=== design 1 ===
==> design_1/clocks.png <==
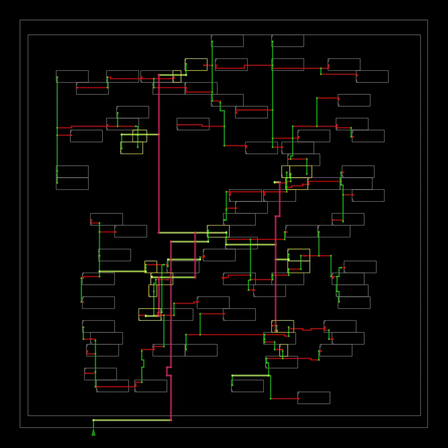

File: config.mk
export PLATFORM = sky130hd
export DESIGN_NAME = router_port_arbiter_flat
export DESIGN_NICKNAME = d
export VERILOG_FILES = /design/src/rtl/router_port_arbiter_if.sv /design/src/rtl/router_port_arbiter.sv /design/src/flat_wrapper.sv
export SDC_FILE = /design/constraint.sdc
export NUM_CORES = 1
export LEC_CHECK = 0
export CORE_MARGIN = 1.5
export CORE_UTILIZATION = 46
export DETAILED_ROUTE_END_ITERATION = 8
export GPL_TIMING_DRIVEN = 1
export HOLD_SLACK_MARGIN = 0.06
export PLACE_DENSITY = 0.86
export SLEW_MARGIN = 20
export SYNTH_ARGS = -nofsm -noshare
export SYNTH_HDL_FRONTEND = slang
export SYNTH_SLANG_ARGS = --single-unit
File: constraint.sdc
create_clock -name clk -period 10.53 [get_ports clk]
set_input_delay 2.106 -clock clk [delete_from_list [all_inputs] [get_ports clk]]
set_output_delay 2.106 -clock clk [all_outputs]
set_load 0.01 [all_outputs]
File: src/rtl/router_port_arbiter_if.sv
// ---------------------------------------------------------------------------
// router_port_arbiter_if
//
// Purpose:
//   Bundles the beat handshakes around the router port arbiter: the two input
//   ports (A and B) and the per-output-port slot interface.
//
// Signals:
//   a_valid/a_ready/a_data/a_addr  input port A beat handshake
//   b_valid/b_ready/b_data/b_addr  input port B beat handshake
//   out_valid[NUM_OUT]             per-output-port beat held
//   out_ready[NUM_OUT]             per-output-port beat taken by the buffer
//   out_data[NUM_OUT*DATA_W]       port p at [p*DATA_W +: DATA_W]
//   out_src[NUM_OUT]               source of the held beat (0=A, 1=B)
//
// Modports:
//   slave  - the arbiter itself
//   master - the surrounding port drivers / output buffers
// ---------------------------------------------------------------------------
interface router_port_arbiter_if #(
    parameter int NUM_OUT = 4,
    parameter int DATA_W  = 8,
    parameter int ADDR_W  = 8
);
    logic                      a_valid;
    logic                      a_ready;
    logic [DATA_W-1:0]         a_data;
    logic [ADDR_W-1:0]         a_addr;
    logic                      b_valid;
    logic                      b_ready;
    logic [DATA_W-1:0]         b_data;
    logic [ADDR_W-1:0]         b_addr;
    logic [NUM_OUT-1:0]        out_valid;
    logic [NUM_OUT-1:0]        out_ready;
    logic [NUM_OUT*DATA_W-1:0] out_data;
    logic [NUM_OUT-1:0]        out_src;

    modport slave (
        input  a_valid, a_data, a_addr,
        input  b_valid, b_data, b_addr,
        input  out_ready,
        output a_ready, b_ready,
        output out_valid, out_data, out_src
    );

    modport master (
        output a_valid, a_data, a_addr,
        output b_valid, b_data, b_addr,
        output out_ready,
        input  a_ready, b_ready,
        input  out_valid, out_data, out_src
    );
endinterface

File: src/rtl/router_port_arbiter.sv
// ---------------------------------------------------------------------------
// router_port_arbiter
//
// Purpose:
//   Shares NUM_OUT output ports between two input ports (A, B). Each beat is
//   steered by addr[$clog2(NUM_OUT)-1:0] into a one-entry slot per output
//   port. Contention for a port is resolved per port by round-robin or fixed
//   priority; beats to disabled ports are accepted, dropped and counted.
//
// Ports:
//   clk, rst        clock, synchronous active-high reset
//   ctrl_wr_en      control register write strobe
//   ctrl_wr_data    control write data
//   ctrl_q          control register value
//                     [0] enable, [1] rr_en, [2] fixed_sel,
//                     [15:8] port_mask, [31] clr_drop (pulse, reads 0)
//   bus             beat handshakes (router_port_arbiter_if.slave)
//   drop_cnt        saturating count of dropped beats
// ---------------------------------------------------------------------------
module router_port_arbiter #(
    parameter int NUM_OUT = 4,
    parameter int DATA_W  = 8,
    parameter int ADDR_W  = 8
) (
    input  logic                 clk,
    input  logic                 rst,
    input  logic                 ctrl_wr_en,
    input  logic [31:0]          ctrl_wr_data,
    output logic [31:0]          ctrl_q,
    router_port_arbiter_if.slave bus,
    output logic [15:0]          drop_cnt
);

    localparam int DW   = (NUM_OUT > 1) ? $clog2(NUM_OUT) : 1;
    localparam int NDST = 1 << DW;

    localparam logic [31:0] CTRL_RST   = 32'h0000_FF03;
    // Only enable, rr_en, fixed_sel and port_mask are held; the rest read 0.
    localparam logic [31:0] CTRL_STORE = 32'h0000_FF07;

    logic [31:0]               r_ctrl;
    logic [NUM_OUT-1:0]        r_valid;
    logic [NUM_OUT-1:0]        r_src;
    logic [NUM_OUT-1:0]        r_rr_last;   // last granted source per port (0=A, 1=B)
    logic [NUM_OUT*DATA_W-1:0] r_data;
    logic [15:0]               r_drop_cnt;

    logic            w_enable;
    logic            w_rr_en;
    logic            w_fixed_sel;
    logic [DW-1:0]   w_a_dst;
    logic [DW-1:0]   w_b_dst;
    logic [NDST-1:0] w_port_en_ext;
    logic [NDST-1:0] w_free_ext;
    logic            w_a_en;
    logic            w_b_en;
    logic            w_contend;
    logic            w_a_wins;
    logic            w_a_ready;
    logic            w_b_ready;
    logic            w_a_grant;
    logic            w_b_grant;
    logic            w_a_drop;
    logic            w_b_drop;
    logic [NUM_OUT-1:0] w_a_load;
    logic [NUM_OUT-1:0] w_b_load;
    logic [1:0]      w_drop_inc;
    logic [16:0]     w_drop_sum;
    logic            w_clr_drop;
    logic            w_unused_bits;

    assign w_enable    = r_ctrl[0];
    assign w_rr_en     = r_ctrl[1];
    assign w_fixed_sel = r_ctrl[2];
    assign w_a_dst     = bus.a_addr[DW-1:0];
    assign w_b_dst     = bus.b_addr[DW-1:0];
    assign w_clr_drop  = ctrl_wr_en & ctrl_wr_data[31];

    // Enable/free vectors are widened to the full destination code space so
    // codes >= NUM_OUT (non-power-of-two NUM_OUT) read as disabled ports.
    always_comb begin
        w_port_en_ext = '0;
        w_free_ext    = '0;
        w_port_en_ext[NUM_OUT-1:0] = r_ctrl[8 +: NUM_OUT];
        w_free_ext[NUM_OUT-1:0]    = ~r_valid | bus.out_ready;
    end

    assign w_a_en    = w_port_en_ext[w_a_dst];
    assign w_b_en    = w_port_en_ext[w_b_dst];
    assign w_contend = bus.a_valid & bus.b_valid & w_a_en & w_b_en & (w_a_dst == w_b_dst);
    // Round-robin: A wins unless A was the last source granted to this port.
    assign w_a_wins  = w_rr_en ? r_rr_last[w_a_dst] : ~w_fixed_sel;

    always_comb begin
        w_a_ready = 1'b0;
        w_b_ready = 1'b0;
        w_a_grant = 1'b0;
        w_b_grant = 1'b0;
        w_a_drop  = 1'b0;
        w_b_drop  = 1'b0;
        if (!rst && w_enable) begin
            if (bus.a_valid) begin
                if (!w_a_en) begin
                    w_a_ready = 1'b1;
                    w_a_drop  = 1'b1;
                end else if (w_free_ext[w_a_dst] && (!w_contend || w_a_wins)) begin
                    w_a_ready = 1'b1;
                    w_a_grant = 1'b1;
                end
            end
            if (bus.b_valid) begin
                if (!w_b_en) begin
                    w_b_ready = 1'b1;
                    w_b_drop  = 1'b1;
                end else if (w_free_ext[w_b_dst] && (!w_contend || !w_a_wins)) begin
                    w_b_ready = 1'b1;
                    w_b_grant = 1'b1;
                end
            end
        end
    end

    always_comb begin
        for (int p = 0; p < NUM_OUT; p++) begin
            w_a_load[p] = w_a_grant && (w_a_dst == DW'(p));
            w_b_load[p] = w_b_grant && (w_b_dst == DW'(p));
        end
    end

    // Output slots: a load wins over a drain, which gives drain-and-fill in
    // one cycle. A and B never load the same port in the same cycle.
    always_ff @(posedge clk) begin
        if (rst) begin
            r_valid   <= '0;
            r_src     <= '0;
            r_data    <= '0;
            r_rr_last <= '1;
        end else begin
            for (int p = 0; p < NUM_OUT; p++) begin
                if (w_a_load[p]) begin
                    r_valid[p]                   <= 1'b1;
                    r_src[p]                     <= 1'b0;
                    r_data[p*DATA_W +: DATA_W]   <= bus.a_data;
                    r_rr_last[p]                 <= 1'b0;
                end else if (w_b_load[p]) begin
                    r_valid[p]                   <= 1'b1;
                    r_src[p]                     <= 1'b1;
                    r_data[p*DATA_W +: DATA_W]   <= bus.b_data;
                    r_rr_last[p]                 <= 1'b1;
                end else if (bus.out_ready[p]) begin
                    r_valid[p]                   <= 1'b0;
                end
            end
        end
    end

    always_ff @(posedge clk) begin
        if (rst) begin
            r_ctrl <= CTRL_RST;
        end else if (ctrl_wr_en) begin
            r_ctrl <= ctrl_wr_data & CTRL_STORE;
        end
    end

    assign w_drop_inc = {1'b0, w_a_drop} + {1'b0, w_b_drop};
    assign w_drop_sum = {1'b0, r_drop_cnt} + {15'd0, w_drop_inc};

    always_ff @(posedge clk) begin
        if (rst) begin
            r_drop_cnt <= '0;
        end else if (w_clr_drop) begin
            r_drop_cnt <= '0;
        end else if (w_drop_sum[16]) begin
            r_drop_cnt <= 16'hFFFF;
        end else begin
            r_drop_cnt <= w_drop_sum[15:0];
        end
    end

    assign ctrl_q        = r_ctrl;
    assign drop_cnt      = r_drop_cnt;
    assign bus.a_ready   = w_a_ready;
    assign bus.b_ready   = w_b_ready;
    assign bus.out_valid = r_valid;
    assign bus.out_data  = r_data;
    assign bus.out_src   = r_src;

    // Address bits above the destination field and control bits outside the
    // decoded fields carry no meaning here.
    assign w_unused_bits = ^{bus.a_addr[ADDR_W-1:DW], bus.b_addr[ADDR_W-1:DW],
                             r_ctrl[31:3], w_port_en_ext};

endmodule

File: src/flat_wrapper.sv
// flat-port wrapper written by rule: the top's interface ports become plain ports
module router_port_arbiter_flat 
#(
    parameter int NUM_OUT = 4,
    parameter int DATA_W  = 8,
    parameter int ADDR_W  = 8
)
  (clk, rst, ctrl_wr_en, ctrl_wr_data, ctrl_q, drop_cnt, bus_a_valid, bus_a_data, bus_a_addr, bus_b_valid, bus_b_data, bus_b_addr, bus_out_ready, bus_a_ready, bus_b_ready, bus_out_valid, bus_out_data, bus_out_src);
  router_port_arbiter_if #(.NUM_OUT(NUM_OUT), .DATA_W(DATA_W), .ADDR_W(ADDR_W)) bus_i ();
  input  logic clk;
  input  logic rst;
  input  logic ctrl_wr_en;
  input  logic [31:0] ctrl_wr_data;
  output logic [31:0] ctrl_q;
  output logic [15:0] drop_cnt;
  input wire logic [$bits(bus_i.a_valid)-1:0] bus_a_valid;
  input wire logic [$bits(bus_i.a_data)-1:0] bus_a_data;
  input wire logic [$bits(bus_i.a_addr)-1:0] bus_a_addr;
  input wire logic [$bits(bus_i.b_valid)-1:0] bus_b_valid;
  input wire logic [$bits(bus_i.b_data)-1:0] bus_b_data;
  input wire logic [$bits(bus_i.b_addr)-1:0] bus_b_addr;
  input wire logic [$bits(bus_i.out_ready)-1:0] bus_out_ready;
  output wire logic [$bits(bus_i.a_ready)-1:0] bus_a_ready;
  output wire logic [$bits(bus_i.b_ready)-1:0] bus_b_ready;
  output wire logic [$bits(bus_i.out_valid)-1:0] bus_out_valid;
  output wire logic [$bits(bus_i.out_data)-1:0] bus_out_data;
  output wire logic [$bits(bus_i.out_src)-1:0] bus_out_src;
  assign bus_i.a_valid = bus_a_valid;
  assign bus_i.a_data = bus_a_data;
  assign bus_i.a_addr = bus_a_addr;
  assign bus_i.b_valid = bus_b_valid;
  assign bus_i.b_data = bus_b_data;
  assign bus_i.b_addr = bus_b_addr;
  assign bus_i.out_ready = bus_out_ready;
  assign bus_a_ready = bus_i.a_ready;
  assign bus_b_ready = bus_i.b_ready;
  assign bus_out_valid = bus_i.out_valid;
  assign bus_out_data = bus_i.out_data;
  assign bus_out_src = bus_i.out_src;
  router_port_arbiter #(.NUM_OUT(NUM_OUT), .DATA_W(DATA_W), .ADDR_W(ADDR_W)) u_core (.clk(clk), .rst(rst), .ctrl_wr_en(ctrl_wr_en), .ctrl_wr_data(ctrl_wr_data), .ctrl_q(ctrl_q), .bus(bus_i), .drop_cnt(drop_cnt));
endmodule
=== design 2 ===
<file path="config.mk">
export PLATFORM = sky130hd
export DESIGN_NAME = unidad_control_booth
export DESIGN_NICKNAME = d
export VERILOG_FILES = /design/src/rtl/uc_pkg.sv /design/src/rtl/contador_desc.sv /design/src/rtl/unidad_control_booth.sv
export SDC_FILE = /design/constraint.sdc
export NUM_CORES = 1
export LEC_CHECK = 0
export CORE_AREA = 2 2 39 41
export CTS_CLUSTER_DIAMETER = 100
export DETAILED_ROUTE_END_ITERATION = 6
export DIE_AREA = 0 0 41 43
export HOLD_SLACK_MARGIN = 0.02
export PLACE_DENSITY = 0.47
export SLEW_MARGIN = 40
export SYNTH_ARGS = -nofsm -noshare
export SYNTH_HDL_FRONTEND = slang
export SYNTH_HIERARCHICAL = 1
export SYNTH_SLANG_ARGS = --single-unit
</file>
<file path="constraint.sdc">
create_clock -name clk -period 1.31 [get_ports clk]
set_clock_uncertainty 0.05 [all_clocks]
set_input_delay 0.131 -clock clk [delete_from_list [all_inputs] [get_ports clk]]
set_output_delay 0.131 -clock clk [all_outputs]
set_load 0.005 [all_outputs]
</file>
<file path="src/rtl/uc_pkg.sv">
`default_nettype none
// ============================================================================
// Module   : uc_pkg
// Purpose  : Shared constants for the Booth multiplier control unit.
//            - FSM state encoding (3 bits).
//            - Booth pair decode results and the {q0,qm1} decode helper.
// Revision : 1.0 - initial release
// ============================================================================
package uc_pkg;

  // FSM state encoding
  localparam logic [2:0] IDLE  = 3'd0;
  localparam logic [2:0] INIT  = 3'd1;
  localparam logic [2:0] EVAL  = 3'd2;
  localparam logic [2:0] SHIFT = 3'd3;
  localparam logic [2:0] DONE  = 3'd4;

  // Booth pair decode
  localparam logic [1:0] OP_NONE = 2'd0;
  localparam logic [1:0] OP_ADD  = 2'd1;
  localparam logic [1:0] OP_SUB  = 2'd2;

  // {Q[0], Q-1}: 10 starts a run of ones (subtract M),
  // 01 ends a run of ones (add M), 00/11 are inside a run (no operation).
  function automatic logic [1:0] booth_decode(input logic q0, input logic qm1);
    logic [1:0] op;
    case ({q0, qm1})
      2'b10:   op = OP_SUB;
      2'b01:   op = OP_ADD;
      default: op = OP_NONE;
    endcase
    return op;
  endfunction

endpackage
`default_nettype wire

</file>
<file path="src/rtl/contador_desc.sv">
`default_nettype none
// ============================================================================
// Module   : contador_desc
// Purpose  : Loadable down-counter that tracks the remaining Booth iterations.
// Ports    : clk        in   rising-edge clock
//            reset      in   asynchronous active-high reset (count -> 0)
//            carga      in   load count with valor (priority over decrementa)
//            valor      in   [CW-1:0] load value
//            decrementa in   decrement count by one
//            cuenta     out  [CW-1:0] current count
// Revision : 1.0 - initial release
// ============================================================================
module contador_desc #(
  parameter int CW = 2
) (
  input  logic          clk,
  input  logic          reset,
  input  logic          carga,
  input  logic [CW-1:0] valor,
  input  logic          decrementa,
  output logic [CW-1:0] cuenta
);

  logic [CW-1:0] r_cuenta;

  always_ff @(posedge clk or posedge reset) begin
    if (reset) begin
      r_cuenta <= '0;
    end else if (carga) begin
      r_cuenta <= valor;
    end else if (decrementa) begin
      r_cuenta <= r_cuenta - 1'b1;
    end
  end

  assign cuenta = r_cuenta;

endmodule
`default_nettype wire

</file>
<file path="src/rtl/unidad_control_booth.sv">
`default_nettype none
// ============================================================================
// Module   : unidad_control_booth
// Purpose  : Moore control unit for a radix-2 Booth multiplier datapath.
//            Sequences INIT -> (EVAL -> SHIFT) x N -> DONE under a level
//            inicio/fin handshake.
// Ports    : clk       in   rising-edge clock
//            reset     in   asynchronous active-high reset (forces IDLE)
//            inicio    in   start request, level
//            q0        in   datapath Q[0]
//            qm1       in   datapath Q-1 flip-flop
//            carga_ini out  load M, Q; clear A and Q-1
//            carga_a   out  load A from adder/subtractor
//            resta     out  adder mode (1: A-M, 0: A+M)
//            desplaza  out  arithmetic shift right of A:Q:Q-1
//            fin       out  product valid in A:Q
// Revision : 1.0 - initial release
// ============================================================================
module unidad_control_booth #(
  parameter int N  = 3,
  parameter int CW = 2
) (
  input  logic clk,
  input  logic reset,
  input  logic inicio,
  input  logic q0,
  input  logic qm1,
  output logic carga_ini,
  output logic carga_a,
  output logic resta,
  output logic desplaza,
  output logic fin
);

  import uc_pkg::*;

  localparam logic [CW-1:0] C_CARGA_N = CW'(N);
  localparam logic [CW-1:0] C_ULTIMA  = CW'(1);

  logic [2:0]    r_estado;
  logic [2:0]    w_estado_sig;
  logic          r_inicio;
  logic [CW-1:0] w_cuenta;
  logic [1:0]    w_op;

  // inicio is taken through one flop: the start and release decisions act on
  // a cleanly sampled level, so INIT follows one cycle after inicio is seen
  // high and IDLE follows one cycle after it is seen low in DONE.
  always_ff @(posedge clk or posedge reset) begin
    if (reset) begin
      r_inicio <= 1'b0;
    end else begin
      r_inicio <= inicio;
    end
  end

  // State register
  always_ff @(posedge clk or posedge reset) begin
    if (reset) begin
      r_estado <= IDLE;
    end else begin
      r_estado <= w_estado_sig;
    end
  end

  // Next-state logic; inicio is only observed in IDLE and DONE, so an
  // operation in flight cannot be aborted except by reset.
  always_comb begin
    w_estado_sig = r_estado;
    case (r_estado)
      IDLE:    if (r_inicio) w_estado_sig = INIT;
      INIT:    w_estado_sig = EVAL;
      EVAL:    w_estado_sig = SHIFT;
      // The count still holds the pre-decrement value during SHIFT.
      SHIFT:   w_estado_sig = (w_cuenta == C_ULTIMA) ? DONE : EVAL;
      DONE:    if (!r_inicio) w_estado_sig = IDLE;
      default: w_estado_sig = IDLE;
    endcase
  end

  assign w_op = booth_decode(q0, qm1);

  // Output decode; q0/qm1 only move on carga_ini or desplaza edges, so they
  // are settled throughout EVAL.
  always_comb begin
    carga_ini = 1'b0;
    carga_a   = 1'b0;
    resta     = 1'b0;
    desplaza  = 1'b0;
    fin       = 1'b0;
    case (r_estado)
      INIT:  carga_ini = 1'b1;
      EVAL: begin
        carga_a = (w_op != OP_NONE);
        resta   = (w_op == OP_SUB);
      end
      SHIFT: desplaza = 1'b1;
      DONE:  fin = 1'b1;
      default: ;
    endcase
  end

  contador_desc #(
    .CW (CW)
  ) u_contador (
    .clk        (clk),
    .reset      (reset),
    .carga      (r_estado == INIT),
    .valor      (C_CARGA_N),
    .decrementa (r_estado == SHIFT),
    .cuenta     (w_cuenta)
  );

endmodule
`default_nettype wire

</file>
==> design_2/layer_met3.png <==
The bar under the picture is 10 um long.
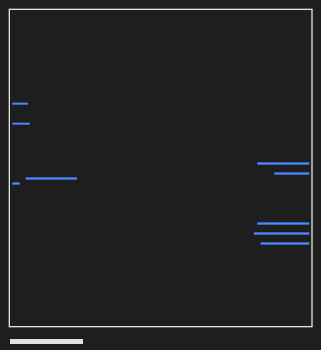
nets with wire on the layer	8
longest straight run	7.20 um
via count: 341
final wirelength: 849 um

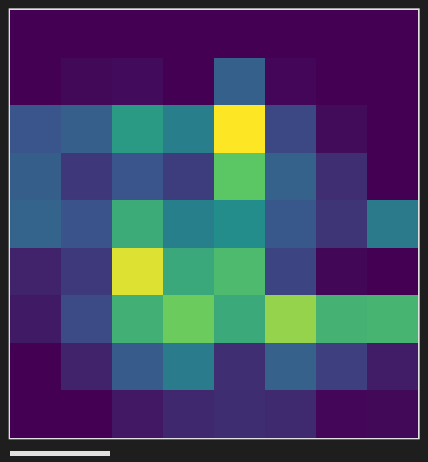
(design_2/metal_density.png)
The bar under the picture is 10 um long. The die is cut into 8 by 9 equal tiles; dark purple is low, yellow is high, scaled to the fullest tile. Values are wire area over tile area, all layers added.
nearly empty tiles	29%
densest ninth of the die	middle
mean over tiles	0.076
emptiest ninth of the die	top right
fullest tile	0.31
tiles over half the peak	18%

==> metrics.csv, design 2 <==
stage;metric;value;unit
outcome;outcome;finished with violations;
outcome;failing checks;setup timing;
min_path;Worst Hold Class;in -> reg;
finish;Non-Filler Instances;80;
min_path;Hold Crit Start;inicio;
die;Well Taps;16;
worst_setup_path;RR Endpoint;u_contador/cuenta[1]$_DFFE_PP0P_;
finish;flop share of the area;22.8;%
finish;Antenna diodes;0;
worst_setup_path;CP max stage delay;0.40;ns
min_path;Worst Hold Endpoint;r_inicio$_DFF_PP0_;
worst_setup_path;WP buf/inv;2;
logic_synthesis;ao+oa area frac;11.7;%
placement;Placed Cells;64;
finish;Util after Layout;48.3;%
finish;Flop area;153;sq um
logic_synthesis;EDFF count, synth;0;
die;IO Count;10;
timing;Finish-stage setup viols;4;
grt;routing usage on met2;18.1;%
logic_synthesis;cells in synth_stat.txt;31;
timing;final worst-path setup slack;-0.131;ns
timing;Fin Setup TNS;-0.220;ns
grt;GRT overflow;0;
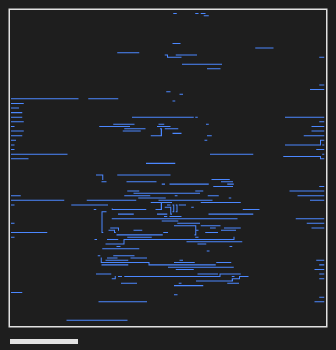
(design_1/layer_met3.png)
The bar under the picture is 20 um long.
longest straight run	36.8 um
nets with wire on the layer	111
share of all routed wire	8.6%
main direction	horizontal

About design_1/clocks.png:
# clk buffers: 10
cts bufs inserted: 9
clk_skew: 0.0167 ns

==> metrics.csv, design 1 <==
stage;metric;value;unit
outcome;outcome;complete, no violations;
drt;DR iter-0 viols;445;
logic_synthesis;Mean Syn Cell Area;8.90;sq um
power;switching pwr;0.165;mW
timing;final worst-path setup slack;3.32;ns
finish;Comb area;2010;sq um
grt;Total GRT Usage;25.5;%
finish;Final non-clock buffer share;22.8;%
worst_setup_path;WP buf/inv;2;
min_path;Hold Crit Start;u_core.bus.out_src[3]$_SDFFE_PP0P_;
finish;inverter count;10;
worst_setup_path;CP Data Arrival Time;5.10;ns
placement;RD Place Congestion;0.926;
finish;most frequent cells in the layout;clkdlybuf4s50_1 (109), dfxtp_1 (71), o21ai_0 (36), nand4_1 (34), nor3_1 (28);
finish;Final #Nets;582;
die;CORE AREA;7810;sq um
timing;Worst Tran Pin Value;1.09;ns
drt;DRC viols;0;
logic_synthesis;Gate Count Post-Synth;420;
power;Pwr top;registers;
timing;Finish-stage setup viols;0;
die;Well Taps;102;
power;Clock power frac;34.3;%
power;leak pwr;1.65;nW

==> layout pictures side by side <==
M2 wires.
shot_01.png
The bar under the picture is 20 um long.
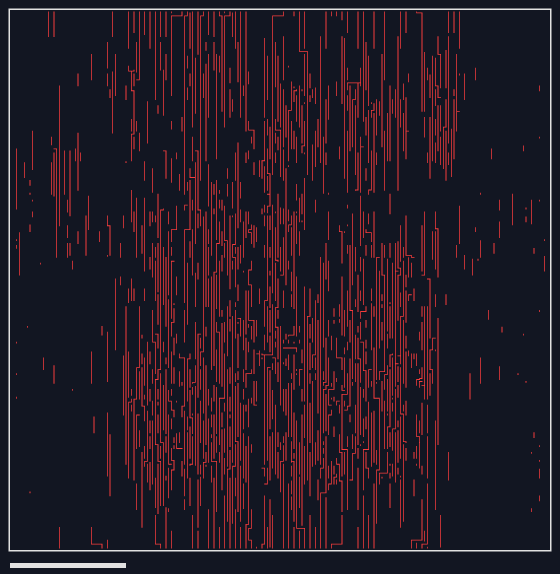
shot_02.png
The bar under the picture is 10 um long.
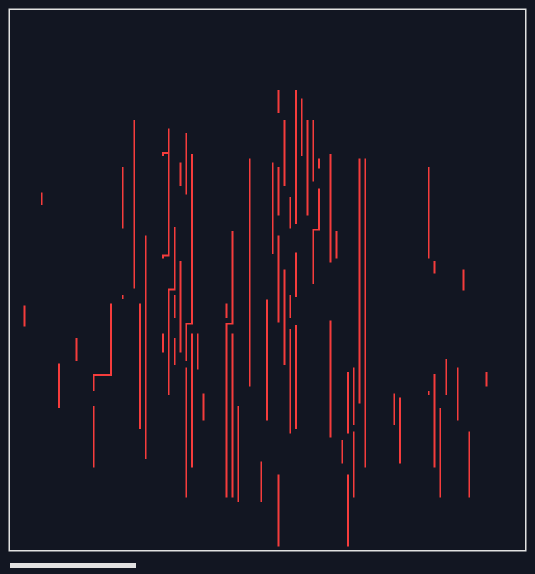
- design 2 = shot_02.png
- design 1 = shot_01.png
The one with the largest die is shot_01.png.


=== design 3 ===
==> design_3/layer_met4.png <==
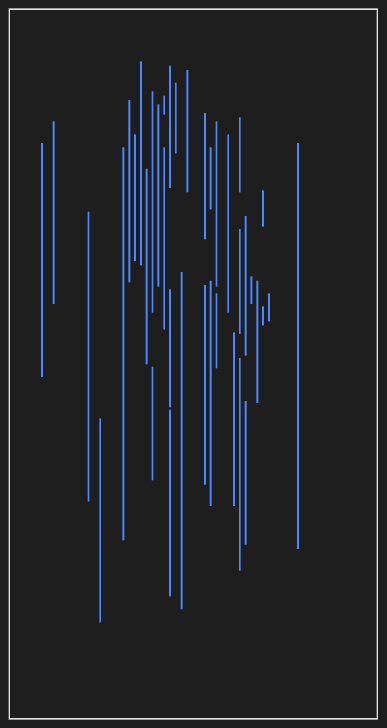

--- src/rtl/vga_timing_pkg.sv ---
// 640x480@60 VGA timing constants and the vertical-region state type shared by the
// sync generator and its line counter.
package vga_timing_pkg;

  localparam logic [15:0] H_ACTIVE = 16'd640;
  localparam logic [15:0] H_FP     = 16'd16;
  localparam logic [15:0] H_SYNC   = 16'd96;
  localparam logic [15:0] H_BP     = 16'd48;
  localparam logic [15:0] H_TOTAL  = H_ACTIVE + H_FP + H_SYNC + H_BP;

  localparam logic [15:0] V_ACTIVE = 16'd480;
  localparam logic [15:0] V_FP     = 16'd10;
  localparam logic [15:0] V_SYNC   = 16'd2;
  localparam logic [15:0] V_BP     = 16'd33;
  localparam logic [15:0] V_TOTAL  = V_ACTIVE + V_FP + V_SYNC + V_BP;

  localparam logic [15:0] H_SYNC_START = H_ACTIVE + H_FP;
  localparam logic [15:0] H_SYNC_END   = H_ACTIVE + H_FP + H_SYNC - 16'd1;

  // First line of each vertical region.
  localparam logic [15:0] V_FP_START   = V_ACTIVE;
  localparam logic [15:0] V_SYNC_START = V_ACTIVE + V_FP;
  localparam logic [15:0] V_BP_START   = V_ACTIVE + V_FP + V_SYNC;
  localparam logic [15:0] V_LAST       = V_TOTAL - 16'd1;

  typedef enum logic [1:0] {
    StVAct,
    StVFp,
    StVSync,
    StVBp
  } v_state_e;

endpackage

--- src/rtl/vga_vertical_counter.sv ---
// Vertical line counter plus vertical-region FSM; both step only on the new-line enable.
// Exposes current and next values so the top can act on the effective line without lag.
module vga_vertical_counter
  import vga_timing_pkg::*;
(
  input  logic        clk_25MHz,
  input  logic        rst_n,
  input  logic        enable_V_Counter,
  output logic [15:0] v,
  output logic [15:0] v_next,
  output v_state_e    state,
  output v_state_e    state_next
);

  logic [15:0] v_q;
  v_state_e    state_q;

  assign v     = v_q;
  assign state = state_q;

  always_comb begin
    v_next = (v_q == V_LAST) ? 16'd0 : v_q + 16'd1;
  end

  // Region transitions are keyed on the line being entered, not the one being left.
  always_comb begin
    state_next = state_q;
    if (enable_V_Counter) begin
      unique case (state_q)
        StVAct:  if (v_next == V_FP_START)   state_next = StVFp;
        StVFp:   if (v_next == V_SYNC_START) state_next = StVSync;
        StVSync: if (v_next == V_BP_START)   state_next = StVBp;
        StVBp:   if (v_next == 16'd0)        state_next = StVAct;
      endcase
    end
  end

  always_ff @(posedge clk_25MHz or negedge rst_n) begin
    if (!rst_n) begin
      v_q     <= 16'd0;
      state_q <= StVAct;
    end else begin
      if (enable_V_Counter) v_q <= v_next;
      state_q <= state_next;
    end
  end

endmodule

--- src/rtl/vga_sync_generator.sv ---
// Registered 640x480@60 sync, blanking and pixel coordinates from the upstream horizontal
// count; every output reflects the inputs of the previous clock.
module vga_sync_generator
  import vga_timing_pkg::*;
#(
  parameter logic SYNC_POL = 1'b0
) (
  input  logic        clk_25MHz,
  input  logic        rst_n,
  input  logic [15:0] H_Count_Value,
  input  logic        enable_V_Counter,
  output logic        hsync,
  output logic        vsync,
  output logic        video_on,
  output logic [9:0]  pixel_x,
  output logic [9:0]  pixel_y,
  output logic [15:0] V_Count_Value,
  output logic        line_start,
  output logic        frame_start,
  output logic        h_range_err
);

  logic [15:0] v;
  logic [15:0] v_next;
  logic [15:0] v_eff;
  v_state_e    state;
  v_state_e    state_next;
  logic        h_active;
  logic        h_in_sync;
  logic        h_over;
  logic        video_d;

  vga_vertical_counter u_vcnt (
    .clk_25MHz        (clk_25MHz),
    .rst_n            (rst_n),
    .enable_V_Counter (enable_V_Counter),
    .v                (v),
    .v_next           (v_next),
    .state            (state),
    .state_next       (state_next)
  );

  // The counter register already holds v_eff one cycle later, matching output latency.
  assign V_Count_Value = v;

  always_comb begin
    v_eff     = enable_V_Counter ? v_next : v;
    h_active  = H_Count_Value < H_ACTIVE;
    h_in_sync = (H_Count_Value >= H_SYNC_START) && (H_Count_Value <= H_SYNC_END);
    h_over    = H_Count_Value >= H_TOTAL;
    // state_next equals state when no enable, so it is the region of v_eff.
    video_d   = h_active && (state_next == StVAct);
  end

  always_ff @(posedge clk_25MHz or negedge rst_n) begin
    if (!rst_n) begin
      hsync       <= !SYNC_POL;
      vsync       <= !SYNC_POL;
      video_on    <= 1'b0;
      pixel_x     <= 10'd0;
      pixel_y     <= 10'd0;
      line_start  <= 1'b0;
      frame_start <= 1'b0;
      h_range_err <= 1'b0;
    end else begin
      hsync       <= h_in_sync ? SYNC_POL : !SYNC_POL;
      vsync       <= (state_next == StVSync) ? SYNC_POL : !SYNC_POL;
      video_on    <= video_d;
      pixel_x     <= video_d ? H_Count_Value[9:0] : 10'd0;
      pixel_y     <= video_d ? v_eff[9:0] : 10'd0;
      line_start  <= enable_V_Counter;
      frame_start <= enable_V_Counter && (v_next == 16'd0);
      if (h_over) h_range_err <= 1'b1;
    end
  end

endmodule

--- config.mk ---
export PLATFORM = sky130hd
export DESIGN_NAME = vga_sync_generator
export DESIGN_NICKNAME = d
export VERILOG_FILES = /design/src/rtl/vga_timing_pkg.sv /design/src/rtl/vga_vertical_counter.sv /design/src/rtl/vga_sync_generator.sv
export SDC_FILE = /design/constraint.sdc
export NUM_CORES = 1
export LEC_CHECK = 0
export ABC_AREA = 1
export ABC_CLOCK_PERIOD_IN_PS = 2350
export CAP_MARGIN = 0
export CORE_ASPECT_RATIO = 2
export CORE_MARGIN = 2
export CORE_UTILIZATION = 45
export DETAILED_ROUTE_END_ITERATION = 12
export GPL_TIMING_DRIVEN = 0
export HOLD_SLACK_MARGIN = 0.05
export MAX_ROUTING_LAYER = met4
export PLACE_DENSITY = 0.82
export REMOVE_ABC_BUFFERS = 1
export SLEW_MARGIN = 40
export SYNTH_ARGS = -nofsm -noshare
export SYNTH_HDL_FRONTEND = slang
export SYNTH_HIERARCHICAL = 1
export SYNTH_SLANG_ARGS = --single-unit
--- constraint.sdc ---
create_clock -name clk_25MHz -period 2.35 [get_ports clk_25MHz]
set_clock_uncertainty 0.05 [all_clocks]
set_input_delay 0.47 -clock clk_25MHz [delete_from_list [all_inputs] [get_ports clk_25MHz]]
set_output_delay 0.47 -clock clk_25MHz [all_outputs]
set_load 0.01 [all_outputs]
=== design 4 ===
`config.mk`:
```
export PLATFORM = sky130hd
export DESIGN_NAME = shift_arbiter
export DESIGN_NICKNAME = d
export VERILOG_FILES = /design/src/rtl/shift_arbiter_pkg.sv /design/src/rtl/shift_core.sv /design/src/rtl/shift_arbiter.sv
export SDC_FILE = /design/constraint.sdc
export NUM_CORES = 1
export LEC_CHECK = 0
export ABC_CLOCK_PERIOD_IN_PS = 5800
export CAP_MARGIN = 25
export CELL_PAD_IN_SITES_DETAIL_PLACEMENT = 2
export CELL_PAD_IN_SITES_GLOBAL_PLACEMENT = 2
export CORE_UTILIZATION = 37
export DETAILED_ROUTE_END_ITERATION = 12
export PLACE_DENSITY_LB_ADDON = 0.1
export SLEW_MARGIN = 5
export SYNTH_ARGS = -nofsm -noshare
export SYNTH_HDL_FRONTEND = slang
export SYNTH_SLANG_ARGS = --single-unit
```
`constraint.sdc`:
```
create_clock -name clk -period 5.8 [get_ports clk]
set_clock_uncertainty 0.15 [all_clocks]
set_input_delay 1.16 -clock clk [delete_from_list [all_inputs] [get_ports clk]]
set_output_delay 1.16 -clock clk [all_outputs]
set_load 0.03 [all_outputs]
```
`src/rtl/shift_arbiter_pkg.sv`:
```
// Shared constants and op decoding for the two-port shift arbiter.
package shift_arbiter_pkg;

  localparam int NUM_PORTS    = 2;
  localparam int DATA_W       = 32;
  localparam int AMT_W        = 5;
  localparam int OP_W         = 5;
  localparam int OP_LEFT_BIT  = 0;
  localparam int OP_ARITH_BIT = 2;

  typedef enum logic [1:0] {
    SHIFT_SRL = 2'd0,
    SHIFT_SRA = 2'd1,
    SHIFT_SLL = 2'd2
  } shift_kind_e;

  // Left wins over arithmetic: the arithmetic bit only qualifies right shifts.
  function automatic shift_kind_e decode_op(input logic [OP_W-1:0] op);
    if (op[OP_LEFT_BIT]) begin
      return SHIFT_SLL;
    end else if (op[OP_ARITH_BIT]) begin
      return SHIFT_SRA;
    end else begin
      return SHIFT_SRL;
    end
  endfunction

endpackage

```
`src/rtl/shift_core.sv`:
```
// Purely combinational 32-bit barrel shifter shared by both requesters.
module shift_core
  import shift_arbiter_pkg::*;
(
  input  logic [DATA_W-1:0] a,
  input  logic [AMT_W-1:0]  amount,
  input  logic [OP_W-1:0]   op,
  output logic [DATA_W-1:0] result
);

  shift_kind_e kind;

  assign kind = decode_op(op);

  always_comb begin
    result = a;
    case (kind)
      SHIFT_SLL: result = a << amount;
      SHIFT_SRA: result = $signed(a) >>> amount;
      default:   result = a >> amount;
    endcase
  end

endmodule

```
`src/rtl/shift_arbiter.sv`:
```
// Two-requester arbiter in front of one shared shifter with a one-entry result register.
// Build option SHIFT_ARB_FIXED_PRIO_EN: port 0 always wins a tie and the round-robin pointer is removed.
module shift_arbiter
  import shift_arbiter_pkg::*;
#(
  parameter int TAG_W = 4
) (
  input  logic              clk,
  input  logic              rst_n,
  input  logic              req0_valid,
  output logic              req0_ready,
  input  logic [31:0]       req0_a,
  input  logic [4:0]        req0_b,
  input  logic [4:0]        req0_op,
  input  logic [TAG_W-1:0]  req0_tag,
  input  logic              req1_valid,
  output logic              req1_ready,
  input  logic [31:0]       req1_a,
  input  logic [4:0]        req1_b,
  input  logic [4:0]        req1_op,
  input  logic [TAG_W-1:0]  req1_tag,
  output logic              rsp_valid,
  input  logic              rsp_ready,
  output logic              rsp_id,
  output logic [31:0]       rsp_data,
  output logic [TAG_W-1:0]  rsp_tag
);

  logic [NUM_PORTS-1:0] valid_vec;
  logic [NUM_PORTS-1:0] ready_vec;
  logic [NUM_PORTS-1:0] accept_vec;
  logic [DATA_W-1:0]    a_arr   [NUM_PORTS];
  logic [AMT_W-1:0]     b_arr   [NUM_PORTS];
  logic [OP_W-1:0]      op_arr  [NUM_PORTS];
  logic [TAG_W-1:0]     tag_arr [NUM_PORTS];

  logic                 slot_free;
  logic                 any_accept;
  logic                 sel;
  logic [DATA_W-1:0]    shift_result;

  logic                 valid_reg;
  logic                 id_reg;
  logic [DATA_W-1:0]    data_reg;
  logic [TAG_W-1:0]     tag_reg;

  assign valid_vec  = {req1_valid, req0_valid};
  assign a_arr[0]   = req0_a;
  assign a_arr[1]   = req1_a;
  assign b_arr[0]   = req0_b;
  assign b_arr[1]   = req1_b;
  assign op_arr[0]  = req0_op;
  assign op_arr[1]  = req1_op;
  assign tag_arr[0] = req0_tag;
  assign tag_arr[1] = req1_tag;

  // The slot can be refilled in the same cycle the consumer drains it.
  assign slot_free = !valid_reg || rsp_ready;

`ifdef SHIFT_ARB_FIXED_PRIO_EN
  assign ready_vec[0] = slot_free;
  assign ready_vec[1] = slot_free && !valid_vec[0];
`else
  logic rr_reg;
  logic rr_next;

  // A port holds the grant unless the other port is valid and rr points away from it;
  // this keeps each ready independent of its own port's valid.
  for (genvar gi = 0; gi < NUM_PORTS; gi++) begin : g_ready
    localparam int OTHER = NUM_PORTS - 1 - gi;
    assign ready_vec[gi] = slot_free && (!valid_vec[OTHER] || (rr_reg == 1'(gi)));
  end

  always_comb begin
    rr_next = rr_reg;
    if (accept_vec[0]) begin
      rr_next = 1'b1;
    end else if (accept_vec[1]) begin
      rr_next = 1'b0;
    end
  end

  always_ff @(posedge clk or negedge rst_n) begin
    if (!rst_n) begin
      rr_reg <= 1'b0;
    end else begin
      rr_reg <= rr_next;
    end
  end
`endif

  for (genvar gi = 0; gi < NUM_PORTS; gi++) begin : g_accept
    assign accept_vec[gi] = valid_vec[gi] && ready_vec[gi];
  end

  assign any_accept = |accept_vec;
  assign sel        = accept_vec[1];
  assign req0_ready = ready_vec[0];
  assign req1_ready = ready_vec[1];

  shift_core u_shift_core (
    .a      (a_arr[sel]),
    .amount (b_arr[sel]),
    .op     (op_arr[sel]),
    .result (shift_result)
  );

  always_ff @(posedge clk or negedge rst_n) begin
    if (!rst_n) begin
      valid_reg <= 1'b0;
      id_reg    <= 1'b0;
      data_reg  <= '0;
      tag_reg   <= '0;
    end else if (any_accept) begin
      valid_reg <= 1'b1;
      id_reg    <= sel;
      data_reg  <= shift_result;
      tag_reg   <= tag_arr[sel];
    end else if (rsp_ready) begin
      valid_reg <= 1'b0;
    end
  end

  assign rsp_valid = valid_reg;
  assign rsp_id    = id_reg;
  assign rsp_data  = data_reg;
  assign rsp_tag   = tag_reg;

endmodule

```
=== design 5 ===
**src/rtl/image_refill_irq_ctrl_if.sv**
```systemverilog
// Host-facing handshakes of the refill controller: status-read port, refill
// data stream in, and pixel stream out toward the per-channel FIFOs.
interface image_refill_irq_ctrl_if #(
  parameter int DATA_W = 128,
  parameter int CH_W   = 2,
  parameter int LEN_W  = 9
);
  logic              rd_req;
  logic              rd_ack;
  logic              rd_hit;
  logic [CH_W-1:0]   rd_ch;
  logic [LEN_W-1:0]  rd_len;

  logic              s_valid;
  logic              s_last;
  logic [DATA_W-1:0] s_data;
  logic [CH_W-1:0]   s_ch;
  logic              s_ready;

  logic              m_valid;
  logic [DATA_W-1:0] m_data;
  logic [CH_W-1:0]   m_ch;
  logic              m_ready;

  modport slave (
    input  rd_req, s_valid, s_last, s_data, s_ch, m_ready,
    output rd_ack, rd_hit, rd_ch, rd_len, s_ready, m_valid, m_data, m_ch
  );

  modport master (
    output rd_req, s_valid, s_last, s_data, s_ch, m_ready,
    input  rd_ack, rd_hit, rd_ch, rd_len, s_ready, m_valid, m_data, m_ch
  );
endinterface

```
**src/rtl/image_refill_irq_ctrl.sv**
```systemverilog
// Per-channel refill request tracker: raises irq when a FIFO drops below its
// watermark, hands out bursts on status reads and forwards the refill beats.
module image_refill_irq_ctrl #(
  parameter  int NUM_CH    = 4,
  parameter  int DATA_W    = 128,
  parameter  int DEPTH     = 4096,
  parameter  int MAX_BURST = 256,
  localparam int CH_W      = (NUM_CH > 1) ? $clog2(NUM_CH) : 1,
  localparam int LVL_W     = $clog2(DEPTH) + 1,
  localparam int LEN_W     = $clog2(MAX_BURST) + 1
) (
  input  logic                    s_axi_aclk,
  input  logic                    reset,
  input  logic                    cfg_en,
  input  logic [NUM_CH*LVL_W-1:0] cfg_watermark,
  input  logic [NUM_CH*LVL_W-1:0] fifo_level,
  output logic                    irq,
  output logic                    err_pulse,
  image_refill_irq_ctrl_if.slave  bus
);

  typedef enum logic [1:0] {
    ST_IDLE = 2'd0,
    ST_REQ  = 2'd1,
    ST_XFER = 2'd2
  } ch_state_e;

  ch_state_e        state_q [NUM_CH];
  ch_state_e        state_d [NUM_CH];
  logic [LEN_W-1:0] len_q   [NUM_CH];
  logic [LEN_W-1:0] len_d   [NUM_CH];
  logic [LEN_W-1:0] cnt_q   [NUM_CH];
  logic [LEN_W-1:0] cnt_d   [NUM_CH];

  logic [LEN_W-1:0] refill_len [NUM_CH];
  logic             refill_ok  [NUM_CH];
  logic             last_beat  [NUM_CH];

  logic              irq_q, irq_d;
  logic              err_q, err_d;
  logic              rd_ack_q, rd_ack_d;
  logic              rd_hit_q, rd_hit_d;
  logic [CH_W-1:0]   rd_ch_q, rd_ch_d;
  logic [LEN_W-1:0]  rd_len_q, rd_len_d;
  logic              m_valid_q, m_valid_d;
  logic [DATA_W-1:0] m_data_q, m_data_d;
  logic [CH_W-1:0]   m_ch_q, m_ch_d;

  logic              s_ready;
  logic              accept;
  logic              fwd;
  logic              proto_err;
  logic              rd_found;
  logic [CH_W-1:0]   rd_sel;
  logic [LEN_W-1:0]  rd_sel_len;

  // Refill size is the free space in the FIFO, capped at one maximum burst;
  // a full (or over-reported) FIFO yields zero and never requests.
  for (genvar gi = 0; gi < NUM_CH; gi++) begin : g_ch
    logic [31:0] level32;
    logic [31:0] wm32;
    logic [31:0] room32;

    assign level32 = 32'(fifo_level[gi*LVL_W +: LVL_W]);
    assign wm32    = 32'(cfg_watermark[gi*LVL_W +: LVL_W]);
    assign room32  = (level32 >= 32'(DEPTH)) ? 32'd0 : (32'(DEPTH) - level32);

    assign refill_len[gi] = (room32 > 32'(MAX_BURST)) ? LEN_W'(MAX_BURST) : LEN_W'(room32);
    assign refill_ok[gi]  = (level32 < wm32) && (room32 != 32'd0);
    assign last_beat[gi]  = (cnt_q[gi] == (len_q[gi] - LEN_W'(1)));
  end

  assign s_ready = !m_valid_q || bus.m_ready;
  assign accept  = bus.s_valid && s_ready;

  always_comb begin
    state_d    = state_q;
    len_d      = len_q;
    cnt_d      = cnt_q;
    rd_found   = 1'b0;
    rd_sel     = '0;
    rd_sel_len = '0;
    fwd        = 1'b0;
    proto_err  = 1'b0;

    // Descending scan so the lowest-index requester is the one left selected.
    for (int c = NUM_CH - 1; c >= 0; c--) begin
      if (state_q[c] == ST_REQ) begin
        rd_found   = 1'b1;
        rd_sel     = CH_W'(c);
        rd_sel_len = len_q[c];
      end
    end

    for (int c = 0; c < NUM_CH; c++) begin
      unique case (state_q[c])
        ST_IDLE: begin
          if (cfg_en && refill_ok[c]) begin
            state_d[c] = ST_REQ;
            len_d[c]   = refill_len[c];
            cnt_d[c]   = '0;
          end
        end
        ST_REQ: begin
          if (bus.rd_req && (rd_sel == CH_W'(c))) begin
            state_d[c] = ST_XFER;
          end
        end
        ST_XFER: begin
          if (accept && (bus.s_ch == CH_W'(c))) begin
            fwd = 1'b1;
            // An early or missing s_last still closes the burst, but is flagged.
            if (last_beat[c] || bus.s_last) begin
              state_d[c] = ST_IDLE;
              cnt_d[c]   = '0;
            end else begin
              cnt_d[c] = cnt_q[c] + LEN_W'(1);
            end
            if (last_beat[c] != bus.s_last) begin
              proto_err = 1'b1;
            end
          end
        end
        default: state_d[c] = ST_IDLE;
      endcase
    end

    if (accept && !fwd) begin
      proto_err = 1'b1;
    end

    rd_ack_d = bus.rd_req;
    rd_hit_d = bus.rd_req && rd_found;
    rd_ch_d  = rd_hit_d ? rd_sel : '0;
    rd_len_d = rd_hit_d ? rd_sel_len : '0;

    irq_d = rd_found;
    err_d = proto_err;

    m_valid_d = m_valid_q;
    m_data_d  = m_data_q;
    m_ch_d    = m_ch_q;
    if (fwd) begin
      m_valid_d = 1'b1;
      m_data_d  = bus.s_data;
      m_ch_d    = bus.s_ch;
    end else if (bus.m_ready) begin
      m_valid_d = 1'b0;
    end
  end

  always_ff @(posedge s_axi_aclk) begin
    if (reset) begin
      for (int c = 0; c < NUM_CH; c++) begin
        state_q[c] <= ST_IDLE;
        len_q[c]   <= '0;
        cnt_q[c]   <= '0;
      end
      irq_q     <= 1'b0;
      err_q     <= 1'b0;
      rd_ack_q  <= 1'b0;
      rd_hit_q  <= 1'b0;
      rd_ch_q   <= '0;
      rd_len_q  <= '0;
      m_valid_q <= 1'b0;
      m_data_q  <= '0;
      m_ch_q    <= '0;
    end else begin
      state_q   <= state_d;
      len_q     <= len_d;
      cnt_q     <= cnt_d;
      irq_q     <= irq_d;
      err_q     <= err_d;
      rd_ack_q  <= rd_ack_d;
      rd_hit_q  <= rd_hit_d;
      rd_ch_q   <= rd_ch_d;
      rd_len_q  <= rd_len_d;
      m_valid_q <= m_valid_d;
      m_data_q  <= m_data_d;
      m_ch_q    <= m_ch_d;
    end
  end

  assign irq         = irq_q;
  assign err_pulse   = err_q;
  assign bus.rd_ack  = rd_ack_q;
  assign bus.rd_hit  = rd_hit_q;
  assign bus.rd_ch   = rd_ch_q;
  assign bus.rd_len  = rd_len_q;
  assign bus.s_ready = s_ready;
  assign bus.m_valid = m_valid_q;
  assign bus.m_data  = m_data_q;
  assign bus.m_ch    = m_ch_q;

endmodule

```
**src/flat_wrapper.sv**
```systemverilog
// flat-port wrapper written by rule: the top's interface ports become plain ports
module image_refill_irq_ctrl_flat 
#(
  parameter  int NUM_CH    = 4,
  parameter  int DATA_W    = 128,
  parameter  int DEPTH     = 4096,
  parameter  int MAX_BURST = 256,
  localparam int CH_W      = (NUM_CH > 1) ? $clog2(NUM_CH) : 1,
  localparam int LVL_W     = $clog2(DEPTH) + 1,
  localparam int LEN_W     = $clog2(MAX_BURST) + 1
)
  (s_axi_aclk, reset, cfg_en, cfg_watermark, fifo_level, irq, err_pulse, bus_rd_req, bus_s_valid, bus_s_last, bus_s_data, bus_s_ch, bus_m_ready, bus_rd_ack, bus_rd_hit, bus_rd_ch, bus_rd_len, bus_s_ready, bus_m_valid, bus_m_data, bus_m_ch);
  image_refill_irq_ctrl_if #(.DATA_W(DATA_W)) bus_i ();
  input  logic s_axi_aclk;
  input  logic reset;
  input  logic cfg_en;
  input  logic [NUM_CH*LVL_W-1:0] cfg_watermark;
  input  logic [NUM_CH*LVL_W-1:0] fifo_level;
  output logic irq;
  output logic err_pulse;
  input wire logic [$bits(bus_i.rd_req)-1:0] bus_rd_req;
  input wire logic [$bits(bus_i.s_valid)-1:0] bus_s_valid;
  input wire logic [$bits(bus_i.s_last)-1:0] bus_s_last;
  input wire logic [$bits(bus_i.s_data)-1:0] bus_s_data;
  input wire logic [$bits(bus_i.s_ch)-1:0] bus_s_ch;
  input wire logic [$bits(bus_i.m_ready)-1:0] bus_m_ready;
  output wire logic [$bits(bus_i.rd_ack)-1:0] bus_rd_ack;
  output wire logic [$bits(bus_i.rd_hit)-1:0] bus_rd_hit;
  output wire logic [$bits(bus_i.rd_ch)-1:0] bus_rd_ch;
  output wire logic [$bits(bus_i.rd_len)-1:0] bus_rd_len;
  output wire logic [$bits(bus_i.s_ready)-1:0] bus_s_ready;
  output wire logic [$bits(bus_i.m_valid)-1:0] bus_m_valid;
  output wire logic [$bits(bus_i.m_data)-1:0] bus_m_data;
  output wire logic [$bits(bus_i.m_ch)-1:0] bus_m_ch;
  assign bus_i.rd_req = bus_rd_req;
  assign bus_i.s_valid = bus_s_valid;
  assign bus_i.s_last = bus_s_last;
  assign bus_i.s_data = bus_s_data;
  assign bus_i.s_ch = bus_s_ch;
  assign bus_i.m_ready = bus_m_ready;
  assign bus_rd_ack = bus_i.rd_ack;
  assign bus_rd_hit = bus_i.rd_hit;
  assign bus_rd_ch = bus_i.rd_ch;
  assign bus_rd_len = bus_i.rd_len;
  assign bus_s_ready = bus_i.s_ready;
  assign bus_m_valid = bus_i.m_valid;
  assign bus_m_data = bus_i.m_data;
  assign bus_m_ch = bus_i.m_ch;
  image_refill_irq_ctrl #(.NUM_CH(NUM_CH), .DATA_W(DATA_W), .DEPTH(DEPTH), .MAX_BURST(MAX_BURST)) u_core (.s_axi_aclk(s_axi_aclk), .reset(reset), .cfg_en(cfg_en), .cfg_watermark(cfg_watermark), .fifo_level(fifo_level), .irq(irq), .err_pulse(err_pulse), .bus(bus_i));
endmodule
```
**config.mk**
```make
export PLATFORM = sky130hd
export DESIGN_NAME = image_refill_irq_ctrl_flat
export DESIGN_NICKNAME = d
export VERILOG_FILES = /design/src/rtl/image_refill_irq_ctrl_if.sv /design/src/rtl/image_refill_irq_ctrl.sv /design/src/flat_wrapper.sv
export SDC_FILE = /design/constraint.sdc
export NUM_CORES = 1
export LEC_CHECK = 0
export CAP_MARGIN = 20
export CELL_PAD_IN_SITES_DETAIL_PLACEMENT = 1
export CELL_PAD_IN_SITES_GLOBAL_PLACEMENT = 1
export CORE_ASPECT_RATIO = 1.1
export CORE_MARGIN = 2
export CORE_UTILIZATION = 34
export CTS_BUF_LIST = sky130_fd_sc_hd__clkbuf_16
export CTS_CLUSTER_SIZE = 40
export DETAILED_ROUTE_END_ITERATION = 12
export GPL_TIMING_DRIVEN = 0
export HOLD_SLACK_MARGIN = 0.15
export PLACE_DENSITY = 0.92
export SLEW_MARGIN = 20
export SYNTH_ARGS = -nofsm -noshare
export SYNTH_HDL_FRONTEND = slang
export SYNTH_SLANG_ARGS = --single-unit
```
**constraint.sdc**
```tcl
create_clock -name s_axi_aclk -period 4.36 [get_ports s_axi_aclk]
set_clock_uncertainty 0.2 [all_clocks]
set_input_delay 1.308 -clock s_axi_aclk [delete_from_list [all_inputs] [get_ports s_axi_aclk]]
set_output_delay 1.308 -clock s_axi_aclk [all_outputs]
set_load 0.05 [all_outputs]
```
=== design 6 ===
**src/rtl/reg_serial_tx_if.sv**
```systemverilog
// Bundles the parallel-load request side and the serial/status side of the
// switch-register transmitter.
//   data_in : parallel word from the switch register
//   send    : frame request (level-sampled by the transmitter while idle)
//   tx      : serial line, idles high
//   busy    : high while a frame is on the line
//   done    : one-cycle pulse when a frame completes
// master = the block issuing requests, slave = the transmitter.
interface reg_serial_tx_if #(
   parameter int WIDTH = 4
);
   logic [WIDTH-1:0] data_in;
   logic             send;
   logic             tx;
   logic             busy;
   logic             done;

   modport master (
      output data_in, send,
      input  tx, busy, done
   );

   modport slave (
      input  data_in, send,
      output tx, busy, done
   );
endinterface

```
**src/rtl/reg_serial_tx.sv**
```systemverilog
// Serial transmitter for the 4-bit switch register. On an accepted send it
// snapshots data_in and shifts out one frame on tx:
//   start bit (0), WIDTH data bits LSB first, stop bit (1),
// each bit held for CLKS_PER_BIT cycles. All outputs are registered.
// Ports:
//   clock : system clock, all logic on posedge
//   reset : synchronous, active-high
//   bus   : reg_serial_tx_if.slave (data_in, send in; tx, busy, done out)
module reg_serial_tx #(
   parameter int WIDTH        = 4,
   parameter int CLKS_PER_BIT = 4
) (
   input  logic           clock,
   input  logic           reset,
   reg_serial_tx_if.slave bus
);

   localparam int BAUD_W = (CLKS_PER_BIT > 1) ? $clog2(CLKS_PER_BIT) : 1;
   localparam int BIT_W  = (WIDTH > 1) ? $clog2(WIDTH) : 1;

   localparam logic [BAUD_W-1:0] BAUD_MAX = BAUD_W'(CLKS_PER_BIT - 1);
   localparam logic [BIT_W-1:0]  BIT_MAX  = BIT_W'(WIDTH - 1);

   localparam logic [1:0] IDLE  = 2'd0;
   localparam logic [1:0] START = 2'd1;
   localparam logic [1:0] DATA  = 2'd2;
   localparam logic [1:0] STOP  = 2'd3;

   logic [1:0]        state;
   logic [BAUD_W-1:0] baud_cnt;
   logic [BIT_W-1:0]  bit_cnt;
   logic [WIDTH-1:0]  shift_reg;
   logic [WIDTH-1:0]  shift_next;
   logic              tx_r;
   logic              busy_r;
   logic              done_r;
   logic              bit_end;

   assign shift_next = shift_reg >> 1;
   assign bit_end    = (baud_cnt == BAUD_MAX);

   // tx is loaded with the value of the bit being entered on the same edge
   // that changes state, so the line is registered yet has no extra lag.
   always_ff @(posedge clock) begin
      if (reset) begin
         state     <= IDLE;
         baud_cnt  <= '0;
         bit_cnt   <= '0;
         shift_reg <= '0;
         tx_r      <= 1'b1;
         busy_r    <= 1'b0;
         done_r    <= 1'b0;
      end else begin
         done_r <= 1'b0;
         case (state)
            IDLE: begin
               tx_r     <= 1'b1;
               busy_r   <= 1'b0;
               baud_cnt <= '0;
               bit_cnt  <= '0;
               if (bus.send) begin
                  shift_reg <= bus.data_in;
                  state     <= START;
                  tx_r      <= 1'b0;
                  busy_r    <= 1'b1;
               end
            end
            START: begin
               if (bit_end) begin
                  baud_cnt <= '0;
                  bit_cnt  <= '0;
                  state    <= DATA;
                  tx_r     <= shift_reg[0];
               end else begin
                  baud_cnt <= baud_cnt + 1'b1;
               end
            end
            DATA: begin
               if (bit_end) begin
                  baud_cnt <= '0;
                  if (bit_cnt == BIT_MAX) begin
                     state <= STOP;
                     tx_r  <= 1'b1;
                  end else begin
                     bit_cnt   <= bit_cnt + 1'b1;
                     shift_reg <= shift_next;
                     tx_r      <= shift_next[0];
                  end
               end else begin
                  baud_cnt <= baud_cnt + 1'b1;
               end
            end
            STOP: begin
               if (bit_end) begin
                  baud_cnt <= '0;
                  state    <= IDLE;
                  tx_r     <= 1'b1;
                  busy_r   <= 1'b0;
                  done_r   <= 1'b1;
               end else begin
                  baud_cnt <= baud_cnt + 1'b1;
               end
            end
            default: begin
               state    <= IDLE;
               baud_cnt <= '0;
               bit_cnt  <= '0;
               tx_r     <= 1'b1;
               busy_r   <= 1'b0;
            end
         endcase
      end
   end

   assign bus.tx   = tx_r;
   assign bus.busy = busy_r;
   assign bus.done = done_r;

endmodule

```
**src/flat_wrapper.sv**
```systemverilog
// flat-port wrapper written by rule: the top's interface ports become plain ports
module reg_serial_tx_flat 
#(
   parameter int WIDTH        = 4,
   parameter int CLKS_PER_BIT = 4
)
  (clock, reset, bus_data_in, bus_send, bus_tx, bus_busy, bus_done);
  reg_serial_tx_if #(.WIDTH(WIDTH)) bus_i ();
  input  logic clock;
  input  logic reset;
  input wire logic [$bits(bus_i.data_in)-1:0] bus_data_in;
  input wire logic [$bits(bus_i.send)-1:0] bus_send;
  output wire logic [$bits(bus_i.tx)-1:0] bus_tx;
  output wire logic [$bits(bus_i.busy)-1:0] bus_busy;
  output wire logic [$bits(bus_i.done)-1:0] bus_done;
  assign bus_i.data_in = bus_data_in;
  assign bus_i.send = bus_send;
  assign bus_tx = bus_i.tx;
  assign bus_busy = bus_i.busy;
  assign bus_done = bus_i.done;
  reg_serial_tx #(.WIDTH(WIDTH), .CLKS_PER_BIT(CLKS_PER_BIT)) u_core (.clock(clock), .reset(reset), .bus(bus_i));
endmodule
```
**config.mk**
```make
export PLATFORM = sky130hd
export DESIGN_NAME = reg_serial_tx_flat
export DESIGN_NICKNAME = d
export VERILOG_FILES = /design/src/rtl/reg_serial_tx_if.sv /design/src/rtl/reg_serial_tx.sv /design/src/flat_wrapper.sv
export SDC_FILE = /design/constraint.sdc
export NUM_CORES = 1
export LEC_CHECK = 0
export CAP_MARGIN = 25
export CORE_AREA = 5 5 42 44
export DETAILED_ROUTE_END_ITERATION = 8
export DIE_AREA = 0 0 47 49
export PLACE_DENSITY = 0.77
export REMOVE_ABC_BUFFERS = 1
export SLEW_MARGIN = 10
export SYNTH_ARGS = -nofsm -noshare
export SYNTH_HDL_FRONTEND = slang
export SYNTH_SLANG_ARGS = --single-unit
```
**constraint.sdc**
```tcl
create_clock -name clock -period 2.43 [get_ports clock]
set_input_delay 0.3645 -clock clock [delete_from_list [all_inputs] [get_ports clock]]
set_output_delay 0.3645 -clock clock [all_outputs]
set_load 0.05 [all_outputs]
```

==> screenshots <==
M2 wires.
image #1
The bar under the picture is 50 um long.
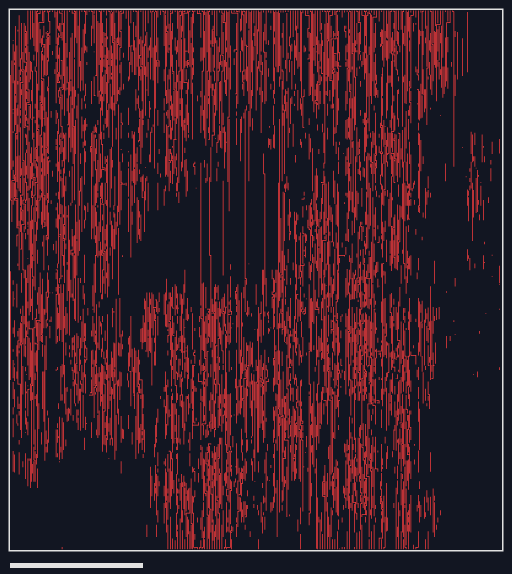
image #2
The bar under the picture is 10 um long.
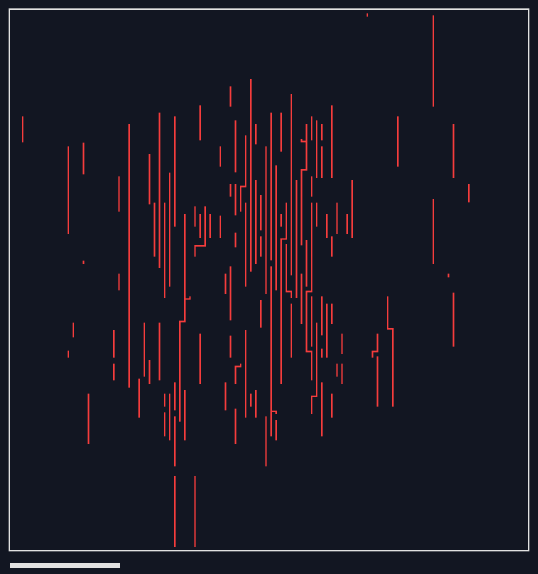
image #3
The bar under the picture is 20 um long.
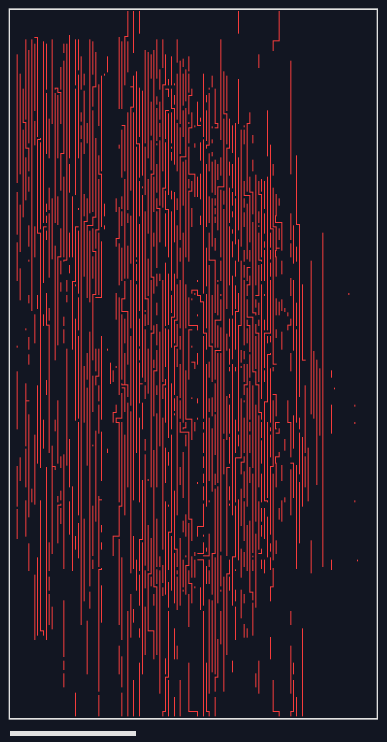
image #4
The bar under the picture is 50 um long.
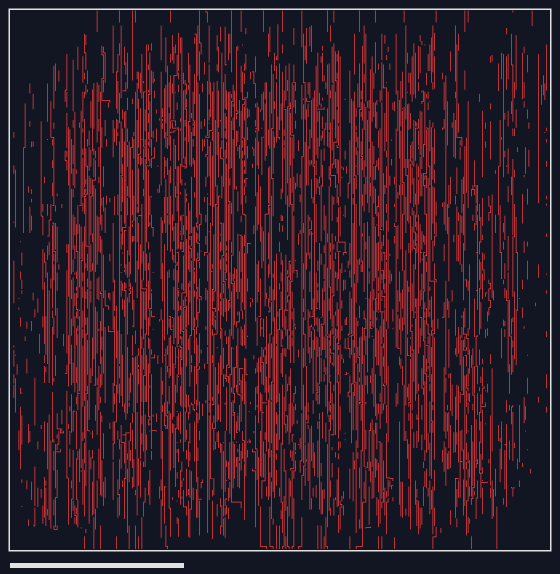
- smallest die: image #2
- largest die: image #1
Image #4 is design 4.
Image #1 is design 5.
Image #2 is design 6.
Image #3 is design 3.

Key to image #2:
nets with wire on the layer	80
longest straight run	23.8 um

==> design_3/layer_met1.png <==
Cells faint in the background.
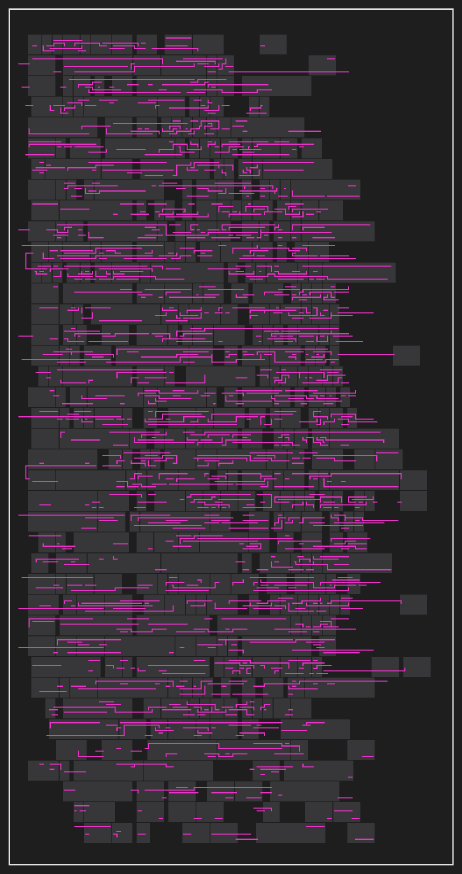
longest straight run	27.6 um
share of all routed wire	30%
wire length on this layer	3,080 um
nets with wire on the layer	431
grt met1 use: 28.7%
final wirelength: 10.2 mm
via count: 3,077

## Picture notes: design_3/layer_met4.png
share of all routed wire	9.5%
wire length on this layer	970 um

==> metrics.csv, design 3 <==
stage;metric;value;unit
outcome;outcome;finished with violations;
outcome;failing checks;setup timing;
worst_setup_path;CP max stage delay;0.44;ns
timing;final worst-path setup slack;-0.576;ns
die;die extent in x;58.0;um
logic_synthesis;xor and xnor area share after synthesis;0.668;%
drt;DRC viols;0;
drt;DR iter-0 viols;231;
clock_tree;post_cts resized;61;
finish;number of non-clock buffers;105;
finish;flop share of the area;27.4;%
grt;routing usage on met2;52.3;%
clock_tree;htree depth;2;
min_path;Worst Hold Class;in -> async;
timing;Final period util;124;%
drt;post-route ant nets;0;
power;PD cells;829;nW/um^2
timing;Finish-stage setup viols;23;
power;P_comb;1.66;mW
logic_synthesis;ao+oa area frac;4.29;%
finish;Flop area;1120;sq um
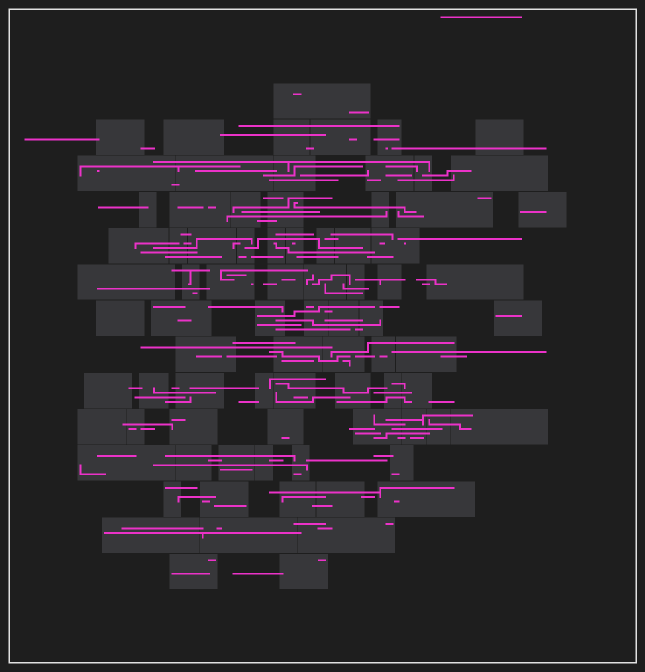
(design_6/layer_met1.png)
Cells faint in the background.
wire length on this layer	570 um
nets with wire on the layer	82

==> metrics.csv, design 6 <==
stage;metric;value;unit
outcome;outcome;complete, no violations;
die;row cnt;14;
clock_tree;Clk pin slew, worst setup/hold paths;0.08;ns
clock_tree;clk sink count;13;
finish;Fillers;142;
finish;Flop area;260;sq um
grt;initial antenna violation count;0;
grt;number of global-route vias before repair;477;
worst_setup_path;Worst path depth;1;
power;PD cells;1170;nW/um^2
logic_synthesis;Gate Count Post-Synth;72;
run;Log Warnings;29;
placement;Port Buffer Count;9;
worst_setup_path;CP Data Arrival Time;1.42;ns
power;P_comb;0.468;mW
power;sequential power;0.325;mW
drt;Detailed Routing Iterations Pass 1;4;
drt;WL met3;61;um
worst_setup_path;reg2reg start;u_core.state[0]$_SDFFE_PP0P_;
grt;grt met1 use;16.4;%
drt;post-route ant nets;0;
logic_synthesis;EDFF count, synth;0;
worst_setup_path;CP Launch Type;flop;
finish;most instantiated logic cell after routing;dfxtp_1;
logic_synthesis;cells in synth_stat.txt;72;
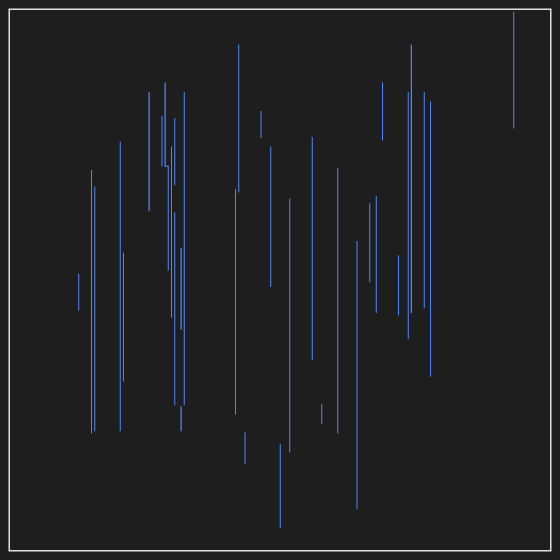
(design_4/layer_met4.png)
longest straight run	89.8 um
wire length on this layer	1,510 um

==> metrics.csv, design 4 <==
stage;metric;value;unit
grt;largest net degree at the start of global routing;82;
outcome;outcome;complete, no violations;
finish;Comb gates;837;
finish;Seq cells;39;
finish;flop share of the area;9.46;%
timing;Worst Tran Pin Value;0.957;ns
power;Clk power;0.367;mW
power;Clock power frac;15.6;%
timing;WHS;0.331;ns
worst_setup_path;Worst path depth;8;
worst_setup_path;Critical Path Source;req0_valid;
placement;DP Worst Slack;0.975;ns
worst_setup_path;RR Endpoint;rsp_data[19]$_DFFE_PN0P_;
power;P_comb;1.59;mW
finish;Flop area;976;sq um
worst_setup_path;CP Data Arrival Time;4.55;ns
finish;number of non-clock buffers;167;
finish;fin area;10300;sq um
finish;Comb area;7090;sq um
run;Max Cap Viol;0;
power;VDD IR max;0.125;mV
power;internal power;1.21;mW
logic_synthesis;asr flop ratio synth;100;%
worst_setup_path;Crit-path slowest cell;nor3_4;
drt;wl on met1;19.0;mm
power;Switching Share;48.8;%
worst_setup_path;reg2reg start;rr_reg$_DFFE_PN0P_;
logic_synthesis;Area leader share;18.9;%
drt;Routed WL per cell;31.1;um
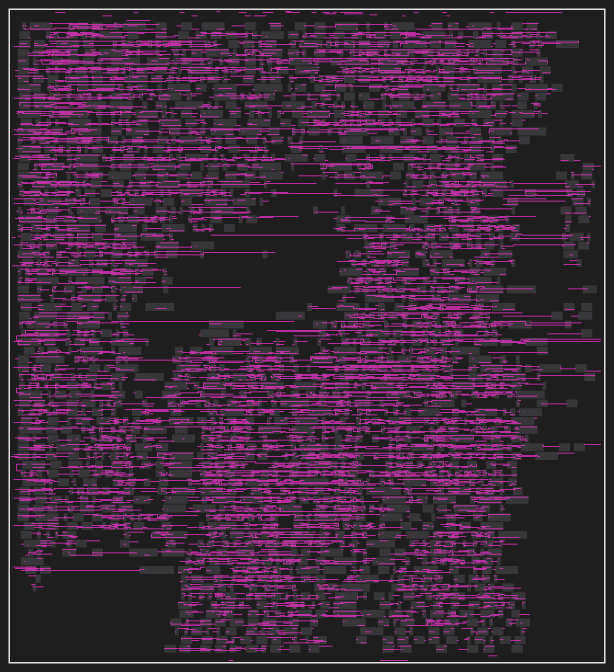
(design_5/layer_met1.png)
Cells faint in the background.
main direction	horizontal
wire length on this layer	19,800 um
nets with wire on the layer	2,110

==> metrics.csv, design 5 <==
stage;metric;value;unit
die;IO Count;388;
die;row cnt;72;
power;Clock power frac;42.2;%
worst_setup_path;CP max stage delay;0.53;ns
die;die extent in x;184;um
power;Pwr top;the clock network;
logic_synthesis;Synth top cell by count;nand2_1;
finish;number of non-clock buffers;461;
grt;Most Used Layer, Global Route;met2;
clock_tree;clk sink count;226;
worst_setup_path;CP Data Arrival Time;4.37;ns
logic_synthesis;fa+ha+maj area frac;6.59;%
power;VDD IR max;0.335;mV
clock_tree;post_cts resized;6;
clock_tree;CTS tree;built;
worst_setup_path;RR Endpoint;u_core.bus.m_data[75]$_SDFFE_PP0P_;
outcome;outcome;complete, no violations;
logic_synthesis;ao+oa area frac;20.9;%
drt;WL met3;3.47;mm
finish;fin area;17600;sq um
worst_setup_path;Worst path top cell family by delay;AND-OR/OR-AND gates;
timing;Final period util;95.5;%
min_path;Hold Crit Start;u_core.bus.m_data[99]$_SDFFE_PP0P_;


==> screenshots <==
M3 wires.
picture 1
The bar under the picture is 10 um long.
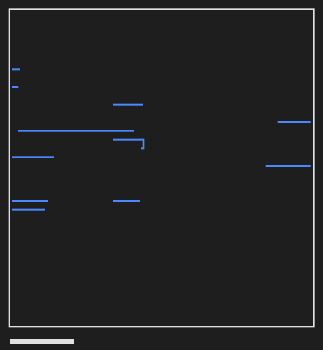
picture 2
The bar under the picture is 50 um long.
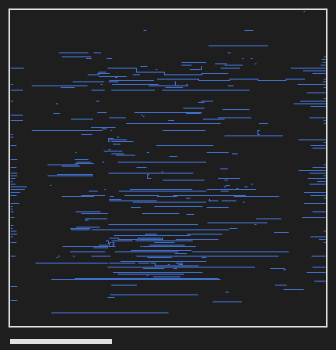
picture 3
The bar under the picture is 50 um long.
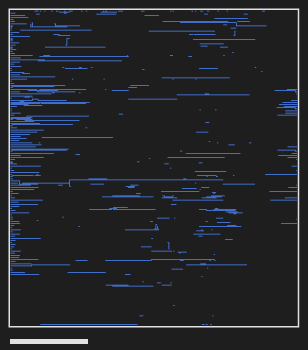
picture 4
The bar under the picture is 20 um long.
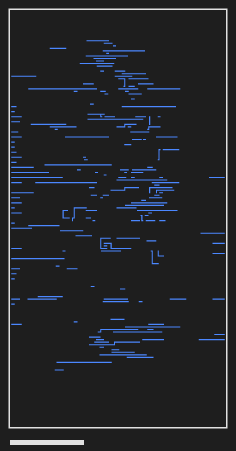
| from | picture |
|---|---|
| design 3 | picture 4 |
| design 4 | picture 2 |
| design 5 | picture 3 |
| design 6 | picture 1 |
- smallest die: picture 1


==> screenshots <==
Signal wires on met1.
Cells faint in the background.
(a)
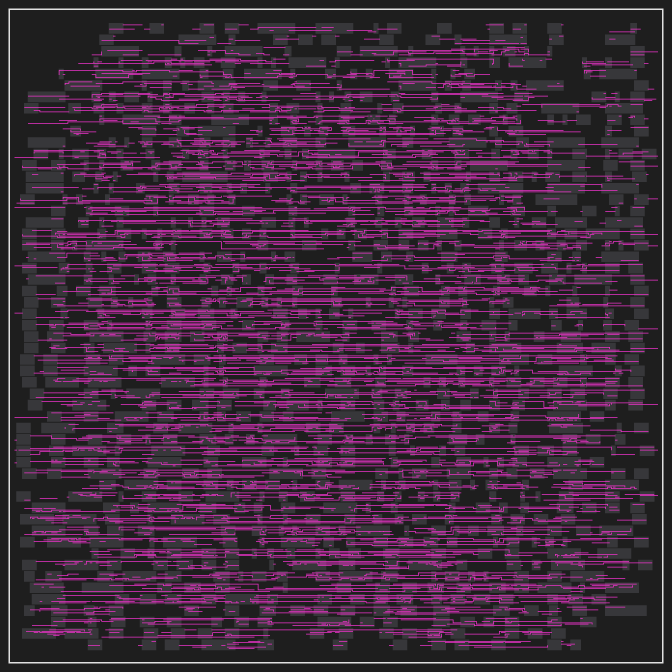
(b)
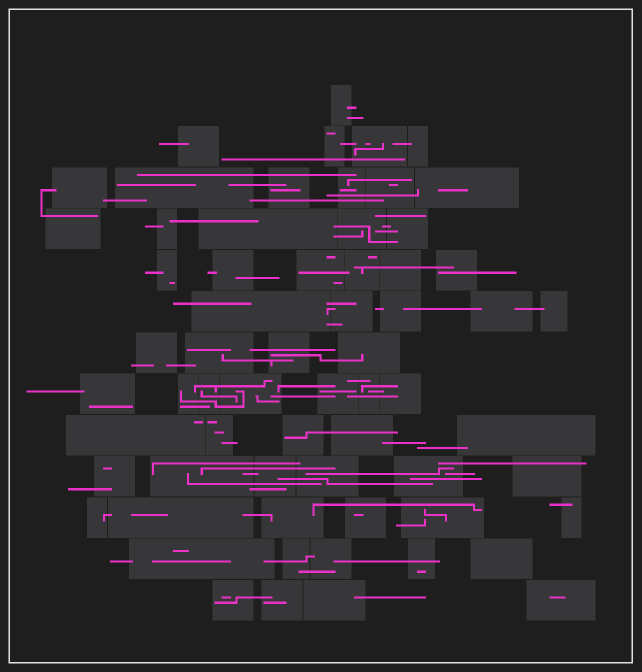
(c)
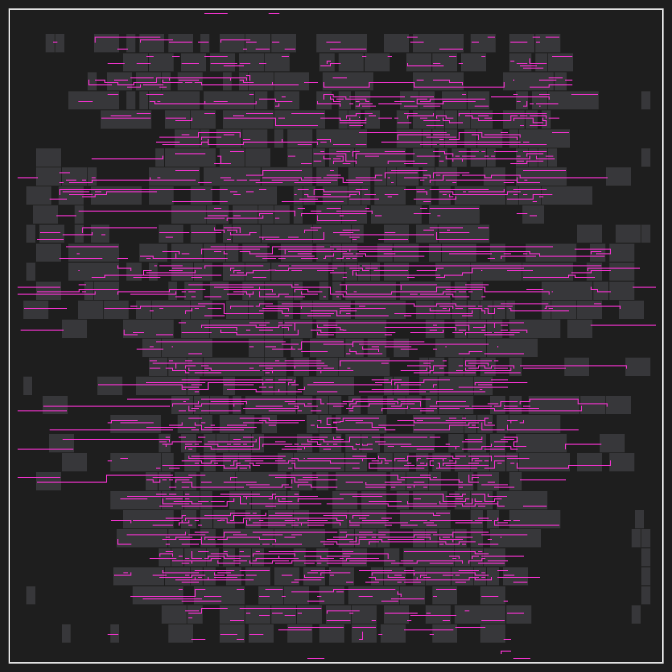
(c) is design 1.
(a) is design 4.
(b) is design 2.

Power figures rest on the tool's default switching activity, not on a simulated workload.
